=== mul_err_monitor ===
==> mul_err_monitor/clock_wires.png <==
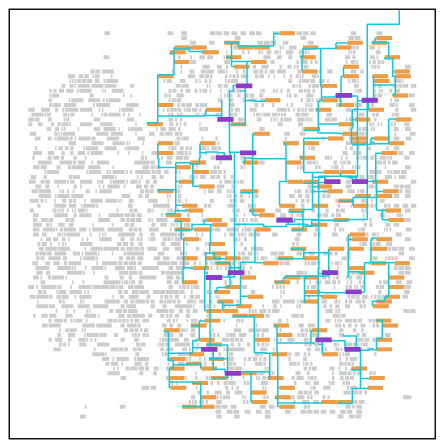
==> src/rtl/mul_err_monitor.sv <==
// mul_err_monitor: error-statistics collector for the 9x9 signed approximate
// multiplier path. For each accepted (a, b, approximate result) sample it
// recomputes the exact product, registers the signed and absolute error, and
// folds them into the sweep statistics one edge later.
module mul_err_monitor #(
  parameter  int MAC_IN_WIDTH  = 9,
  parameter  int CNT_WIDTH     = 20,
  parameter  int ACC_WIDTH     = 40,
  localparam int MAC_OUT_WIDTH = 2 * MAC_IN_WIDTH
) (
  input  logic                       clk_i,
  input  logic                       rst_ni,
  input  logic                       start_i,
  input  logic                       valid_i,
  output logic                       ready_o,
  input  logic [MAC_IN_WIDTH-1:0]    a_i,
  input  logic [MAC_IN_WIDTH-1:0]    b_i,
  input  logic [MAC_OUT_WIDTH-1:0]   res_i,
  input  logic                       last_i,
  output logic                       busy_o,
  output logic                       done_o,
  output logic [CNT_WIDTH-1:0]       n_samples_o,
  output logic [CNT_WIDTH-1:0]       n_err_o,
  output logic [ACC_WIDTH-1:0]       sum_abs_err_o,
  output logic [ACC_WIDTH-1:0]       sum_err_o,
  output logic [MAC_OUT_WIDTH:0]     max_abs_err_o,
  output logic                       ovf_o
);

  // One extra bit over the product width so res - exact never overflows.
  localparam int ERR_WIDTH = MAC_OUT_WIDTH + 1;

  typedef enum logic [1:0] {
    IDLE  = 2'd0,
    RUN   = 2'd1,
    DRAIN = 2'd2,
    DONE  = 2'd3
  } state_t;

  state_t state_reg, state_next;

  logic arm;
  logic xfer;

  logic signed [ERR_WIDTH-1:0] a_ext, b_ext, res_ext;
  logic signed [ERR_WIDTH-1:0] exact;
  logic signed [ERR_WIDTH-1:0] err;
  logic        [ERR_WIDTH-1:0] abs_err;

  logic                        s1_valid_reg;
  logic signed [ERR_WIDTH-1:0] err_reg;
  logic        [ERR_WIDTH-1:0] abs_err_reg;

  logic [CNT_WIDTH-1:0] n_samples_reg;
  logic [CNT_WIDTH-1:0] n_err_reg;
  logic [ACC_WIDTH-1:0] sum_abs_reg;
  logic [ACC_WIDTH-1:0] sum_err_reg;
  logic [ERR_WIDTH-1:0] max_abs_reg;
  logic                 ovf_reg;

  logic [ACC_WIDTH:0]   sum_abs_wide;
  logic                 err_nonzero;

  // start_i is only honoured when no sweep is in flight.
  assign arm  = start_i && ((state_reg == IDLE) || (state_reg == DONE));
  assign xfer = valid_i && ready_o;

  // Sign-extend everything to the error width before the arithmetic.
  assign a_ext   = ERR_WIDTH'($signed(a_i));
  assign b_ext   = ERR_WIDTH'($signed(b_i));
  assign res_ext = ERR_WIDTH'($signed(res_i));
  assign exact   = a_ext * b_ext;
  assign err     = res_ext - exact;
  assign abs_err = err[ERR_WIDTH-1] ? unsigned'(-err) : unsigned'(err);

  // State register.
  always_ff @(posedge clk_i or negedge rst_ni) begin
    if (!rst_ni) state_reg <= IDLE;
    else         state_reg <= state_next;
  end

  // Next-state logic: DRAIN lasts exactly one cycle to flush stage 2.
  always_comb begin
    state_next = state_reg;
    case (state_reg)
      IDLE:    if (start_i) state_next = RUN;
      RUN:     if (xfer && last_i) state_next = DRAIN;
      DRAIN:   state_next = DONE;
      DONE:    if (start_i) state_next = RUN;
      default: state_next = IDLE;
    endcase
  end

  // Outputs decoded from the registered state only, so ready_o never depends on valid_i.
  always_comb begin
    ready_o = (state_reg == RUN);
    busy_o  = (state_reg == RUN) || (state_reg == DRAIN);
    done_o  = (state_reg == DONE);
  end

  // Stage 1: capture the error of each accepted sample.
  always_ff @(posedge clk_i or negedge rst_ni) begin
    if (!rst_ni) begin
      s1_valid_reg <= 1'b0;
      err_reg      <= '0;
      abs_err_reg  <= '0;
    end else begin
      s1_valid_reg <= xfer;
      if (xfer) begin
        err_reg     <= err;
        abs_err_reg <= abs_err;
      end
    end
  end

  assign sum_abs_wide = {1'b0, sum_abs_reg} + (ACC_WIDTH + 1)'(abs_err_reg);
  assign err_nonzero  = (err_reg != '0);

  // Stage 2: fold the registered error into the statistics; arming a sweep clears them.
  always_ff @(posedge clk_i or negedge rst_ni) begin
    if (!rst_ni) begin
      n_samples_reg <= '0;
      n_err_reg     <= '0;
      sum_abs_reg   <= '0;
      sum_err_reg   <= '0;
      max_abs_reg   <= '0;
      ovf_reg       <= 1'b0;
    end else if (arm) begin
      n_samples_reg <= '0;
      n_err_reg     <= '0;
      sum_abs_reg   <= '0;
      sum_err_reg   <= '0;
      max_abs_reg   <= '0;
      ovf_reg       <= 1'b0;
    end else if (s1_valid_reg) begin
      n_samples_reg <= n_samples_reg + 1'b1;
      if (&n_samples_reg) ovf_reg <= 1'b1;
      if (err_nonzero) begin
        n_err_reg <= n_err_reg + 1'b1;
        if (&n_err_reg) ovf_reg <= 1'b1;
      end
      // Absolute-error sum saturates instead of wrapping.
      if (sum_abs_wide[ACC_WIDTH]) begin
        sum_abs_reg <= '1;
        ovf_reg     <= 1'b1;
      end else begin
        sum_abs_reg <= sum_abs_wide[ACC_WIDTH-1:0];
      end
      // Bias sum wraps; err_reg is signed so the cast sign-extends.
      sum_err_reg <= sum_err_reg + ACC_WIDTH'(err_reg);
      if (abs_err_reg > max_abs_reg) max_abs_reg <= abs_err_reg;
    end
  end

  assign n_samples_o   = n_samples_reg;
  assign n_err_o       = n_err_reg;
  assign sum_abs_err_o = sum_abs_reg;
  assign sum_err_o     = sum_err_reg;
  assign max_abs_err_o = max_abs_reg;
  assign ovf_o         = ovf_reg;

endmodule

==> config.mk <==
export PLATFORM = sky130hd
export DESIGN_NAME = mul_err_monitor
export DESIGN_NICKNAME = d
export VERILOG_FILES = /design/src/rtl/mul_err_monitor.sv
export SDC_FILE = /design/constraint.sdc
export NUM_CORES = 1
export LEC_CHECK = 0
export CORE_AREA = 10 10 231 233
export DETAILED_ROUTE_END_ITERATION = 16
export DIE_AREA = 0 0 241 243
export MAX_ROUTING_LAYER = met4
export PLACE_DENSITY = 0.46
export SYNTH_ARGS = -nofsm -noshare
export SYNTH_HDL_FRONTEND = slang
export SYNTH_SLANG_ARGS = --single-unit
==> constraint.sdc <==
create_clock -name clk_i -period 4.7 [get_ports clk_i]
set_clock_uncertainty 0.2 [all_clocks]
set_input_delay 0.94 -clock clk_i [delete_from_list [all_inputs] [get_ports clk_i]]
set_output_delay 0.94 -clock clk_i [all_outputs]
set_load 0.01 [all_outputs]
==> Changelog: implementation <==
### Metrics

- Fin Hold WS: 330 ps
- Synth-to-Final Area Change: 32.3%
- Registers, synthesis: 180
- Crit path launch: a_i[3]
- Crit-path cells: buf_6 > and2_4 > fa_1 > fa_2 > fa_1 > inv_1 > fa_1 > inv_2 > fa_1 > inv_2 > ha_4 > a2111oi_4 > o21ai_2 > buf_4 > a311oi_2 > mux2i_1 > nand3_1 > or4_4 > nor3_4 > a31oi_1 > xor2_1 > o21ai_1
- Failing checks: negative setup slack
- Outcome: complete, but fails checks
- Met2 WL post-DR: 22.6 mm
- YS warnings: 0
- Design area: 20400 sq um
- Yosys Instances: 1756
- CTS Buf Count: 17
- Worst slew pin tran: 1050 ps
- WHS Endpoint: max_abs_err_o[7]$_DFFE_PN0P_
- Most numerous cell in the Yosys netlist: nand2_1
- FA/HA/MAJ Cells, Area Fraction: 22.7%
- Die Span Y: 243 um
- WP depth: 22
- Nets: 2323
- Antenna Violating Nets Remaining: 0
- Deepest clock path buffer count: 2
- Simple share: 18.4%
- Setup Viol. Count Final: 30
- RSZ-0062 raised after global routing: yes
- Xor+xnor area frac: 7.04%
- Largest net degree at the start of global routing: 90
- Buffer and inverter count on the worst path: 5
- HP Start: max_abs_err_o[7]$_DFFE_PN0P_
- Routability cong.: 0.829
- Setup ws final: -1400 ps
- Clock transition at path regs: 70 ps
- Storage element area: 4510 sq um
- GRT Total Usage: 16.4%
- GR Util met1: 20.4%
- Row count: 81
- Total grt overflow: 0
- Logic area: 10700 sq um
- Avg Cell Area, Syn: 8.78 sq um
- Synth Seq Share: 29.2%
- Max-area cell class: combinational gates
- Commonest Layout Cell: dfrtp_1
- Final core occ: 41.9%
Notes on mul_err_monitor/clock_wires.png above:
Key: orange = flip-flops [count 180]; cyan = clock wires [length 2880 um]; purple = clock-net drivers [count 17]
There are 18 routed clock nets.
clk latency late pin: 450 ps


=== tree_accum_ctrl ===
==> tree_accum_ctrl/clock_wires.png <==
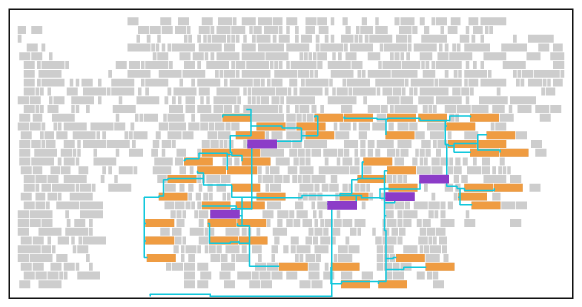
==> tree_accum_ctrl/clock_nets.png <==
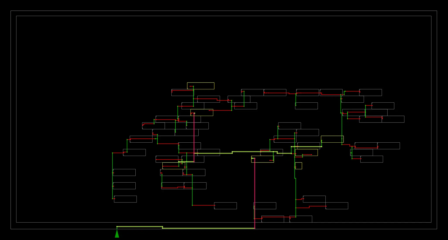
[config.mk]
export PLATFORM = sky130hd
export DESIGN_NAME = tree_accum_ctrl
export DESIGN_NICKNAME = d
export VERILOG_FILES = /design/src/rtl/tree_accum_pkg.sv /design/src/rtl/tree_accum_ctrl_treeadder.sv /design/src/rtl/tree_accum_ctrl.sv
export SDC_FILE = /design/constraint.sdc
export NUM_CORES = 1
export LEC_CHECK = 0
export CORE_ASPECT_RATIO = 0.5
export CORE_MARGIN = 2
export CORE_UTILIZATION = 45
export DETAILED_ROUTE_END_ITERATION = 8
export GPL_TIMING_DRIVEN = 0
export PLACE_DENSITY = 0.75
export SLEW_MARGIN = 10
export SYNTH_ARGS = -nofsm -noshare
export SYNTH_HDL_FRONTEND = slang
export SYNTH_SLANG_ARGS = --single-unit
[constraint.sdc]
create_clock -name clk -period 3 [get_ports clk]
set_input_delay 0.6 -clock clk [delete_from_list [all_inputs] [get_ports clk]]
set_output_delay 0.6 -clock clk [all_outputs]
set_load 0.005 [all_outputs]
[src/rtl/tree_accum_pkg.sv]
// Shared types and default widths for the tree accumulator controller.
// The ACC_SAT_EN build option is handled in tree_accum_ctrl.
package tree_accum_pkg;

    localparam int LANES         = 8;
    localparam int DEF_WIDTH     = 16;
    localparam int DEF_ACC_WIDTH = 24;
    localparam int DEF_CNT_W     = 8;

    typedef enum logic [1:0] {
        IDLE,
        RUN,
        DRAIN,
        DONE
    } state_t;

endpackage

[src/rtl/tree_accum_ctrl_treeadder.sv]
// Combinational 8-input adder tree; every level wraps modulo 2^WIDTH.
// Lane i is in_data[i*WIDTH +: WIDTH].
module treeadder
    import tree_accum_pkg::*;
#(
    parameter int WIDTH = DEF_WIDTH
) (
    input  logic [LANES*WIDTH-1:0] in_data,
    output logic [WIDTH-1:0]       sum
);

    logic [WIDTH-1:0] lvl1 [4];
    logic [WIDTH-1:0] lvl2 [2];

    always_comb begin
        for (int i = 0; i < 4; i++) begin
            lvl1[i] = in_data[(2*i)*WIDTH +: WIDTH]
                    + in_data[(2*i+1)*WIDTH +: WIDTH];
        end
        for (int j = 0; j < 2; j++) begin
            lvl2[j] = lvl1[2*j] + lvl1[2*j+1];
        end
        sum = lvl2[0] + lvl2[1];
    end

endmodule

[src/rtl/tree_accum_ctrl.sv]
// Streams cfg_beats x 8-lane beats through treeadder and accumulates the sums.
// Define ACC_SAT_EN for a saturating accumulator with a sticky ovf flag.
module tree_accum_ctrl
    import tree_accum_pkg::*;
#(
    parameter int WIDTH     = DEF_WIDTH,
    parameter int ACC_WIDTH = DEF_ACC_WIDTH,
    parameter int CNT_W     = DEF_CNT_W
) (
    input  logic                   clk,
    input  logic                   rst,
    input  logic                   start,
    input  logic [CNT_W-1:0]       cfg_beats,
    output logic                   busy,
    input  logic [LANES*WIDTH-1:0] in_data,
    input  logic                   in_valid,
    output logic                   in_ready,
    output logic [ACC_WIDTH-1:0]   out_data,
    output logic                   out_valid,
    input  logic                   out_ready,
    output logic                   ovf
);

    state_t               state, state_nx;
    logic [CNT_W-1:0]     remaining;
    logic [WIDTH-1:0]     tree_sum;
    logic [WIDTH-1:0]     pipe_sum;
    logic                 pipe_vld;
    logic [ACC_WIDTH-1:0] acc;
    logic [ACC_WIDTH-1:0] acc_upd;
    logic [ACC_WIDTH-1:0] sum_sx;
    logic                 hs;
    logic                 job_go;

    treeadder #(.WIDTH(WIDTH)) u_tree (
        .in_data (in_data),
        .sum     (tree_sum)
    );

    assign in_ready  = (state == RUN);
    assign busy      = (state != IDLE);
    assign out_valid = (state == DONE);
    assign out_data  = acc;
    assign hs        = in_valid && in_ready;
    assign job_go    = (state == IDLE) && start;
    assign sum_sx    = {{(ACC_WIDTH-WIDTH){pipe_sum[WIDTH-1]}}, pipe_sum};

`ifdef ACC_SAT_EN
    logic                 ovf_q;
    logic                 clamp;
    logic [ACC_WIDTH:0]   sum_ext;

    // One guard bit exposes signed overflow of the accumulate.
    assign sum_ext = {acc[ACC_WIDTH-1], acc} + {sum_sx[ACC_WIDTH-1], sum_sx};
    assign clamp   = sum_ext[ACC_WIDTH] != sum_ext[ACC_WIDTH-1];

    always_comb begin
        acc_upd = sum_ext[ACC_WIDTH-1:0];
        if (clamp) begin
            acc_upd = {sum_ext[ACC_WIDTH], {(ACC_WIDTH-1){~sum_ext[ACC_WIDTH]}}};
        end
    end

    always_ff @(posedge clk or posedge rst) begin
        if (rst) begin
            ovf_q <= 1'b0;
        end else if (job_go) begin
            ovf_q <= 1'b0;
        end else if (pipe_vld && clamp) begin
            ovf_q <= 1'b1;
        end
    end

    assign ovf = ovf_q;
`else
    assign acc_upd = acc + sum_sx;
    assign ovf     = 1'b0;
`endif

    always_ff @(posedge clk or posedge rst) begin
        if (rst) begin
            state <= IDLE;
        end else begin
            state <= state_nx;
        end
    end

    always_comb begin
        state_nx = state;
        unique case (state)
            IDLE: begin
                if (start) begin
                    state_nx = (cfg_beats != '0) ? RUN : DONE;
                end
            end
            RUN: begin
                if (hs && remaining == CNT_W'(1)) begin
                    state_nx = DRAIN;
                end
            end
            DRAIN: begin
                if (pipe_vld) begin
                    state_nx = DONE;
                end
            end
            DONE: begin
                if (out_ready) begin
                    state_nx = IDLE;
                end
            end
            default: state_nx = IDLE;
        endcase
    end

    always_ff @(posedge clk or posedge rst) begin
        if (rst) begin
            acc       <= '0;
            pipe_sum  <= '0;
            pipe_vld  <= 1'b0;
            remaining <= '0;
        end else begin
            pipe_vld <= hs;
            if (hs) begin
                pipe_sum  <= tree_sum;
                remaining <= remaining - CNT_W'(1);
            end
            if (job_go) begin
                acc       <= '0;
                remaining <= cfg_beats;
            end else if (pipe_vld) begin
                acc <= acc_upd;
            end
        end
    end

endmodule

==> Changelog: implementation <==
### Metrics

- Synth unique cells: 58
- Non-clk buf share: 20.2%
- Fillers: 1203
- R2R Path End: out_data[16]$_DFFE_PP0P_
- MI comb cells: 459
- Maximum VDD drop: 0.000624 V
- Setup Viol. Count Final: 14
- GRT Total Usage: 19.7%
- Largest area contributor in the netlist: fa_1
- GR Util met1: 24.8%
- CP max stage cell: fa_1
- Number of I/O pins: 169
- Met3 WL post-DR: 1.11 mm
- Setup TNS: -15050 ps
- Failing checks: negative setup slack
- Antenna fix cells: 0
- MUX area fraction: 1.90%
- Hold depth: 2
- Complex Gates by Area: 12.5%
- Final wirelength: 14.7 mm
- Avg Cell Area, Syn: 8.80 sq um
- Max-slew violations: 0
- Setup ws final: -1530 ps
- DRC: 0
- Post-CTS sizing: 107
- Xor+xnor area frac: 5.37%
- HP Start: pipe_sum[3]$_DFFE_PP0P_
- Top sig layer: met4
- Outcome: complete, but fails checks
- Most frequent cells after synthesis: inv_1 (217), fa_1 (88), dfrtp_1 (51)
- Logic area: 4650 sq um
- CP delay by family, top: adder cells
- Simple share: 11.5%
About tree_accum_ctrl/clock_wires.png:
Key: purple = clock-net drivers [count 5]; orange = flip-flops [count 51]; cyan = clock wires [length 670 um]
There are 6 routed clock nets.
clk_skew: 3.97 ps
clk latency late pin: 290 ps

About tree_accum_ctrl/clock_nets.png:
flip-flops: 51
CTS Buf Count: 5
P_clk: 0.641 mW
clk sinks: 51
Layout clock buffers: 5


=== ahb_timer_s2_flat ===
==> ahb_timer_s2_flat/sizing.png <==
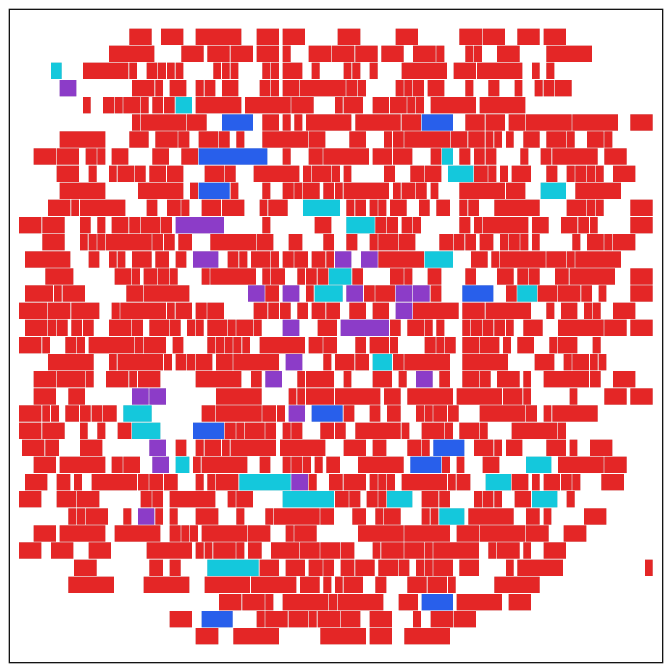
==> ahb_timer_s2_flat/m1.png <==
Supply wires on this layer in grey.
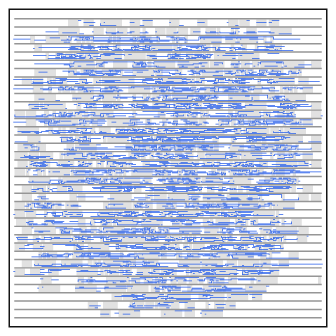
`config.mk`:
```
export PLATFORM = sky130hd
export DESIGN_NAME = ahb_timer_s2_flat
export DESIGN_NICKNAME = d
export VERILOG_FILES = /design/src/rtl/ahb_timer_pkg.sv /design/src/rtl/ahb_timer_s2_if.sv /design/src/rtl/ahb_timer_core.sv /design/src/rtl/ahb_timer_s2.sv /design/src/flat_wrapper.sv
export SDC_FILE = /design/constraint.sdc
export NUM_CORES = 1
export LEC_CHECK = 0
export CORE_UTILIZATION = 52
export DETAILED_ROUTE_END_ITERATION = 10
export GPL_ROUTABILITY_DRIVEN = 0
export PLACE_DENSITY = 0.81
export RECOVER_POWER = 25
export REMOVE_ABC_BUFFERS = 1
export SLEW_MARGIN = 5
export SYNTH_ARGS = -nofsm -noshare
export SYNTH_HDL_FRONTEND = slang
export SYNTH_SLANG_ARGS = --single-unit
```
`constraint.sdc`:
```
create_clock -name HCLK -period 3.5 [get_ports HCLK]
set_clock_uncertainty 0.05 [all_clocks]
set_input_delay 0.875 -clock HCLK [delete_from_list [all_inputs] [get_ports HCLK]]
set_output_delay 0.875 -clock HCLK [all_outputs]
set_load 0.005 [all_outputs]
```
`src/rtl/ahb_timer_pkg.sv`:
```
// rtl/ahb_timer_pkg.sv - shared constants and types for the AHB timer slave
package ahb_timer_pkg;

    // Word offsets, i.e. haddr[4:2]
    localparam logic [2:0] OFF_CTRL     = 3'd0;
    localparam logic [2:0] OFF_LOAD     = 3'd1;
    localparam logic [2:0] OFF_VALUE    = 3'd2;
    localparam logic [2:0] OFF_PRESCALE = 3'd3;
    localparam logic [2:0] OFF_STATUS   = 3'd4;
    localparam logic [2:0] OFF_LIMIT    = 3'd5;

    localparam logic [1:0] HRESP_OKAY  = 2'b00;
    localparam logic [1:0] HRESP_ERROR = 2'b01;

    localparam logic [2:0] HSIZE_WORD = 3'b010;

    localparam int CTRL_EN      = 0;
    localparam int CTRL_IE      = 1;
    localparam int CTRL_ONESHOT = 2;

    typedef enum logic [1:0] {
        ST_OK   = 2'd0,
        ST_ERR1 = 2'd1,
        ST_ERR2 = 2'd2
    } resp_state_e;

endpackage

```
`src/rtl/ahb_timer_s2_if.sv`:
```
// rtl/ahb_timer_s2_if.sv - AHB-Lite slave port 2 bundle
interface ahb_timer_s2_if;
    logic        hsel_s2;
    logic [31:0] haddr_s;
    logic [1:0]  htrans_s;
    logic        hwrite_s;
    logic [2:0]  hsize_s;
    logic [31:0] hwdata_s;
    logic        hready;
    logic        hready_resp_s2;
    logic [1:0]  hresp_s2;
    logic [31:0] hrdata_s2;

    modport slave (
        input  hsel_s2, haddr_s, htrans_s, hwrite_s, hsize_s, hwdata_s, hready,
        output hready_resp_s2, hresp_s2, hrdata_s2
    );

    modport master (
        output hsel_s2, haddr_s, htrans_s, hwrite_s, hsize_s, hwdata_s, hready,
        input  hready_resp_s2, hresp_s2, hrdata_s2
    );
endinterface

```
`src/rtl/ahb_timer_core.sv`:
```
// rtl/ahb_timer_core.sv - prescaler, down counter, pending flag and interrupt
module ahb_timer_core
    import ahb_timer_pkg::*;
#(
    parameter int CNT_W = 32,
    parameter int PRE_W = 8
) (
    input  logic             clk,
    input  logic             rst,
    input  logic             ctrl_we,
    input  logic             load_we,
    input  logic             pre_we,
    input  logic             status_we,
    input  logic [31:0]      wdata,
    output logic [2:0]       ctrl_q,
    output logic [CNT_W-1:0] load_q,
    output logic [CNT_W-1:0] value_q,
    output logic [PRE_W-1:0] prescale_q,
    output logic             pend_q,
    output logic             irq
);

    logic [PRE_W-1:0] pre_cnt;
    logic             en;
    logic             tick;
    logic             expire;

    assign en     = ctrl_q[CTRL_EN];
    assign tick   = en && (pre_cnt == prescale_q);
    // A LOAD write in the same cycle reloads the counter and suppresses expiry
    assign expire = tick && (value_q == '0) && !load_we;

    always_ff @(posedge clk) begin
        if (rst) begin
            pre_cnt    <= '0;
            ctrl_q     <= '0;
            load_q     <= '0;
            value_q    <= '0;
            prescale_q <= '0;
            pend_q     <= 1'b0;
            irq        <= 1'b0;
        end else begin
            if (load_we || tick)
                pre_cnt <= '0;
            else if (en)
                pre_cnt <= pre_cnt + PRE_W'(1);

            if (ctrl_we)
                ctrl_q <= wdata[2:0];
            else if (expire && ctrl_q[CTRL_ONESHOT])
                ctrl_q[CTRL_EN] <= 1'b0;

            if (load_we)
                load_q <= wdata[CNT_W-1:0];

            if (pre_we)
                prescale_q <= wdata[PRE_W-1:0];

            if (load_we)
                value_q <= wdata[CNT_W-1:0];
            else if (tick) begin
                if (value_q != '0)
                    value_q <= value_q - CNT_W'(1);
                else if (!ctrl_q[CTRL_ONESHOT])
                    value_q <= load_q;
            end

            // Hardware set beats a simultaneous write-1-to-clear
            pend_q <= expire || (pend_q && !(status_we && wdata[0]));
            irq    <= pend_q && ctrl_q[CTRL_IE];
        end
    end

endmodule

```
`src/rtl/ahb_timer_s2.sv`:
```
// rtl/ahb_timer_s2.sv - AHB-Lite timer slave: decode, response FSM, read mux
module ahb_timer_s2
    import ahb_timer_pkg::*;
#(
    parameter int CNT_W = 32,
    parameter int PRE_W = 8
) (
    input  logic         HCLK,
    input  logic         HRESET,
    ahb_timer_s2_if.slave bus,
    output logic         timer_irq
);

    resp_state_e state, state_nxt;

    logic             accept;
    logic             illegal;
    logic             dp_ok;
    logic             dp_write;
    logic [2:0]       dp_off;
    logic             wr_commit;
    logic [2:0]       ctrl_q;
    logic [CNT_W-1:0] load_q;
    logic [CNT_W-1:0] value_q;
    logic [PRE_W-1:0] prescale_q;
    logic             pend_q;
    logic             unused_bits;

    assign accept  = bus.hsel_s2 && bus.htrans_s[1] && bus.hready;
    assign illegal = (bus.hsize_s != HSIZE_WORD)
                  || (bus.haddr_s[1:0] != 2'b00)
                  || (bus.haddr_s[4:2] >= OFF_LIMIT)
                  || (bus.hwrite_s && bus.haddr_s[4:2] == OFF_VALUE);
    assign unused_bits = ^{bus.htrans_s[0], bus.haddr_s[31:5]};

    // Address phase capture; only legal transfers open an OKAY data phase
    always_ff @(posedge HCLK) begin
        if (HRESET) begin
            dp_ok    <= 1'b0;
            dp_write <= 1'b0;
            dp_off   <= '0;
        end else if (bus.hready) begin
            dp_ok    <= accept && !illegal;
            dp_write <= bus.hwrite_s;
            dp_off   <= bus.haddr_s[4:2];
        end
    end

    always_ff @(posedge HCLK) begin
        if (HRESET)
            state <= ST_OK;
        else
            state <= state_nxt;
    end

    always_comb begin
        state_nxt = state;
        case (state)
            ST_OK:   if (accept && illegal) state_nxt = ST_ERR1;
            ST_ERR1: state_nxt = ST_ERR2;
            ST_ERR2: state_nxt = (accept && illegal) ? ST_ERR1 : ST_OK;
            default: state_nxt = ST_OK;
        endcase
    end

    always_comb begin
        bus.hready_resp_s2 = 1'b1;
        bus.hresp_s2       = HRESP_OKAY;
        case (state)
            ST_ERR1: begin
                bus.hready_resp_s2 = 1'b0;
                bus.hresp_s2       = HRESP_ERROR;
            end
            ST_ERR2: bus.hresp_s2 = HRESP_ERROR;
            default: ;
        endcase
    end

    assign wr_commit = dp_ok && dp_write && bus.hready;

    ahb_timer_core #(
        .CNT_W(CNT_W),
        .PRE_W(PRE_W)
    ) u_core (
        .clk        (HCLK),
        .rst        (HRESET),
        .ctrl_we    (wr_commit && dp_off == OFF_CTRL),
        .load_we    (wr_commit && dp_off == OFF_LOAD),
        .pre_we     (wr_commit && dp_off == OFF_PRESCALE),
        .status_we  (wr_commit && dp_off == OFF_STATUS),
        .wdata      (bus.hwdata_s),
        .ctrl_q     (ctrl_q),
        .load_q     (load_q),
        .value_q    (value_q),
        .prescale_q (prescale_q),
        .pend_q     (pend_q),
        .irq        (timer_irq)
    );

    always_comb begin
        bus.hrdata_s2 = '0;
        if (dp_ok && !dp_write) begin
            case (dp_off)
                OFF_CTRL:     bus.hrdata_s2 = {29'd0, ctrl_q};
                OFF_LOAD:     bus.hrdata_s2 = 32'(load_q);
                OFF_VALUE:    bus.hrdata_s2 = 32'(value_q);
                OFF_PRESCALE: bus.hrdata_s2 = 32'(prescale_q);
                OFF_STATUS:   bus.hrdata_s2 = {31'd0, pend_q};
                default:      bus.hrdata_s2 = '0;
            endcase
        end
    end

endmodule
```
`src/flat_wrapper.sv`:
```
// flat-port wrapper written by rule: the top's interface ports become plain ports
module ahb_timer_s2_flat import ahb_timer_pkg::*;
#(
    parameter int CNT_W = 32,
    parameter int PRE_W = 8
)
  (HCLK, HRESET, timer_irq, bus_hsel_s2, bus_haddr_s, bus_htrans_s, bus_hwrite_s, bus_hsize_s, bus_hwdata_s, bus_hready, bus_hready_resp_s2, bus_hresp_s2, bus_hrdata_s2);
  ahb_timer_s2_if bus_i ();
  input  logic HCLK;
  input  logic HRESET;
  output logic timer_irq;
  input wire logic [$bits(bus_i.hsel_s2)-1:0] bus_hsel_s2;
  input wire logic [$bits(bus_i.haddr_s)-1:0] bus_haddr_s;
  input wire logic [$bits(bus_i.htrans_s)-1:0] bus_htrans_s;
  input wire logic [$bits(bus_i.hwrite_s)-1:0] bus_hwrite_s;
  input wire logic [$bits(bus_i.hsize_s)-1:0] bus_hsize_s;
  input wire logic [$bits(bus_i.hwdata_s)-1:0] bus_hwdata_s;
  input wire logic [$bits(bus_i.hready)-1:0] bus_hready;
  output wire logic [$bits(bus_i.hready_resp_s2)-1:0] bus_hready_resp_s2;
  output wire logic [$bits(bus_i.hresp_s2)-1:0] bus_hresp_s2;
  output wire logic [$bits(bus_i.hrdata_s2)-1:0] bus_hrdata_s2;
  assign bus_i.hsel_s2 = bus_hsel_s2;
  assign bus_i.haddr_s = bus_haddr_s;
  assign bus_i.htrans_s = bus_htrans_s;
  assign bus_i.hwrite_s = bus_hwrite_s;
  assign bus_i.hsize_s = bus_hsize_s;
  assign bus_i.hwdata_s = bus_hwdata_s;
  assign bus_i.hready = bus_hready;
  assign bus_hready_resp_s2 = bus_i.hready_resp_s2;
  assign bus_hresp_s2 = bus_i.hresp_s2;
  assign bus_hrdata_s2 = bus_i.hrdata_s2;
  ahb_timer_s2 #(.CNT_W(CNT_W), .PRE_W(PRE_W)) u_core (.HCLK(HCLK), .HRESET(HRESET), .bus(bus_i), .timer_irq(timer_irq));
endmodule
```
==> Changelog: implementation <==
### Metrics

- Outcome: complete, no violations
- CP delay by family, top: buffers and inverters
- Largest area contributor in the netlist: dfxtp_1
- WP data required: 2570 ps
- CTS root buffer: clkbuf_8
- FA/HA/MAJ Cells, Area Fraction: 1.87%
- P_clk: 0.719 mW
- Layout clock buffers: 13
- Combinational Power Share: 6.6%
- CTS Buf Count: 9
- Crit path launch: u_core.dp_off[1]$_SDFFE_PP0P_
- Vias in the first global route: 5232
- Design area: 6450 sq um
- Synth unique cells: 66
- Crit-path cells: buf_4 > nor2b_1 > a22oi_1 > nor2_1 > clkdlybuf4s50_1
- Buffer and inverter count on the worst path: 2
- Place WS: 362 ps
- Clk sinks: 92
- Final wirelength: 15.5 mm
- Fillers: 839
- WP depth: 5
- HPWL after DPL: 10.8 mm
- Registers, synthesis: 92
- Clock transition at path regs: 80 ps
- Critical path class: reg2out
- Layout cells sized above 1: 7.49%
- Iter 0 DRT Violations: 534
- Combinational power: 0.126 mW
- Deepest clock path buffer count: 2
- Sequential group share of total power: 55.5%
- Fmax: 0.321 GHz
About ahb_timer_s2_flat/sizing.png:
Key: purple = x3 and x4 [cells 23]; blue = x6 and larger [cells 11]; cyan = x2 [cells 23]; red = x1 and smaller [cells 704]

About ahb_timer_s2_flat/m1.png:
The wires run mostly horizontal. The layer carries 6480 um of wire. The longest straight run is 35.4 um. 734 nets have wire on it. The layer holds 42% of the routed length.


=== hazard_scoreboard ===
**config.mk**
```make
export PLATFORM = sky130hd
export DESIGN_NAME = hazard_scoreboard
export DESIGN_NICKNAME = d
export VERILOG_FILES = /design/src/rtl/hazard_pkg.sv /design/src/rtl/hazard_decode.sv /design/src/rtl/hazard_scoreboard.sv
export SDC_FILE = /design/constraint.sdc
export NUM_CORES = 1
export LEC_CHECK = 0
export CORE_MARGIN = 4
export CORE_UTILIZATION = 40
export CTS_CLUSTER_DIAMETER = 50
export DETAILED_ROUTE_END_ITERATION = 10
export MAX_ROUTING_LAYER = met4
export PLACE_DENSITY = 0.7
export SETUP_SLACK_MARGIN = 0.1
export SLEW_MARGIN = 25
export SYNTH_ARGS = -nofsm -noshare
export SYNTH_HDL_FRONTEND = slang
export SYNTH_SLANG_ARGS = --single-unit
export TNS_END_PERCENT = 10
```
**constraint.sdc**
```tcl
create_clock -name clk -period 3.4 [get_ports clk]
set_clock_uncertainty 0.1 [all_clocks]
set_input_delay 0.68 -clock clk [delete_from_list [all_inputs] [get_ports clk]]
set_output_delay 0.68 -clock clk [all_outputs]
set_load 0.01 [all_outputs]
```
**src/rtl/hazard_pkg.sv**
```systemverilog
// Shared types and constants for the hazard/forwarding scoreboard.
package hazard_pkg;

    localparam logic [6:0] OPC_LUI    = 7'b0110111;
    localparam logic [6:0] OPC_AUIPC  = 7'b0010111;
    localparam logic [6:0] OPC_JAL    = 7'b1101111;
    localparam logic [6:0] OPC_JALR   = 7'b1100111;
    localparam logic [6:0] OPC_LOAD   = 7'b0000011;
    localparam logic [6:0] OPC_STORE  = 7'b0100011;
    localparam logic [6:0] OPC_BRANCH = 7'b1100011;
    localparam logic [6:0] OPC_OP     = 7'b0110011;
    localparam logic [6:0] OPC_OP_IMM = 7'b0010011;

    localparam int FWD_NONE = 0;

    // Width of the per-record ready down-counter; bounds LOAD_LAT/MUL_LAT.
    localparam int RDY_W = 4;

    typedef struct packed {
        logic             valid;
        logic [4:0]       rd;
        logic [RDY_W-1:0] rdy;
    } hz_rec_t;

endpackage

```
**src/rtl/hazard_decode.sv**
```systemverilog
// Operand usage / destination / result-latency decode of the ID instruction.
// Multiply latency tagging is built only when HAZ_MUL_EN is defined.
module hazard_decode
    import hazard_pkg::*;
#(
    parameter int XLEN     = 32,
    parameter int LOAD_LAT = 1
`ifdef HAZ_MUL_EN
    , parameter int MUL_LAT = 2
`endif
) (
    input  logic [XLEN-1:0]  inst_i,
    output logic             rs1_used_o,
    output logic             rs2_used_o,
    output logic             rd_wr_o,
    output logic [4:0]       rd_o,
    output logic [4:0]       rs1_o,
    output logic [4:0]       rs2_o,
    output logic [RDY_W-1:0] rdy_init_o
);
    logic [6:0] opc;
    logic       unused_bits;

    assign opc         = inst_i[6:0];
    assign rd_o        = inst_i[11:7];
    assign rs1_o       = inst_i[19:15];
    assign rs2_o       = inst_i[24:20];
    assign unused_bits = ^inst_i;

    always_comb begin
        rs1_used_o = !(opc == OPC_LUI || opc == OPC_AUIPC || opc == OPC_JAL);
        rs2_used_o = (opc == OPC_BRANCH || opc == OPC_STORE || opc == OPC_OP);
        rd_wr_o    = !(opc == OPC_BRANCH || opc == OPC_STORE);
        rdy_init_o = '0;
        if (opc == OPC_LOAD)
            rdy_init_o = RDY_W'(LOAD_LAT);
`ifdef HAZ_MUL_EN
        if (opc == OPC_OP && inst_i[31:25] == 7'b0000001)
            rdy_init_o = RDY_W'(MUL_LAT);
`endif
    end

endmodule

```
**src/rtl/hazard_scoreboard.sv**
```systemverilog
// Shift-register scoreboard of post-ID destination records driving operand
// forwarding selects and the load-use / multi-cycle stall. Option: HAZ_MUL_EN.
module hazard_scoreboard
    import hazard_pkg::*;
#(
    parameter int XLEN     = 32,
    parameter int DEPTH    = 3,
    parameter int LOAD_LAT = 1,
    parameter int MUL_LAT  = 2,
    parameter int SEL_W    = $clog2(DEPTH+1)
) (
    input  logic             clk,
    input  logic             rst,
    input  logic             id_valid,
    input  logic [XLEN-1:0]  id_inst,
    input  logic             hold,
    input  logic             flush,
    output logic [SEL_W-1:0] fwd_rs1,
    output logic [SEL_W-1:0] fwd_rs2,
    output logic             stall,
    output logic [31:0]      stall_cnt
);
    localparam int MAX_LAT = (LOAD_LAT > MUL_LAT) ? LOAD_LAT : MUL_LAT;

    generate
        if (DEPTH < MAX_LAT + 1) begin : g_depth_err
            $error("hazard_scoreboard: DEPTH must be >= max(LOAD_LAT, MUL_LAT) + 1");
        end
        if (MAX_LAT >= (1 << RDY_W)) begin : g_lat_err
            $error("hazard_scoreboard: latency does not fit the ready counter");
        end
        if (XLEN < 32) begin : g_xlen_err
            $error("hazard_scoreboard: XLEN must be at least 32");
        end
    endgenerate

    logic             rs1_used, rs2_used, rd_wr;
    logic [4:0]       rd, rs1, rs2;
    logic [RDY_W-1:0] rdy_init;

    hazard_decode #(
        .XLEN     (XLEN),
        .LOAD_LAT (LOAD_LAT)
`ifdef HAZ_MUL_EN
        , .MUL_LAT (MUL_LAT)
`endif
    ) u_decode (
        .inst_i     (id_inst),
        .rs1_used_o (rs1_used),
        .rs2_used_o (rs2_used),
        .rd_wr_o    (rd_wr),
        .rd_o       (rd),
        .rs1_o      (rs1),
        .rs2_o      (rs2),
        .rdy_init_o (rdy_init)
    );

    hz_rec_t          rec_q [1:DEPTH];
    hz_rec_t          rec_d [1:DEPTH];
    logic [31:0]      cnt_q, cnt_d;
    logic [SEL_W-1:0] sel1, sel2;
    logic             pend1, pend2, use1, use2, ins;

    // Scan oldest to youngest so the youngest match is the one that sticks.
    always_comb begin
        sel1  = SEL_W'(FWD_NONE);
        sel2  = SEL_W'(FWD_NONE);
        pend1 = 1'b0;
        pend2 = 1'b0;
        for (int k = DEPTH; k >= 1; k--) begin
            if (rec_q[k].valid && rec_q[k].rd == rs1 && rs1 != 5'd0) begin
                pend1 = (rec_q[k].rdy != '0);
                sel1  = pend1 ? SEL_W'(FWD_NONE) : SEL_W'(k);
            end
            if (rec_q[k].valid && rec_q[k].rd == rs2 && rs2 != 5'd0) begin
                pend2 = (rec_q[k].rdy != '0);
                sel2  = pend2 ? SEL_W'(FWD_NONE) : SEL_W'(k);
            end
        end
    end

    assign use1      = id_valid & rs1_used;
    assign use2      = id_valid & rs2_used;
    assign fwd_rs1   = use1 ? sel1 : SEL_W'(FWD_NONE);
    assign fwd_rs2   = use2 ? sel2 : SEL_W'(FWD_NONE);
    assign stall     = (use1 & pend1) | (use2 & pend2);
    assign stall_cnt = cnt_q;

    // A stalled or flushed ID op never enters EX; flush dominates stall.
    assign ins = id_valid & ~stall & ~flush & rd_wr & (rd != 5'd0);

    always_comb begin
        rec_d = rec_q;
        cnt_d = cnt_q;
        if (!hold) begin
            for (int k = DEPTH; k >= 2; k--) begin
                rec_d[k]     = rec_q[k-1];
                rec_d[k].rdy = (rec_q[k-1].rdy == '0) ? '0 : rec_q[k-1].rdy - 1'b1;
            end
            rec_d[1] = '0;
            if (ins) begin
                rec_d[1].valid = 1'b1;
                rec_d[1].rd    = rd;
                rec_d[1].rdy   = rdy_init;
            end
            if (stall)
                cnt_d = cnt_q + 32'd1;
        end
    end

    always_ff @(posedge clk or posedge rst) begin
        if (rst) begin
            for (int k = 1; k <= DEPTH; k++)
                rec_q[k] <= '0;
            cnt_q <= '0;
        end else begin
            rec_q <= rec_d;
            cnt_q <= cnt_d;
        end
    end

endmodule

```
==> Changelog: implementation <==
### Metrics

- Complex Gates by Area: 5.31%
- Post-DR vias/cell: 5.19
- Worst setup path endpoint: stall
- Number of I/O pins: 74
- R2R depth: 8
- Asr flop ratio synth: 100%
- Reg2reg setup slack: 900 ps
- Routability cong.: 0.811
- Non-Filler Instances: 446
- Initial antenna violation count: 0
- Place WS: -202 ps
- Routed metal-1 wirelength: 3.44 mm
- Hold depth: 1
- Outcome: complete, no violations
- DP Cell Count: 431
- Deepest clock path buffer count: 2
- Logic area: 1570 sq um
- Combinational Power Share: 13.6%
- Met3 Use GR: 4.79%
- Fin crit period: 3290 ps
==> hazard_scoreboard/class_map.png <==
Bar = 20 um.
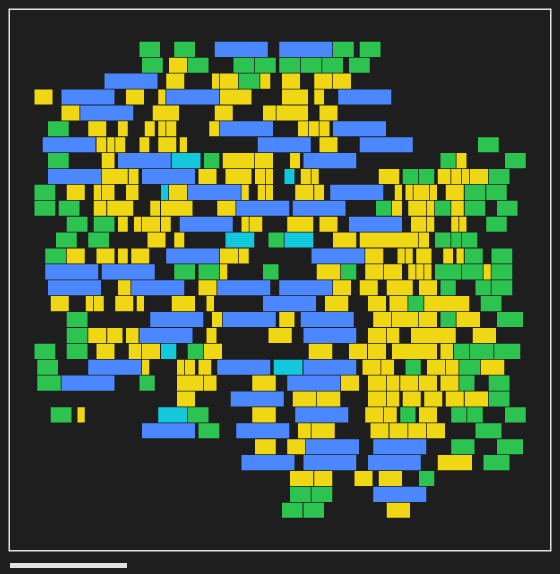
Key: blue = sequential cells [cells 51]; green = remaining buffers and delay cells [cells 89]; yellow = remaining logic cells [cells 202]; cyan = clock drivers and dummy loads [cells 8]

==> hazard_scoreboard/sizing.png <==
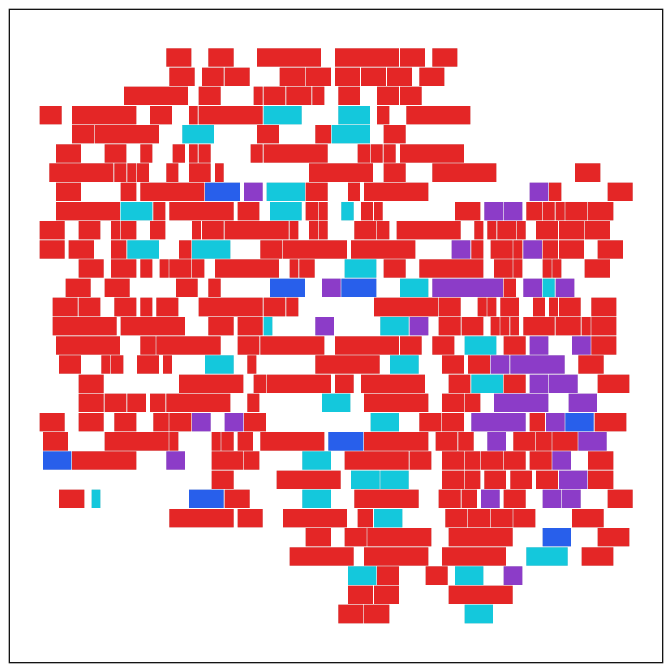
Key: cyan = x2 [cells 31]; red = x1 and smaller [cells 278]; purple = x3 and x4 [cells 33]; blue = x6 and larger [cells 8]
setup ws final: 112 ps
design area: 3910 sq um


=== cd4532_priority_encoder ===
**src/rtl/cd4532_pkg.sv**
```systemverilog
// cd4532_pkg: shared definitions for the CD4532-style priority encoder.
//   N_IN_DEFAULT     default number of request lines
//   N_IN_MAX/YW_MAX  widest supported request vector and its index width
//   cd4532_res_t     encoder result {y, gs, eo}
//   cd4532_msb_index highest-set-bit index of a vector (0 when all zeros)
package cd4532_pkg;

   localparam int unsigned N_IN_DEFAULT = 8;
   localparam int unsigned N_IN_MAX     = 64;
   localparam int unsigned YW_MAX       = 6;

   // y is sized for the widest instance; narrower instances use the low bits.
   typedef struct packed {
      logic [YW_MAX-1:0] y;
      logic              gs;
      logic              eo;
   } cd4532_res_t;

   function automatic logic [YW_MAX-1:0] cd4532_msb_index(input logic [N_IN_MAX-1:0] vec);
      logic [YW_MAX-1:0] idx;
      logic              found;
      idx   = '0;
      found = 1'b0;
      for (int k = N_IN_MAX - 1; k >= 0; k--) begin
         if (!found && vec[k]) begin
            found = 1'b1;
            idx   = YW_MAX'(k);
         end
      end
      return idx;
   endfunction

endpackage

```
**src/rtl/cd4532_prio_core.sv**
```systemverilog
// cd4532_prio_core: combinational CD4532 priority encoder.
//   N_IN  number of request lines (power of two, 2..64)
//   ei    enable in; 0 forces an all-zero result
//   i     request lines, bit N_IN-1 has highest priority
//   res   {y, gs, eo}: index of highest set bit, group select, enable out
module cd4532_prio_core
   import cd4532_pkg::*;
#(
   parameter int unsigned N_IN = N_IN_DEFAULT
) (
   input  logic            ei,
   input  logic [N_IN-1:0] i,
   output cd4532_res_t     res
);

   logic found;

   // Scan from MSB down; the first hit wins, lower bits are don't-care.
   always_comb begin
      res   = '0;
      found = 1'b0;
      for (int k = N_IN - 1; k >= 0; k--) begin
         if (!found && i[k]) begin
            found = 1'b1;
            res.y = YW_MAX'(k);
         end
      end
      res.gs = ei & found;
      res.eo = ei & ~found;
      if (!ei) begin
         res.y = '0;
      end
   end

endmodule

```
**src/rtl/cd4532_priority_encoder.sv**
```systemverilog
// cd4532_priority_encoder: registered 8-input (parameterisable) priority encoder
// reproducing the CD4532 truth table. Cascade wider encoders via EO -> EI.
//   clk  clock, rising edge
//   rst  synchronous active-high reset, clears every register
//   EI   enable in
//   I    request lines, bit N_IN-1 highest priority
//   Y    registered index of highest set request
//   GS   registered group select (enabled and some request set)
//   EO   registered enable out (enabled and no request set)
// Build option: define CD4532_INREG_EN to register EI/I before encoding
// (latency 2 clocks instead of 1).
module cd4532_priority_encoder
   import cd4532_pkg::*;
#(
   parameter int unsigned N_IN = N_IN_DEFAULT,
   parameter int unsigned YW   = $clog2(N_IN)
) (
   input  logic            clk,
   input  logic            rst,
   input  logic            EI,
   input  logic [N_IN-1:0] I,
   output logic [YW-1:0]   Y,
   output logic            GS,
   output logic            EO
);

   logic            ei_s;
   logic [N_IN-1:0] i_s;
   cd4532_res_t     res_d;
   cd4532_res_t     res_q;

`ifdef CD4532_INREG_EN
   logic            ei_q;
   logic [N_IN-1:0] i_q;

   always_ff @(posedge clk) begin
      if (rst) begin
         ei_q <= 1'b0;
         i_q  <= '0;
      end else begin
         ei_q <= EI;
         i_q  <= I;
      end
   end

   assign ei_s = ei_q;
   assign i_s  = i_q;
`else
   assign ei_s = EI;
   assign i_s  = I;
`endif

   cd4532_prio_core #(
      .N_IN (N_IN)
   ) u_core (
      .ei  (ei_s),
      .i   (i_s),
      .res (res_d)
   );

   always_ff @(posedge clk) begin
      if (rst) begin
         res_q <= '0;
      end else begin
         res_q <= res_d;
      end
   end

   assign Y  = res_q.y[YW-1:0];
   assign GS = res_q.gs;
   assign EO = res_q.eo;

   // Upper index bits are always zero for narrow instances.
   logic unused_y_bits;
   assign unused_y_bits = ^res_q.y;

endmodule

```
**config.mk**
```make
export PLATFORM = sky130hd
export DESIGN_NAME = cd4532_priority_encoder
export DESIGN_NICKNAME = d
export VERILOG_FILES = /design/src/rtl/cd4532_pkg.sv /design/src/rtl/cd4532_prio_core.sv /design/src/rtl/cd4532_priority_encoder.sv
export SDC_FILE = /design/constraint.sdc
export NUM_CORES = 1
export LEC_CHECK = 0
export CORE_AREA = 2 2 39 41
export DETAILED_ROUTE_END_ITERATION = 10
export DIE_AREA = 0 0 41 43
export PLACE_DENSITY = 0.54
export SETUP_SLACK_MARGIN = 0.5
export SYNTH_ARGS = -nofsm -noshare
export SYNTH_HDL_FRONTEND = slang
export SYNTH_SLANG_ARGS = --single-unit
```
**constraint.sdc**
```tcl
create_clock -name clk -period 1.2 [get_ports clk]
set_clock_uncertainty 0.2 [all_clocks]
set_input_delay 0.24 -clock clk [delete_from_list [all_inputs] [get_ports clk]]
set_output_delay 0.24 -clock clk [all_outputs]
set_load 0.03 [all_outputs]
```
==> cd4532_priority_encoder/clock_nets.png <==
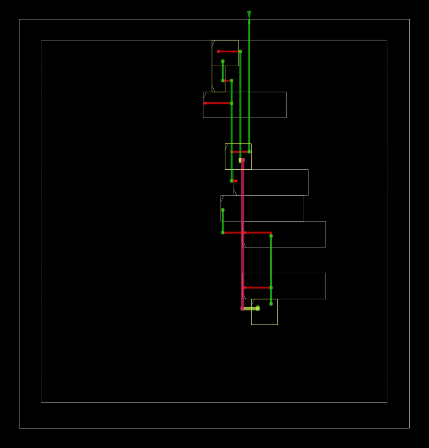
CTS Buf Count: 3
flip-flops: 5
P_clk: 0.192 mW
Layout clock buffers: 4
clk sinks: 5

==> Changelog: implementation <==
### Metrics

- Max-slew violations: 0
- Routability cong.: 0.712
- Non-Filler Instances: 59
- Post-CTS sizing: 47
- Worst Setup Start Kind: register
- FA/HA/MAJ Cells, Area Fraction: 0%
- Outcome: complete, no violations
- Top logic family: simple AND/OR/NAND/NOR gates
- Place WS: -401 ps
- Crit-path cells: buf_6
- Non-CTS inverters: 0
- Cycle use final: 94.7%
- CP max stage cell: dfxtp_4
- Fin Hold WS: 33.7 ps
- Tap Cells: 16
- Max power group: clock
- Combinational power: 0.107 mW
- Row count: 14
- P_sw: 0.117 mW
==> cd4532_priority_encoder/clock_wires.png <==
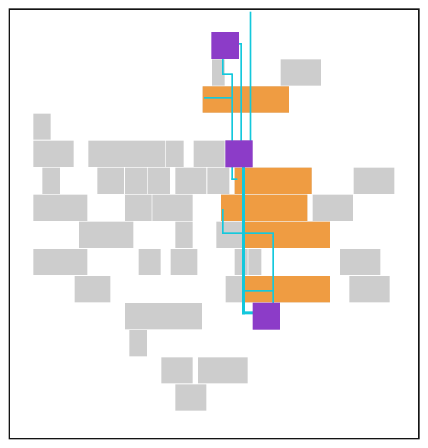
Key: purple = clock-net drivers [count 3]; cyan = clock wires [length 81.4 um]; orange = flip-flops [count 5]
There are 4 routed clock nets.


=== div_issue ===
File: config.mk
export PLATFORM = sky130hd
export DESIGN_NAME = div_issue
export DESIGN_NICKNAME = d
export VERILOG_FILES = /design/src/rtl/div_pkg.sv /design/src/rtl/div_sign_fix.sv /design/src/rtl/div_issue.sv
export SDC_FILE = /design/constraint.sdc
export NUM_CORES = 1
export LEC_CHECK = 0
export CAP_MARGIN = 20
export CORE_MARGIN = 8
export CORE_UTILIZATION = 44
export CTS_BUF_LIST = sky130_fd_sc_hd__clkbuf_2
export DETAILED_ROUTE_END_ITERATION = 6
export PLACE_DENSITY_LB_ADDON = 0.3
export SETUP_SLACK_MARGIN = 0.1
export SLEW_MARGIN = 40
export SYNTH_ARGS = -nofsm -noshare
export SYNTH_HDL_FRONTEND = slang
export SYNTH_SLANG_ARGS = --single-unit
File: constraint.sdc
create_clock -name CK -period 2.14 [get_ports CK]
set_input_delay 0.428 -clock CK [delete_from_list [all_inputs] [get_ports CK]]
set_output_delay 0.428 -clock CK [all_outputs]
set_load 0.005 [all_outputs]
File: src/rtl/div_pkg.sv
// Shared types and constants for the divider issue/capture stage.
package div_pkg;
  typedef enum logic [1:0] {IDLE, WAIT, RUN, DONE} state_t;
  localparam logic [15:0] DZ_QUO  = 16'hFFFF;
  localparam logic [15:0] MIN_NEG = 16'h8000;
endpackage

File: src/rtl/div_sign_fix.sv
// Conditional two's-complement negate, used for operand abs and result sign correction.
module div_sign_fix (
  input  logic [15:0] din,
  input  logic        neg,
  output logic [15:0] dout
);
  assign dout = neg ? (~din + 16'd1) : din;
endmodule

File: src/rtl/div_issue.sv
// Issues one divide job into the free-running sequential divider and holds the
// sign-corrected result until the consumer takes it.
//
// state | meaning
// IDLE  | ready for a request
// WAIT  | operands held, waiting for a divider sample slot
// RUN   | job launched, waiting for the divider to finish
// DONE  | result held until res_ready
module div_issue
  import div_pkg::*;
(
  input  logic        CK,
  input  logic        RST,
  input  logic        req_valid,
  output logic        req_ready,
  input  logic [15:0] req_a,
  input  logic [15:0] req_b,
  input  logic        req_signed,
  output logic [15:0] dv_a,
  output logic [15:0] dv_b,
  input  logic        dv_busy,
  input  logic [15:0] dv_quo,
  input  logic [15:0] dv_rem,
  output logic        res_valid,
  input  logic        res_ready,
  output logic [15:0] res_quo,
  output logic [15:0] res_rem,
  output logic        res_dz,
  output logic        res_ovf
);
  state_t      state;
  logic        accept;
  logic [15:0] abs_a, abs_b, fix_quo, fix_rem;
  logic        sign_q, sign_r, ovf_q;

  assign accept = req_valid & req_ready;

  div_sign_fix u_abs_a   (.din(req_a),  .neg(req_signed & req_a[15]), .dout(abs_a));
  div_sign_fix u_abs_b   (.din(req_b),  .neg(req_signed & req_b[15]), .dout(abs_b));
  div_sign_fix u_fix_quo (.din(dv_quo), .neg(sign_q),                 .dout(fix_quo));
  div_sign_fix u_fix_rem (.din(dv_rem), .neg(sign_r),                 .dout(fix_rem));

  always_ff @(posedge CK or posedge RST) begin
    if (RST) begin
      state     <= IDLE;
      req_ready <= 1'b1;
      res_valid <= 1'b0;
      res_quo   <= '0;
      res_rem   <= '0;
      res_dz    <= 1'b0;
      res_ovf   <= 1'b0;
      dv_a      <= '0;
      dv_b      <= '0;
      sign_q    <= 1'b0;
      sign_r    <= 1'b0;
      ovf_q     <= 1'b0;
    end else begin
      case (state)
        IDLE: begin
          if (accept) begin
            req_ready <= 1'b0;
            if (req_b == '0) begin
              // divide by zero never reaches the divider
              res_valid <= 1'b1;
              res_dz    <= 1'b1;
              res_ovf   <= 1'b0;
              res_quo   <= DZ_QUO;
              res_rem   <= req_a;
              state     <= DONE;
            end else begin
              dv_a   <= abs_a;
              dv_b   <= abs_b;
              sign_q <= req_signed & (req_a[15] ^ req_b[15]);
              sign_r <= req_signed & req_a[15];
              ovf_q  <= req_signed && (req_a == MIN_NEG) && (req_b == 16'hFFFF);
              state  <= WAIT;
            end
          end
        end
        WAIT: begin
          if (!dv_busy) state <= RUN;
        end
        RUN: begin
          // first idle edge after our own launch carries our result
          if (!dv_busy) begin
            res_quo   <= fix_quo;
            res_rem   <= fix_rem;
            res_dz    <= 1'b0;
            res_ovf   <= ovf_q;
            res_valid <= 1'b1;
            dv_a      <= '0;
            dv_b      <= '0;
            state     <= DONE;
          end
        end
        DONE: begin
          if (res_ready) begin
            res_valid <= 1'b0;
            req_ready <= 1'b1;
            state     <= IDLE;
          end
        end
        default: state <= IDLE;
      endcase
    end
  end
endmodule

==> div_issue/clock_nets.png <==
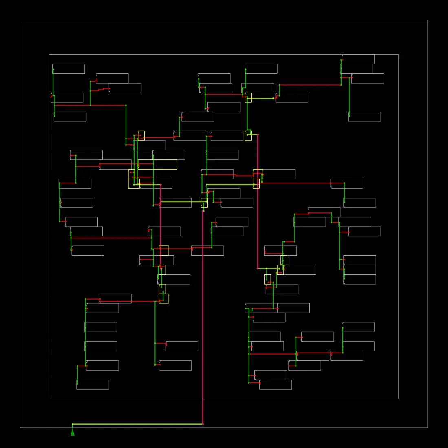
CTS Buf Count: 9
P_clk: 0.779 mW
clk sinks: 73
Layout clock buffers: 9

==> Changelog: implementation <==
### Metrics

- Outcome: complete, no violations
- Via count: 4488
- Total die size: 13400 sq um
- Die Span Y: 116 um
- Number of port buffers: 137
- Seq power: 2.29 mW
- Clock transition at path regs: 210 ps
- Place WS: -378 ps
- Pre-Place Util: 45.1%
- Iter 0 DRT Violations: 238
- Clock share of power: 10.4%
- FA/HA/MAJ Cells, Area Fraction: 2.85%
- Arrival time at the worst endpoint: 2360 ps
- Row count: 36
- Combinational share of cell area: 36.0%
- Placed inst area: 6530 sq um
- GRT Total Usage: 21.2%
- Max-area cell class: combinational gates
- Nets: 781
- Antenna fix cells: 1
- Worst Setup Start Kind: input pin
- Relative slew slack: 64.8%
- Critical path class: in2reg
- Yosys Chip Area: 4390 sq um
- Avg Cell Area, Syn: 8.85 sq um
- R2R Path End: res_rem[6]$_DFFE_PP0P_
- # Post-CTS Setup Buffers: 1
- Setup Viol. Count Final: 0
- Post-Syn Instances: 496
- WP data required: 2520 ps
- Busiest grt layer: met2
- DRC: 0
- Clk tree area frac: 1.74%
- Commonest Layout Cell: clkdlybuf4s50_1
- Sequential group share of total power: 30.7%
- Met3 WL post-DR: 865 um
- R2R depth: 8
- Vias in the first global route: 4591
- Routed metal-1 wirelength: 5.72 mm
- Leak: 2.72 nW

=== mem_port_arbiter ===
==> mem_port_arbiter/m1.png <==
Supply wires on this layer in grey.
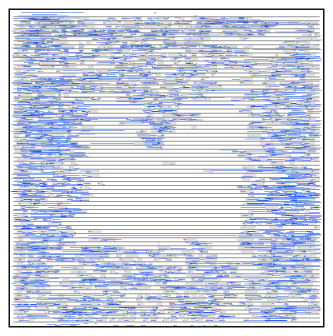
==> mem_port_arbiter/clock_wires.png <==
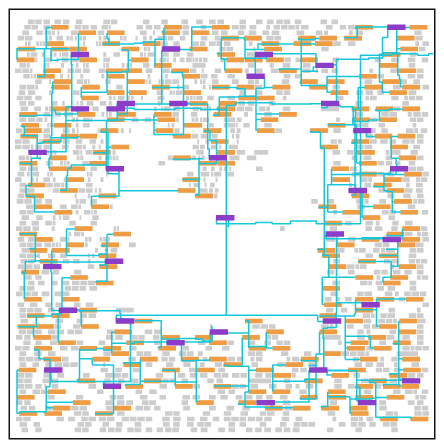
[src/rtl/mem_arb_pkg.sv]
// Shared types for the unified memory port arbiter.
package mem_arb_pkg;

    // Transaction sequencer states.
    typedef enum logic [1:0] {
        IDLE  = 2'd0,
        ISSUE = 2'd1,
        WAIT  = 2'd2,
        DONE  = 2'd3
    } arb_state_e;

    // Which requester owns the transaction in flight.
    typedef enum logic {
        OWN_FETCH = 1'b0,
        OWN_DATA  = 1'b1
    } arb_owner_e;

endpackage

[src/rtl/mem_arb_timeout.sv]
// Response timeout counter: synchronous clear, count enable, saturating.
// expired_o is high while the count sits at TIMEOUT_CYC-1, i.e. during
// the TIMEOUT_CYC-th enabled cycle after a clear.
module mem_arb_timeout #(
    parameter int unsigned TIMEOUT_CYC = 16
) (
    input  logic clk,
    input  logic rst,
    input  logic clear_i,
    input  logic enable_i,
    output logic expired_o
);

    localparam int unsigned CNT_W = $clog2(TIMEOUT_CYC + 1);
    localparam logic [CNT_W-1:0] CNT_LAST = CNT_W'(TIMEOUT_CYC - 1);
    localparam logic [CNT_W-1:0] CNT_SAT  = CNT_W'(TIMEOUT_CYC);

    logic [CNT_W-1:0] count_q;
    logic [CNT_W-1:0] count_d;

    // Next count: clear wins, otherwise increment when enabled, holding at saturation.
    always_comb begin
        count_d = count_q;
        if (clear_i) begin
            count_d = {CNT_W{1'b0}};
        end else if (enable_i && (count_q != CNT_SAT)) begin
            count_d = count_q + CNT_W'(1);
        end else begin
            count_d = count_q;
        end
    end

    // Count register.
    always_ff @(posedge clk or posedge rst) begin
        if (rst) begin
            count_q <= {CNT_W{1'b0}};
        end else begin
            count_q <= count_d;
        end
    end

    assign expired_o = (count_q == CNT_LAST);

endmodule

[src/rtl/mem_port_arbiter.sv]
// Shares one ready/valid memory port between instruction fetch and load/store.
// One transaction at a time, data requests win over fetch, with a response timeout.
module mem_port_arbiter
    import mem_arb_pkg::*;
#(
    parameter int unsigned ADDR_W      = 64,
    parameter int unsigned DATA_W      = 64,
    parameter int unsigned TIMEOUT_CYC = 16
) (
    input  logic                clk,
    input  logic                rst,
    input  logic                i_req,
    input  logic [ADDR_W-1:0]   i_addr,
    output logic                i_done,
    output logic                i_err,
    output logic [DATA_W-1:0]   i_rdata,
    input  logic                d_req,
    input  logic                d_we,
    input  logic [ADDR_W-1:0]   d_addr,
    input  logic [DATA_W-1:0]   d_wdata,
    input  logic [DATA_W/8-1:0] d_wstrb,
    output logic                d_done,
    output logic                d_err,
    output logic [DATA_W-1:0]   d_rdata,
    output logic                m_valid,
    input  logic                m_ready,
    output logic                m_we,
    output logic [ADDR_W-1:0]   m_addr,
    output logic [DATA_W-1:0]   m_wdata,
    output logic [DATA_W/8-1:0] m_wstrb,
    input  logic                m_rvalid,
    input  logic [DATA_W-1:0]   m_rdata,
    output logic                stall
);

    localparam int unsigned STRB_W = DATA_W / 8;

    arb_state_e          state_q,   state_d;
    arb_owner_e          owner_q,   owner_d;
    logic                m_valid_q, m_valid_d;
    logic                m_we_q,    m_we_d;
    logic [ADDR_W-1:0]   m_addr_q,  m_addr_d;
    logic [DATA_W-1:0]   m_wdata_q, m_wdata_d;
    logic [STRB_W-1:0]   m_wstrb_q, m_wstrb_d;
    logic                i_done_q,  i_done_d;
    logic                i_err_q,   i_err_d;
    logic [DATA_W-1:0]   i_rdata_q, i_rdata_d;
    logic                d_done_q,  d_done_d;
    logic                d_err_q,   d_err_d;
    logic [DATA_W-1:0]   d_rdata_q, d_rdata_d;

    logic                tmr_clear;
    logic                tmr_en;
    logic                tmr_expired;
    logic                resp_fire;
    logic                resp_err;
    logic [DATA_W-1:0]   resp_data;

    mem_arb_timeout #(
        .TIMEOUT_CYC (TIMEOUT_CYC)
    ) u_timeout (
        .clk       (clk),
        .rst       (rst),
        .clear_i   (tmr_clear),
        .enable_i  (tmr_en),
        .expired_o (tmr_expired)
    );

    // Next-state, request latch and completion logic for the sequencer.
    always_comb begin
        state_d   = state_q;
        owner_d   = owner_q;
        m_valid_d = m_valid_q;
        m_we_d    = m_we_q;
        m_addr_d  = m_addr_q;
        m_wdata_d = m_wdata_q;
        m_wstrb_d = m_wstrb_q;
        tmr_clear = 1'b0;
        tmr_en    = 1'b0;
        resp_fire = 1'b0;
        resp_err  = 1'b0;
        resp_data = {DATA_W{1'b0}};

        case (state_q)
            IDLE: begin
                if (d_req) begin
                    owner_d   = OWN_DATA;
                    m_valid_d = 1'b1;
                    m_we_d    = d_we;
                    m_addr_d  = d_addr;
                    m_wdata_d = d_wdata;
                    m_wstrb_d = d_we ? d_wstrb : {STRB_W{1'b0}};
                    state_d   = ISSUE;
                end else if (i_req) begin
                    owner_d   = OWN_FETCH;
                    m_valid_d = 1'b1;
                    m_we_d    = 1'b0;
                    m_addr_d  = i_addr;
                    m_wdata_d = {DATA_W{1'b0}};
                    m_wstrb_d = {STRB_W{1'b0}};
                    state_d   = ISSUE;
                end else begin
                    state_d   = IDLE;
                end
            end
            ISSUE: begin
                if (m_ready) begin
                    m_valid_d = 1'b0;
                    tmr_clear = 1'b1;
                    state_d   = WAIT;
                end else begin
                    m_valid_d = 1'b1;
                    state_d   = ISSUE;
                end
            end
            WAIT: begin
                if (m_rvalid) begin
                    resp_fire = 1'b1;
                    resp_data = m_we_q ? {DATA_W{1'b0}} : m_rdata;
                    state_d   = DONE;
                end else if (tmr_expired) begin
                    resp_fire = 1'b1;
                    resp_err  = 1'b1;
                    state_d   = DONE;
                end else begin
                    tmr_en    = 1'b1;
                    state_d   = WAIT;
                end
            end
            DONE: begin
                state_d = IDLE;
            end
            default: begin
                state_d   = IDLE;
                m_valid_d = 1'b0;
            end
        endcase

        // Completion is steered to the owner; done/err last only the DONE cycle,
        // read data is held until the owner's next completion.
        i_done_d  = resp_fire & (owner_q == OWN_FETCH);
        d_done_d  = resp_fire & (owner_q == OWN_DATA);
        i_err_d   = i_done_d & resp_err;
        d_err_d   = d_done_d & resp_err;
        i_rdata_d = i_done_d ? resp_data : i_rdata_q;
        d_rdata_d = d_done_d ? resp_data : d_rdata_q;
    end

    // State and output registers; reset returns to IDLE with every output low.
    always_ff @(posedge clk or posedge rst) begin
        if (rst) begin
            state_q   <= IDLE;
            owner_q   <= OWN_FETCH;
            m_valid_q <= 1'b0;
            m_we_q    <= 1'b0;
            m_addr_q  <= {ADDR_W{1'b0}};
            m_wdata_q <= {DATA_W{1'b0}};
            m_wstrb_q <= {STRB_W{1'b0}};
            i_done_q  <= 1'b0;
            i_err_q   <= 1'b0;
            i_rdata_q <= {DATA_W{1'b0}};
            d_done_q  <= 1'b0;
            d_err_q   <= 1'b0;
            d_rdata_q <= {DATA_W{1'b0}};
        end else begin
            state_q   <= state_d;
            owner_q   <= owner_d;
            m_valid_q <= m_valid_d;
            m_we_q    <= m_we_d;
            m_addr_q  <= m_addr_d;
            m_wdata_q <= m_wdata_d;
            m_wstrb_q <= m_wstrb_d;
            i_done_q  <= i_done_d;
            i_err_q   <= i_err_d;
            i_rdata_q <= i_rdata_d;
            d_done_q  <= d_done_d;
            d_err_q   <= d_err_d;
            d_rdata_q <= d_rdata_d;
        end
    end

    assign m_valid = m_valid_q;
    assign m_we    = m_we_q;
    assign m_addr  = m_addr_q;
    assign m_wdata = m_wdata_q;
    assign m_wstrb = m_wstrb_q;
    assign i_done  = i_done_q;
    assign i_err   = i_err_q;
    assign i_rdata = i_rdata_q;
    assign d_done  = d_done_q;
    assign d_err   = d_err_q;
    assign d_rdata = d_rdata_q;

    // The core is held until every raised request has seen its completion pulse.
    assign stall = (i_req & ~i_done_q) | (d_req & ~d_done_q);

endmodule
[config.mk]
export PLATFORM = sky130hd
export DESIGN_NAME = mem_port_arbiter
export DESIGN_NICKNAME = d
export VERILOG_FILES = /design/src/rtl/mem_arb_pkg.sv /design/src/rtl/mem_arb_timeout.sv /design/src/rtl/mem_port_arbiter.sv
export SDC_FILE = /design/constraint.sdc
export NUM_CORES = 1
export LEC_CHECK = 0
export CAP_MARGIN = 15
export CORE_AREA = 2 2 210 212
export DETAILED_ROUTE_END_ITERATION = 10
export DIE_AREA = 0 0 212 214
export GPL_ROUTABILITY_DRIVEN = 0
export GPL_TIMING_DRIVEN = 1
export HOLD_SLACK_MARGIN = 0.12
export PLACE_DENSITY = 0.56
export SETUP_SLACK_MARGIN = 0.1
export SYNTH_ARGS = -nofsm -noshare
export SYNTH_HDL_FRONTEND = slang
export SYNTH_SLANG_ARGS = --single-unit
export TNS_END_PERCENT = 1
[constraint.sdc]
create_clock -name clk -period 12.7 [get_ports clk]
set_input_delay 2.54 -clock clk [delete_from_list [all_inputs] [get_ports clk]]
set_output_delay 2.54 -clock clk [all_outputs]
set_load 0.01 [all_outputs]
==> Changelog: implementation <==
### Metrics

- Sequential group share of total power: 34.9%
- CP Capture Type: primary output
- Setup TNS: 0 ps
- Outcome: complete, no violations
- Met3 WL post-DR: 3.84 mm
- Arrival time at the worst endpoint: 3920 ps
- Critical path class: in2out
- RSZ-0062 raised after global routing: no
- Reg2reg setup slack: 9300 ps
- Antenna fix cells: 0
- Combinational Power Share: 41.6%
- Most numerous cell in the Yosys netlist: dfrtp_1
- PwrDens: 220 nW/um^2
- Worst-path fanout max: 48
- MUX area fraction: 24.4%
- Combinational power: 1.73 mW
- Registers, synthesis: 278
- CTS tree: done
- P_sw: 1.32 mW
- Yosys Instances: 906
- Die W: 212 um
- DRC: 0
- R2R depth: 6
- Number of I/O pins: 542
- Setup ws final: 6240 ps
- Max power group: combinational logic
- Antenna Violating Nets Remaining: 0
- Synth unique cells: 36
- Largest area contributor in the netlist: dfrtp_1
- Top cells by area, synth: dfrtp_1 (58%), mux2_2 (15%), mux2_1 (9.6%), and2_1 (3.4%), o21ai_0 (2.8%)
- R2R Path End: m_addr[51]$_DFFE_PP0P_
- Pre-Place Util: 27.8%
- Storage element area: 6960 sq um
- Final core occ: 44.2%
- Hold Buf Count CTS: 0
- Worst Setup Start Kind: input pin
- Fmax: 0.155 GHz
- Core area: 42900 sq um
- WP depth: 4
- Yosys Chip Area: 11900 sq um
- First-pass GRT wire length: 60.0 mm
- Logic area: 4350 sq um
- Primary FF master, synth: dfrtp_1
- MI comb cells: 498
- Fin crit period: 6460 ps
## Picture notes: mem_port_arbiter/m1.png
1514 nets have wire on it. The layer carries 15700 um of wire. The longest straight run is 101 um. The layer holds 39% of the routed length. The wires run mostly horizontal.
final wirelength: 40.2 mm
GR Util met1: 19.5%
via count: 8937

## Picture notes: mem_port_arbiter/clock_wires.png
Key: cyan = clock wires [length 4330 um]; purple = clock-net drivers [count 34]; orange = flip-flops [count 278]
There are 35 routed clock nets. Position of the flops: all over the die.


=== rx_packet_fifo ===
<file path="src/rtl/rx_packet_fifo.sv">
// rx_packet_fifo
// Packet-mode receive buffer for the async_receiver byte stream. Bytes are
// stored speculatively as they arrive. Only packets closed by an
// end-of-packet strobe become visible to the consumer. A packet that runs
// out of storage is discarded whole by rewinding the write pointer.
//
// Ports
//   clk              system clock
//   rst_n            synchronous active-low reset
//   RxD_data_ready   byte strobe, RxD_data valid
//   RxD_data         received byte
//   RxD_endofpacket  closes the current packet
//   out_ready        consumer accepts the head byte
//   ovf_clr          clears the sticky overflow flag
//   out_valid        head byte belongs to a committed packet
//   out_data         head byte (show-ahead)
//   out_last         head byte ends its packet
//   pkt_count        complete packets held
//   overflow         sticky, a byte was dropped for lack of space
//   drop_count       packets discarded, saturating at 255
module rx_packet_fifo #(
    parameter int DEPTH = 16,
    parameter int AW    = 4
) (
    input  logic          clk,
    input  logic          rst_n,
    input  logic          RxD_data_ready,
    input  logic [7:0]    RxD_data,
    input  logic          RxD_endofpacket,
    input  logic          out_ready,
    input  logic          ovf_clr,
    output logic          out_valid,
    output logic [7:0]    out_data,
    output logic          out_last,
    output logic [AW:0]   pkt_count,
    output logic          overflow,
    output logic [7:0]    drop_count
);

    localparam logic [AW:0] DEPTH_P = (AW+1)'(DEPTH);

    logic [7:0]       r_mem_data [DEPTH];
    logic [DEPTH-1:0] r_mem_last;

    logic [AW:0]      r_wr_ptr;
    logic [AW:0]      r_wr_commit;
    logic [AW:0]      r_rd_ptr;
    logic             r_err;
    logic [AW:0]      r_pkt_count;
    logic             r_overflow;
    logic [7:0]       r_drop_count;

    logic [AW:0]      w_occ;
    logic             w_full;
    logic             w_wr_en;
    logic             w_drop_byte;
    logic             w_err_eff;
    logic [AW:0]      w_wr_next;
    logic             w_commit;
    logic             w_discard;
    logic [AW-1:0]    w_last_idx;
    logic             w_head_last;
    logic             w_pop;
    logic             w_pop_last;

    // Full is judged on the registered pointers only, so a pop in the same
    // cycle does not make room for an incoming byte.
    assign w_occ       = r_wr_ptr - r_rd_ptr;
    assign w_full      = (w_occ == DEPTH_P);
    assign w_wr_en     = RxD_data_ready & ~r_err & ~w_full;
    assign w_drop_byte = RxD_data_ready & ~r_err & w_full;

    // A byte arriving with the end-of-packet strobe is handled first, so it
    // is either part of the commit or the cause of the discard.
    assign w_err_eff   = r_err | w_drop_byte;
    assign w_wr_next   = r_wr_ptr + {{AW{1'b0}}, w_wr_en};
    assign w_commit    = RxD_endofpacket & ~w_err_eff & (w_wr_next != r_wr_commit);
    assign w_discard   = RxD_endofpacket & w_err_eff;
    assign w_last_idx  = w_wr_next[AW-1:0] - AW'(1);

    assign out_valid   = (r_rd_ptr != r_wr_commit);
    assign out_data    = r_mem_data[r_rd_ptr[AW-1:0]];
    assign w_head_last = r_mem_last[r_rd_ptr[AW-1:0]];
    assign out_last    = out_valid & w_head_last;
    assign w_pop       = out_valid & out_ready;
    assign w_pop_last  = w_pop & w_head_last;

    assign pkt_count   = r_pkt_count;
    assign overflow    = r_overflow;
    assign drop_count  = r_drop_count;

    // Storage is not reset; the pointers alone define what is valid.
    always_ff @(posedge clk) begin
        if (rst_n) begin
            if (w_wr_en) begin
                r_mem_data[r_wr_ptr[AW-1:0]] <= RxD_data;
                r_mem_last[r_wr_ptr[AW-1:0]] <= 1'b0;
            end
            // Placed after the byte write so a byte closing its own packet
            // ends up with the last flag set.
            if (w_commit) begin
                r_mem_last[w_last_idx] <= 1'b1;
            end
        end
    end

    always_ff @(posedge clk) begin
        if (!rst_n) begin
            r_wr_ptr     <= '0;
            r_wr_commit  <= '0;
            r_rd_ptr     <= '0;
            r_err        <= 1'b0;
            r_pkt_count  <= '0;
            r_overflow   <= 1'b0;
            r_drop_count <= '0;
        end else begin
            r_wr_ptr <= w_discard ? r_wr_commit : w_wr_next;
            r_err    <= w_discard ? 1'b0 : w_err_eff;

            if (w_commit) begin
                r_wr_commit <= w_wr_next;
            end

            if (w_pop) begin
                r_rd_ptr <= r_rd_ptr + (AW+1)'(1);
            end

            case ({w_commit, w_pop_last})
                2'b10:   r_pkt_count <= r_pkt_count + (AW+1)'(1);
                2'b01:   r_pkt_count <= r_pkt_count - (AW+1)'(1);
                default: r_pkt_count <= r_pkt_count;
            endcase

            if (w_drop_byte) begin
                r_overflow <= 1'b1;
            end else if (ovf_clr) begin
                r_overflow <= 1'b0;
            end

            if (w_discard && (r_drop_count != 8'hFF)) begin
                r_drop_count <= r_drop_count + 8'd1;
            end
        end
    end

endmodule

</file>
<file path="config.mk">
export PLATFORM = sky130hd
export DESIGN_NAME = rx_packet_fifo
export DESIGN_NICKNAME = d
export VERILOG_FILES = /design/src/rtl/rx_packet_fifo.sv
export SDC_FILE = /design/constraint.sdc
export NUM_CORES = 1
export LEC_CHECK = 0
export CORE_AREA = 2 2 118 120
export CTS_CLUSTER_SIZE = 14
export DETAILED_ROUTE_END_ITERATION = 8
export DIE_AREA = 0 0 120 122
export PLACE_DENSITY_LB_ADDON = 0.12
export SLEW_MARGIN = 10
export SYNTH_ARGS = -nofsm -noshare
export SYNTH_HDL_FRONTEND = slang
export SYNTH_SLANG_ARGS = --single-unit
</file>
<file path="constraint.sdc">
create_clock -name clk -period 6.1 [get_ports clk]
set_clock_uncertainty 0.15 [all_clocks]
set_input_delay 0.915 -clock clk [delete_from_list [all_inputs] [get_ports clk]]
set_output_delay 0.915 -clock clk [all_outputs]
set_load 0.05 [all_outputs]
</file>
==> rx_packet_fifo/class_map.png <==
Bar = 20 um.
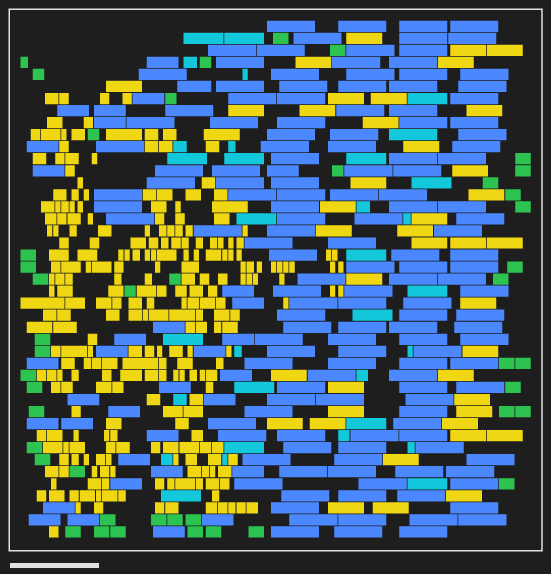
Key: yellow = remaining logic cells [cells 295]; cyan = clock drivers and dummy loads [cells 32]; green = remaining buffers and delay cells [cells 44]; blue = sequential cells [cells 178]
Seq area share: 56.1%
final core occ: 66.0%
row count: 43

==> rx_packet_fifo/clock_nets.png <==
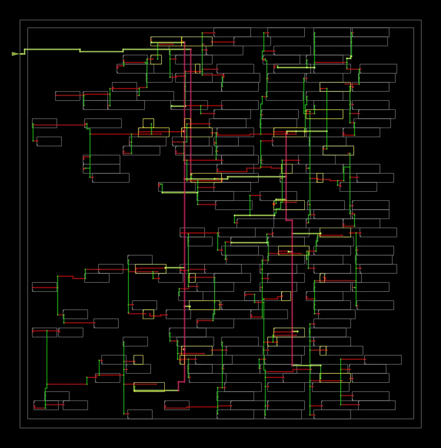
flip-flops: 178
P_clk: 1.00 mW
CTS Buf Count: 17

==> rx_packet_fifo/m1.png <==
Supply wires on this layer in grey.
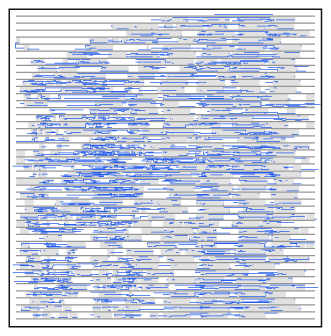
The wires run mostly horizontal. The longest straight run is 46.0 um. 529 nets have wire on it. The layer carries 6630 um of wire.
via count: 4437
GR Util met1: 30.9%
final wirelength: 15.8 mm

==> Changelog: implementation <==
### Metrics

- Yosys Chip Area: 7850 sq um
- Relative slew slack: 23.6%
- Registers, synthesis: 178
- RSZ-0062 raised after global routing: no
- WP data required: 6300 ps
- Arrival time at the worst endpoint: 5630 ps
- Synth-to-Final Area Change: 13.6%
- Asr flop ratio synth: 0%
- Leak: 2.97 nW
- Storage element area: 5010 sq um
- Reg2reg setup slack: 670 ps
- CP max stage cell: dfxtp_1
- R2R depth: 23
- CTS tree: done
- Place WS: 531 ps
- Combinational power: 0.453 mW
- DRC: 0
- Clock transition at path regs: 60 ps
- Floorplan net count: 527
- Outcome: complete, no violations
- DP Cell Count: 697
- Worst setup path endpoint: pkt_count[4]$_SDFFE_PN0P_
- Initial antenna violation count: 0
- Placed inst area: 8370 sq um
- # Post-CTS Setup Buffers: 0
- Nets: 562
- MI comb cells: 286
- Simple share: 9.93%
- GRT Total Usage: 23.4%
- Vias in the first global route: 4484
- Clk tree area frac: 6.10%
- Max-slew violations: 0
- HP Start: pkt_count[4]$_SDFFE_PN0P_
- Sw Ratio: 26.1%
- WHS Endpoint: pkt_count[4]$_SDFFE_PN0P_
- Complex Gates by Area: 4.75%

=== baccarat_dealer ===
==> baccarat_dealer/class_map.png <==
Bar = 20 um.
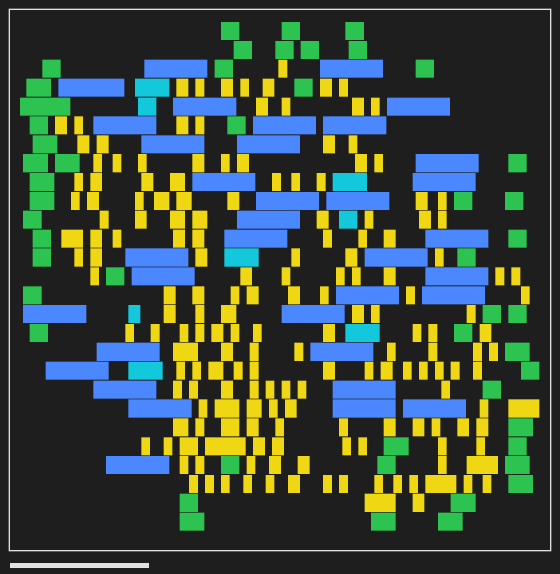
==> baccarat_dealer/clock_wires.png <==
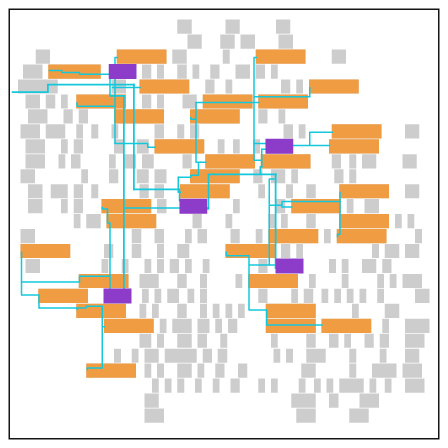
## src/rtl/baccarat_dealer.sv

```systemverilog
// Baccarat dealer: deals player/dealer cards into hand registers, applies the
// third-card rules from external hand scores, and drives the win lights.
module baccarat_dealer #(
  parameter int unsigned DECK_MAX = 13,
  parameter int unsigned FACE_MIN = 10
) (
  input  logic       slow_clock,
  input  logic       resetb,
  input  logic       step,
  input  logic       force_en,
  input  logic [3:0] force_card,
  input  logic [3:0] pscore,
  input  logic [3:0] dscore,
  output logic [3:0] pcard1,
  output logic [3:0] pcard2,
  output logic [3:0] pcard3,
  output logic [3:0] dcard1,
  output logic [3:0] dcard2,
  output logic [3:0] dcard3,
  output logic [3:0] deal_card,
  output logic       player_win_light,
  output logic       dealer_win_light,
  output logic       done
);

  localparam int unsigned CW = 4;

  typedef enum logic [3:0] {
    S_P1, S_D1, S_P2, S_D2, S_DEC, S_P3, S_BDEC, S_D3, S_DONE
  } state_t;

  state_t          state_q, state_d;
  logic [CW-1:0]   dealt_c;
  logic [CW-1:0]   p3_eff;
  logic            banker_draw;
  logic            ld_p1, ld_p2, ld_p3, ld_d1, ld_d2, ld_d3;
  logic            clr;
  logic            pwin_d, dwin_d;

  assign dealt_c = force_en ? force_card : deal_card;

  // Banker third-card table; face cards count as zero.
  always_comb begin
    p3_eff      = (pcard3 >= CW'(FACE_MIN)) ? '0 : pcard3;
    banker_draw = 1'b0;
    if (dscore <= CW'(2))
      banker_draw = 1'b1;
    else if (dscore == CW'(3))
      banker_draw = (p3_eff != CW'(8));
    else if (dscore == CW'(4))
      banker_draw = (p3_eff >= CW'(2)) && (p3_eff <= CW'(7));
    else if (dscore == CW'(5))
      banker_draw = (p3_eff >= CW'(4)) && (p3_eff <= CW'(7));
    else if (dscore == CW'(6))
      banker_draw = (p3_eff >= CW'(6)) && (p3_eff <= CW'(7));
  end

  always_ff @(posedge slow_clock or negedge resetb) begin
    if (!resetb) state_q <= S_P1;
    else         state_q <= state_d;
  end

  always_comb begin
    state_d = state_q;
    ld_p1   = 1'b0;
    ld_p2   = 1'b0;
    ld_p3   = 1'b0;
    ld_d1   = 1'b0;
    ld_d2   = 1'b0;
    ld_d3   = 1'b0;
    clr     = 1'b0;
    pwin_d  = 1'b0;
    dwin_d  = 1'b0;
    case (state_q)
      S_P1: if (step) begin ld_p1 = 1'b1; state_d = S_D1; end
      S_D1: if (step) begin ld_d1 = 1'b1; state_d = S_P2; end
      S_P2: if (step) begin ld_p2 = 1'b1; state_d = S_D2; end
      S_D2: if (step) begin ld_d2 = 1'b1; state_d = S_DEC; end
      S_DEC: begin
        if (step) begin
          if ((pscore >= CW'(8)) || (dscore >= CW'(8))) state_d = S_DONE;
          else if (pscore <= CW'(5))                    state_d = S_P3;
          else if (dscore <= CW'(5))                    state_d = S_D3;
          else                                          state_d = S_DONE;
        end
      end
      S_P3:   if (step) begin ld_p3 = 1'b1; state_d = S_BDEC; end
      S_BDEC: if (step) state_d = banker_draw ? S_D3 : S_DONE;
      S_D3:   if (step) begin ld_d3 = 1'b1; state_d = S_DONE; end
      S_DONE: begin
        if (step) begin
          clr     = 1'b1;
          state_d = S_P1;
        end else begin
          pwin_d = (pscore >= dscore);
          dwin_d = (dscore >= pscore);
        end
      end
      default: state_d = S_P1;
    endcase
  end

  // Free-running deck counter, 1..DECK_MAX.
  always_ff @(posedge slow_clock or negedge resetb) begin
    if (!resetb)                         deal_card <= CW'(1);
    else if (deal_card == CW'(DECK_MAX)) deal_card <= CW'(1);
    else                                 deal_card <= deal_card + CW'(1);
  end

  always_ff @(posedge slow_clock or negedge resetb) begin
    if (!resetb) begin
      pcard1 <= '0;
      pcard2 <= '0;
      pcard3 <= '0;
      dcard1 <= '0;
      dcard2 <= '0;
      dcard3 <= '0;
    end else if (clr) begin
      pcard1 <= '0;
      pcard2 <= '0;
      pcard3 <= '0;
      dcard1 <= '0;
      dcard2 <= '0;
      dcard3 <= '0;
    end else begin
      if (ld_p1) pcard1 <= dealt_c;
      if (ld_p2) pcard2 <= dealt_c;
      if (ld_p3) pcard3 <= dealt_c;
      if (ld_d1) dcard1 <= dealt_c;
      if (ld_d2) dcard2 <= dealt_c;
      if (ld_d3) dcard3 <= dealt_c;
    end
  end

  // done follows the next state so it rises on the entry edge.
  always_ff @(posedge slow_clock or negedge resetb) begin
    if (!resetb) begin
      player_win_light <= 1'b0;
      dealer_win_light <= 1'b0;
      done             <= 1'b0;
    end else begin
      player_win_light <= pwin_d;
      dealer_win_light <= dwin_d;
      done             <= (state_d == S_DONE);
    end
  end

endmodule
```

## config.mk

```make
export PLATFORM = sky130hd
export DESIGN_NAME = baccarat_dealer
export DESIGN_NICKNAME = d
export VERILOG_FILES = /design/src/rtl/baccarat_dealer.sv
export SDC_FILE = /design/constraint.sdc
export NUM_CORES = 1
export LEC_CHECK = 0
export ABC_AREA = 1
export CAP_MARGIN = 20
export CELL_PAD_IN_SITES_DETAIL_PLACEMENT = 1
export CELL_PAD_IN_SITES_GLOBAL_PLACEMENT = 2
export CORE_UTILIZATION = 30
export CTS_BUF_LIST = sky130_fd_sc_hd__clkbuf_2 sky130_fd_sc_hd__clkbuf_4 sky130_fd_sc_hd__clkbuf_8
export DETAILED_ROUTE_END_ITERATION = 6
export HOLD_SLACK_MARGIN = 0.15
export MAX_ROUTING_LAYER = met4
export PLACE_DENSITY = 0.93
export REMOVE_ABC_BUFFERS = 1
export SYNTH_ARGS = -nofsm -noshare
export SYNTH_HDL_FRONTEND = slang
export SYNTH_SLANG_ARGS = --single-unit
export TNS_END_PERCENT = 100
```

## constraint.sdc

```tcl
create_clock -name slow_clock -period 2.3 [get_ports slow_clock]
set_input_delay 0.69 -clock slow_clock [delete_from_list [all_inputs] [get_ports slow_clock]]
set_output_delay 0.69 -clock slow_clock [all_outputs]
set_load 0.1 [all_outputs]
```

==> Changelog: implementation <==
### Metrics

- Non-CTS inverters: 29
- CTS tree: done
- Worst-path fanout max: 12
- CP Capture Type: register
- Mean routed wirelength per cell: 12.8 um
- MUX area fraction: 0%
- Relative slew slack: 70.8%
- DP Cell Count: 334
- Number of port buffers: 46
- MI comb cells: 149
- Outcome: complete, no violations
- Final core occ: 41.6%
- Setup ws final: 453 ps
- DRC: 0
- First-pass GRT wire length: 7.51 mm
- CP delay by family, top: buffers and inverters
- Commonest Layout Cell: nand2_1
About baccarat_dealer/class_map.png:
Key: green = remaining buffers and delay cells [cells 49]; blue = sequential cells [cells 35]; cyan = clock drivers and dummy loads [cells 8]; yellow = remaining logic cells [cells 178]

About baccarat_dealer/clock_wires.png:
Key: cyan = clock wires [length 458 um]; orange = flip-flops [count 35]; purple = clock-net drivers [count 5]
There are 6 routed clock nets.
clk_skew: 7.93 ps



==> notes/layouts.md <==
Pictures saved along the way, in no particular order.

Metal 1.
Supply wires on this layer in grey.
image #1
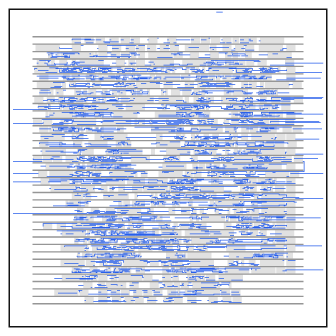
image #2
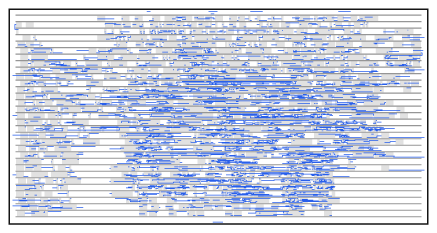
image #3
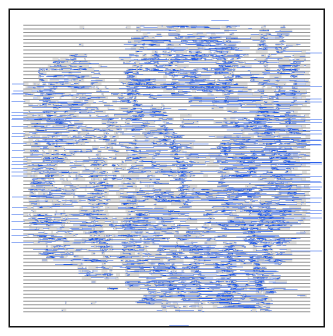
image #4
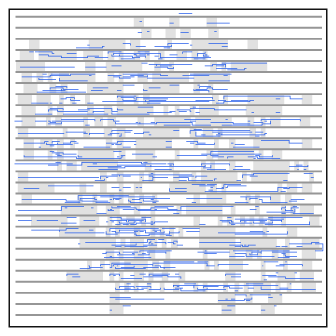
image #5
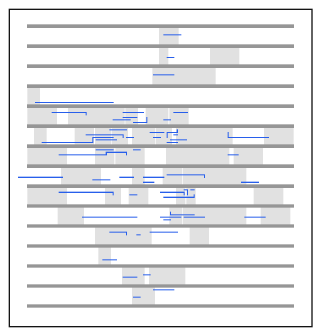
image #6
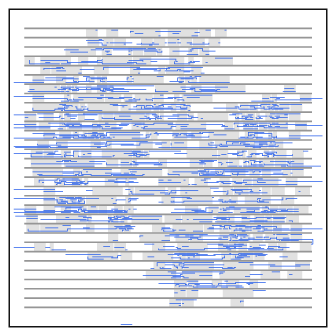
| picture | from |
|---|---|
| image #2 | tree_accum_ctrl |
| image #5 | cd4532_priority_encoder |
| image #3 | mul_err_monitor |
| image #1 | div_issue |
| image #6 | hazard_scoreboard |
| image #4 | baccarat_dealer |

Key to image #1:
The wires run mostly horizontal. The longest straight run is 31.3 um.


==> gallery <==
Cell classes on the final placement.
panel A
Bar = 50 um.
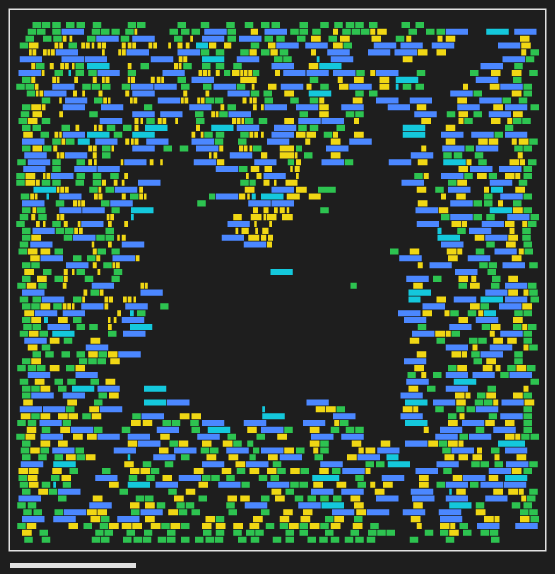
panel B
Bar = 20 um.
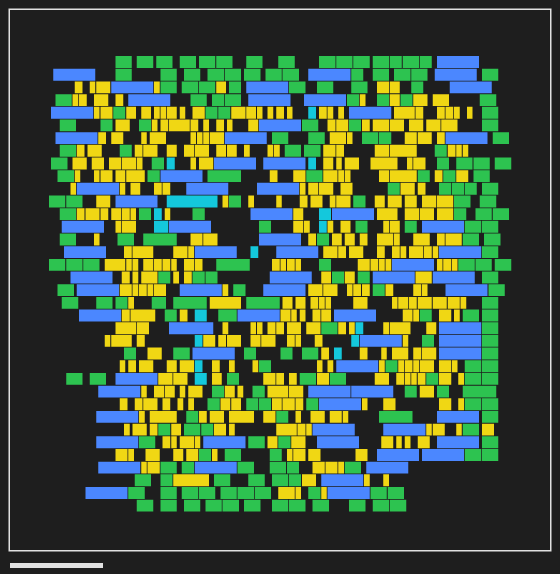
panel C
Bar = 10 um.
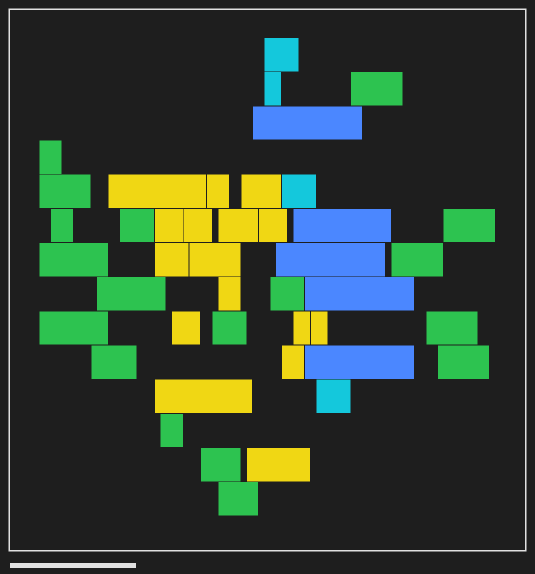
panel D
Bar = 50 um.
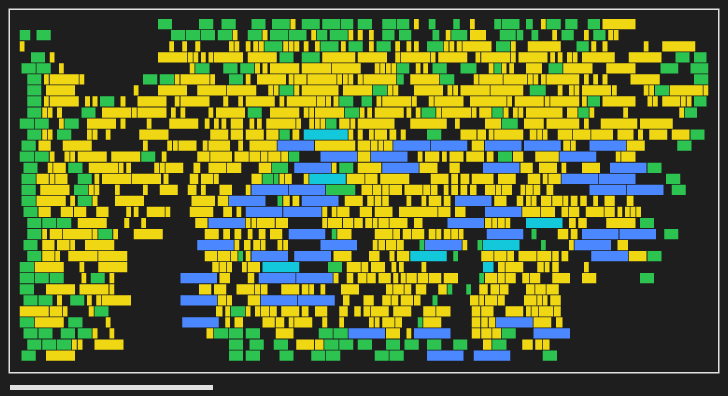
panel E
Bar = 50 um.
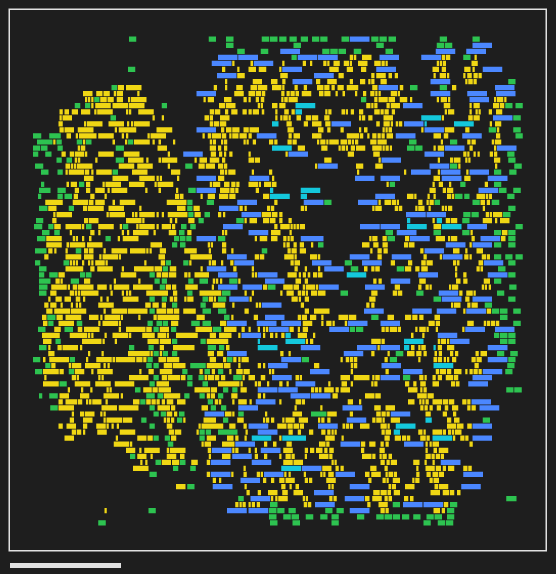
panel F
Bar = 20 um.
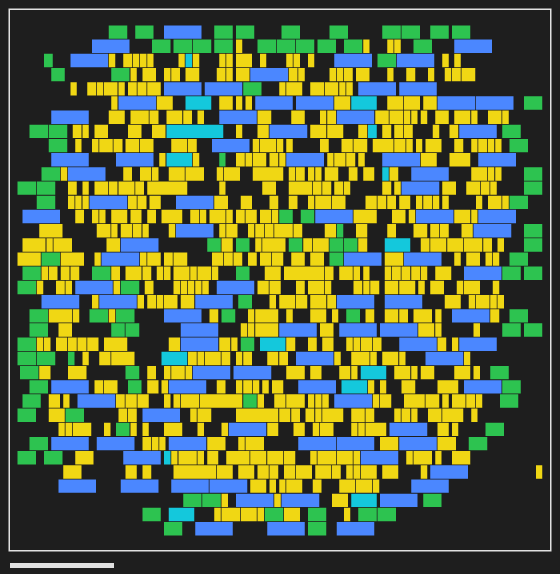
tree_accum_ctrl -> panel D
ahb_timer_s2_flat -> panel F
mul_err_monitor -> panel E
div_issue -> panel B
mem_port_arbiter -> panel A
cd4532_priority_encoder -> panel C
Of these, most sequential cells: panel A

Key to panel F:
Key: blue = sequential cells [cells 92]; cyan = clock drivers and dummy loads [cells 15]; yellow = remaining logic cells [cells 551]; green = remaining buffers and delay cells [cells 103]

Power figures rest on the tool's default switching activity, not on a simulated workload.
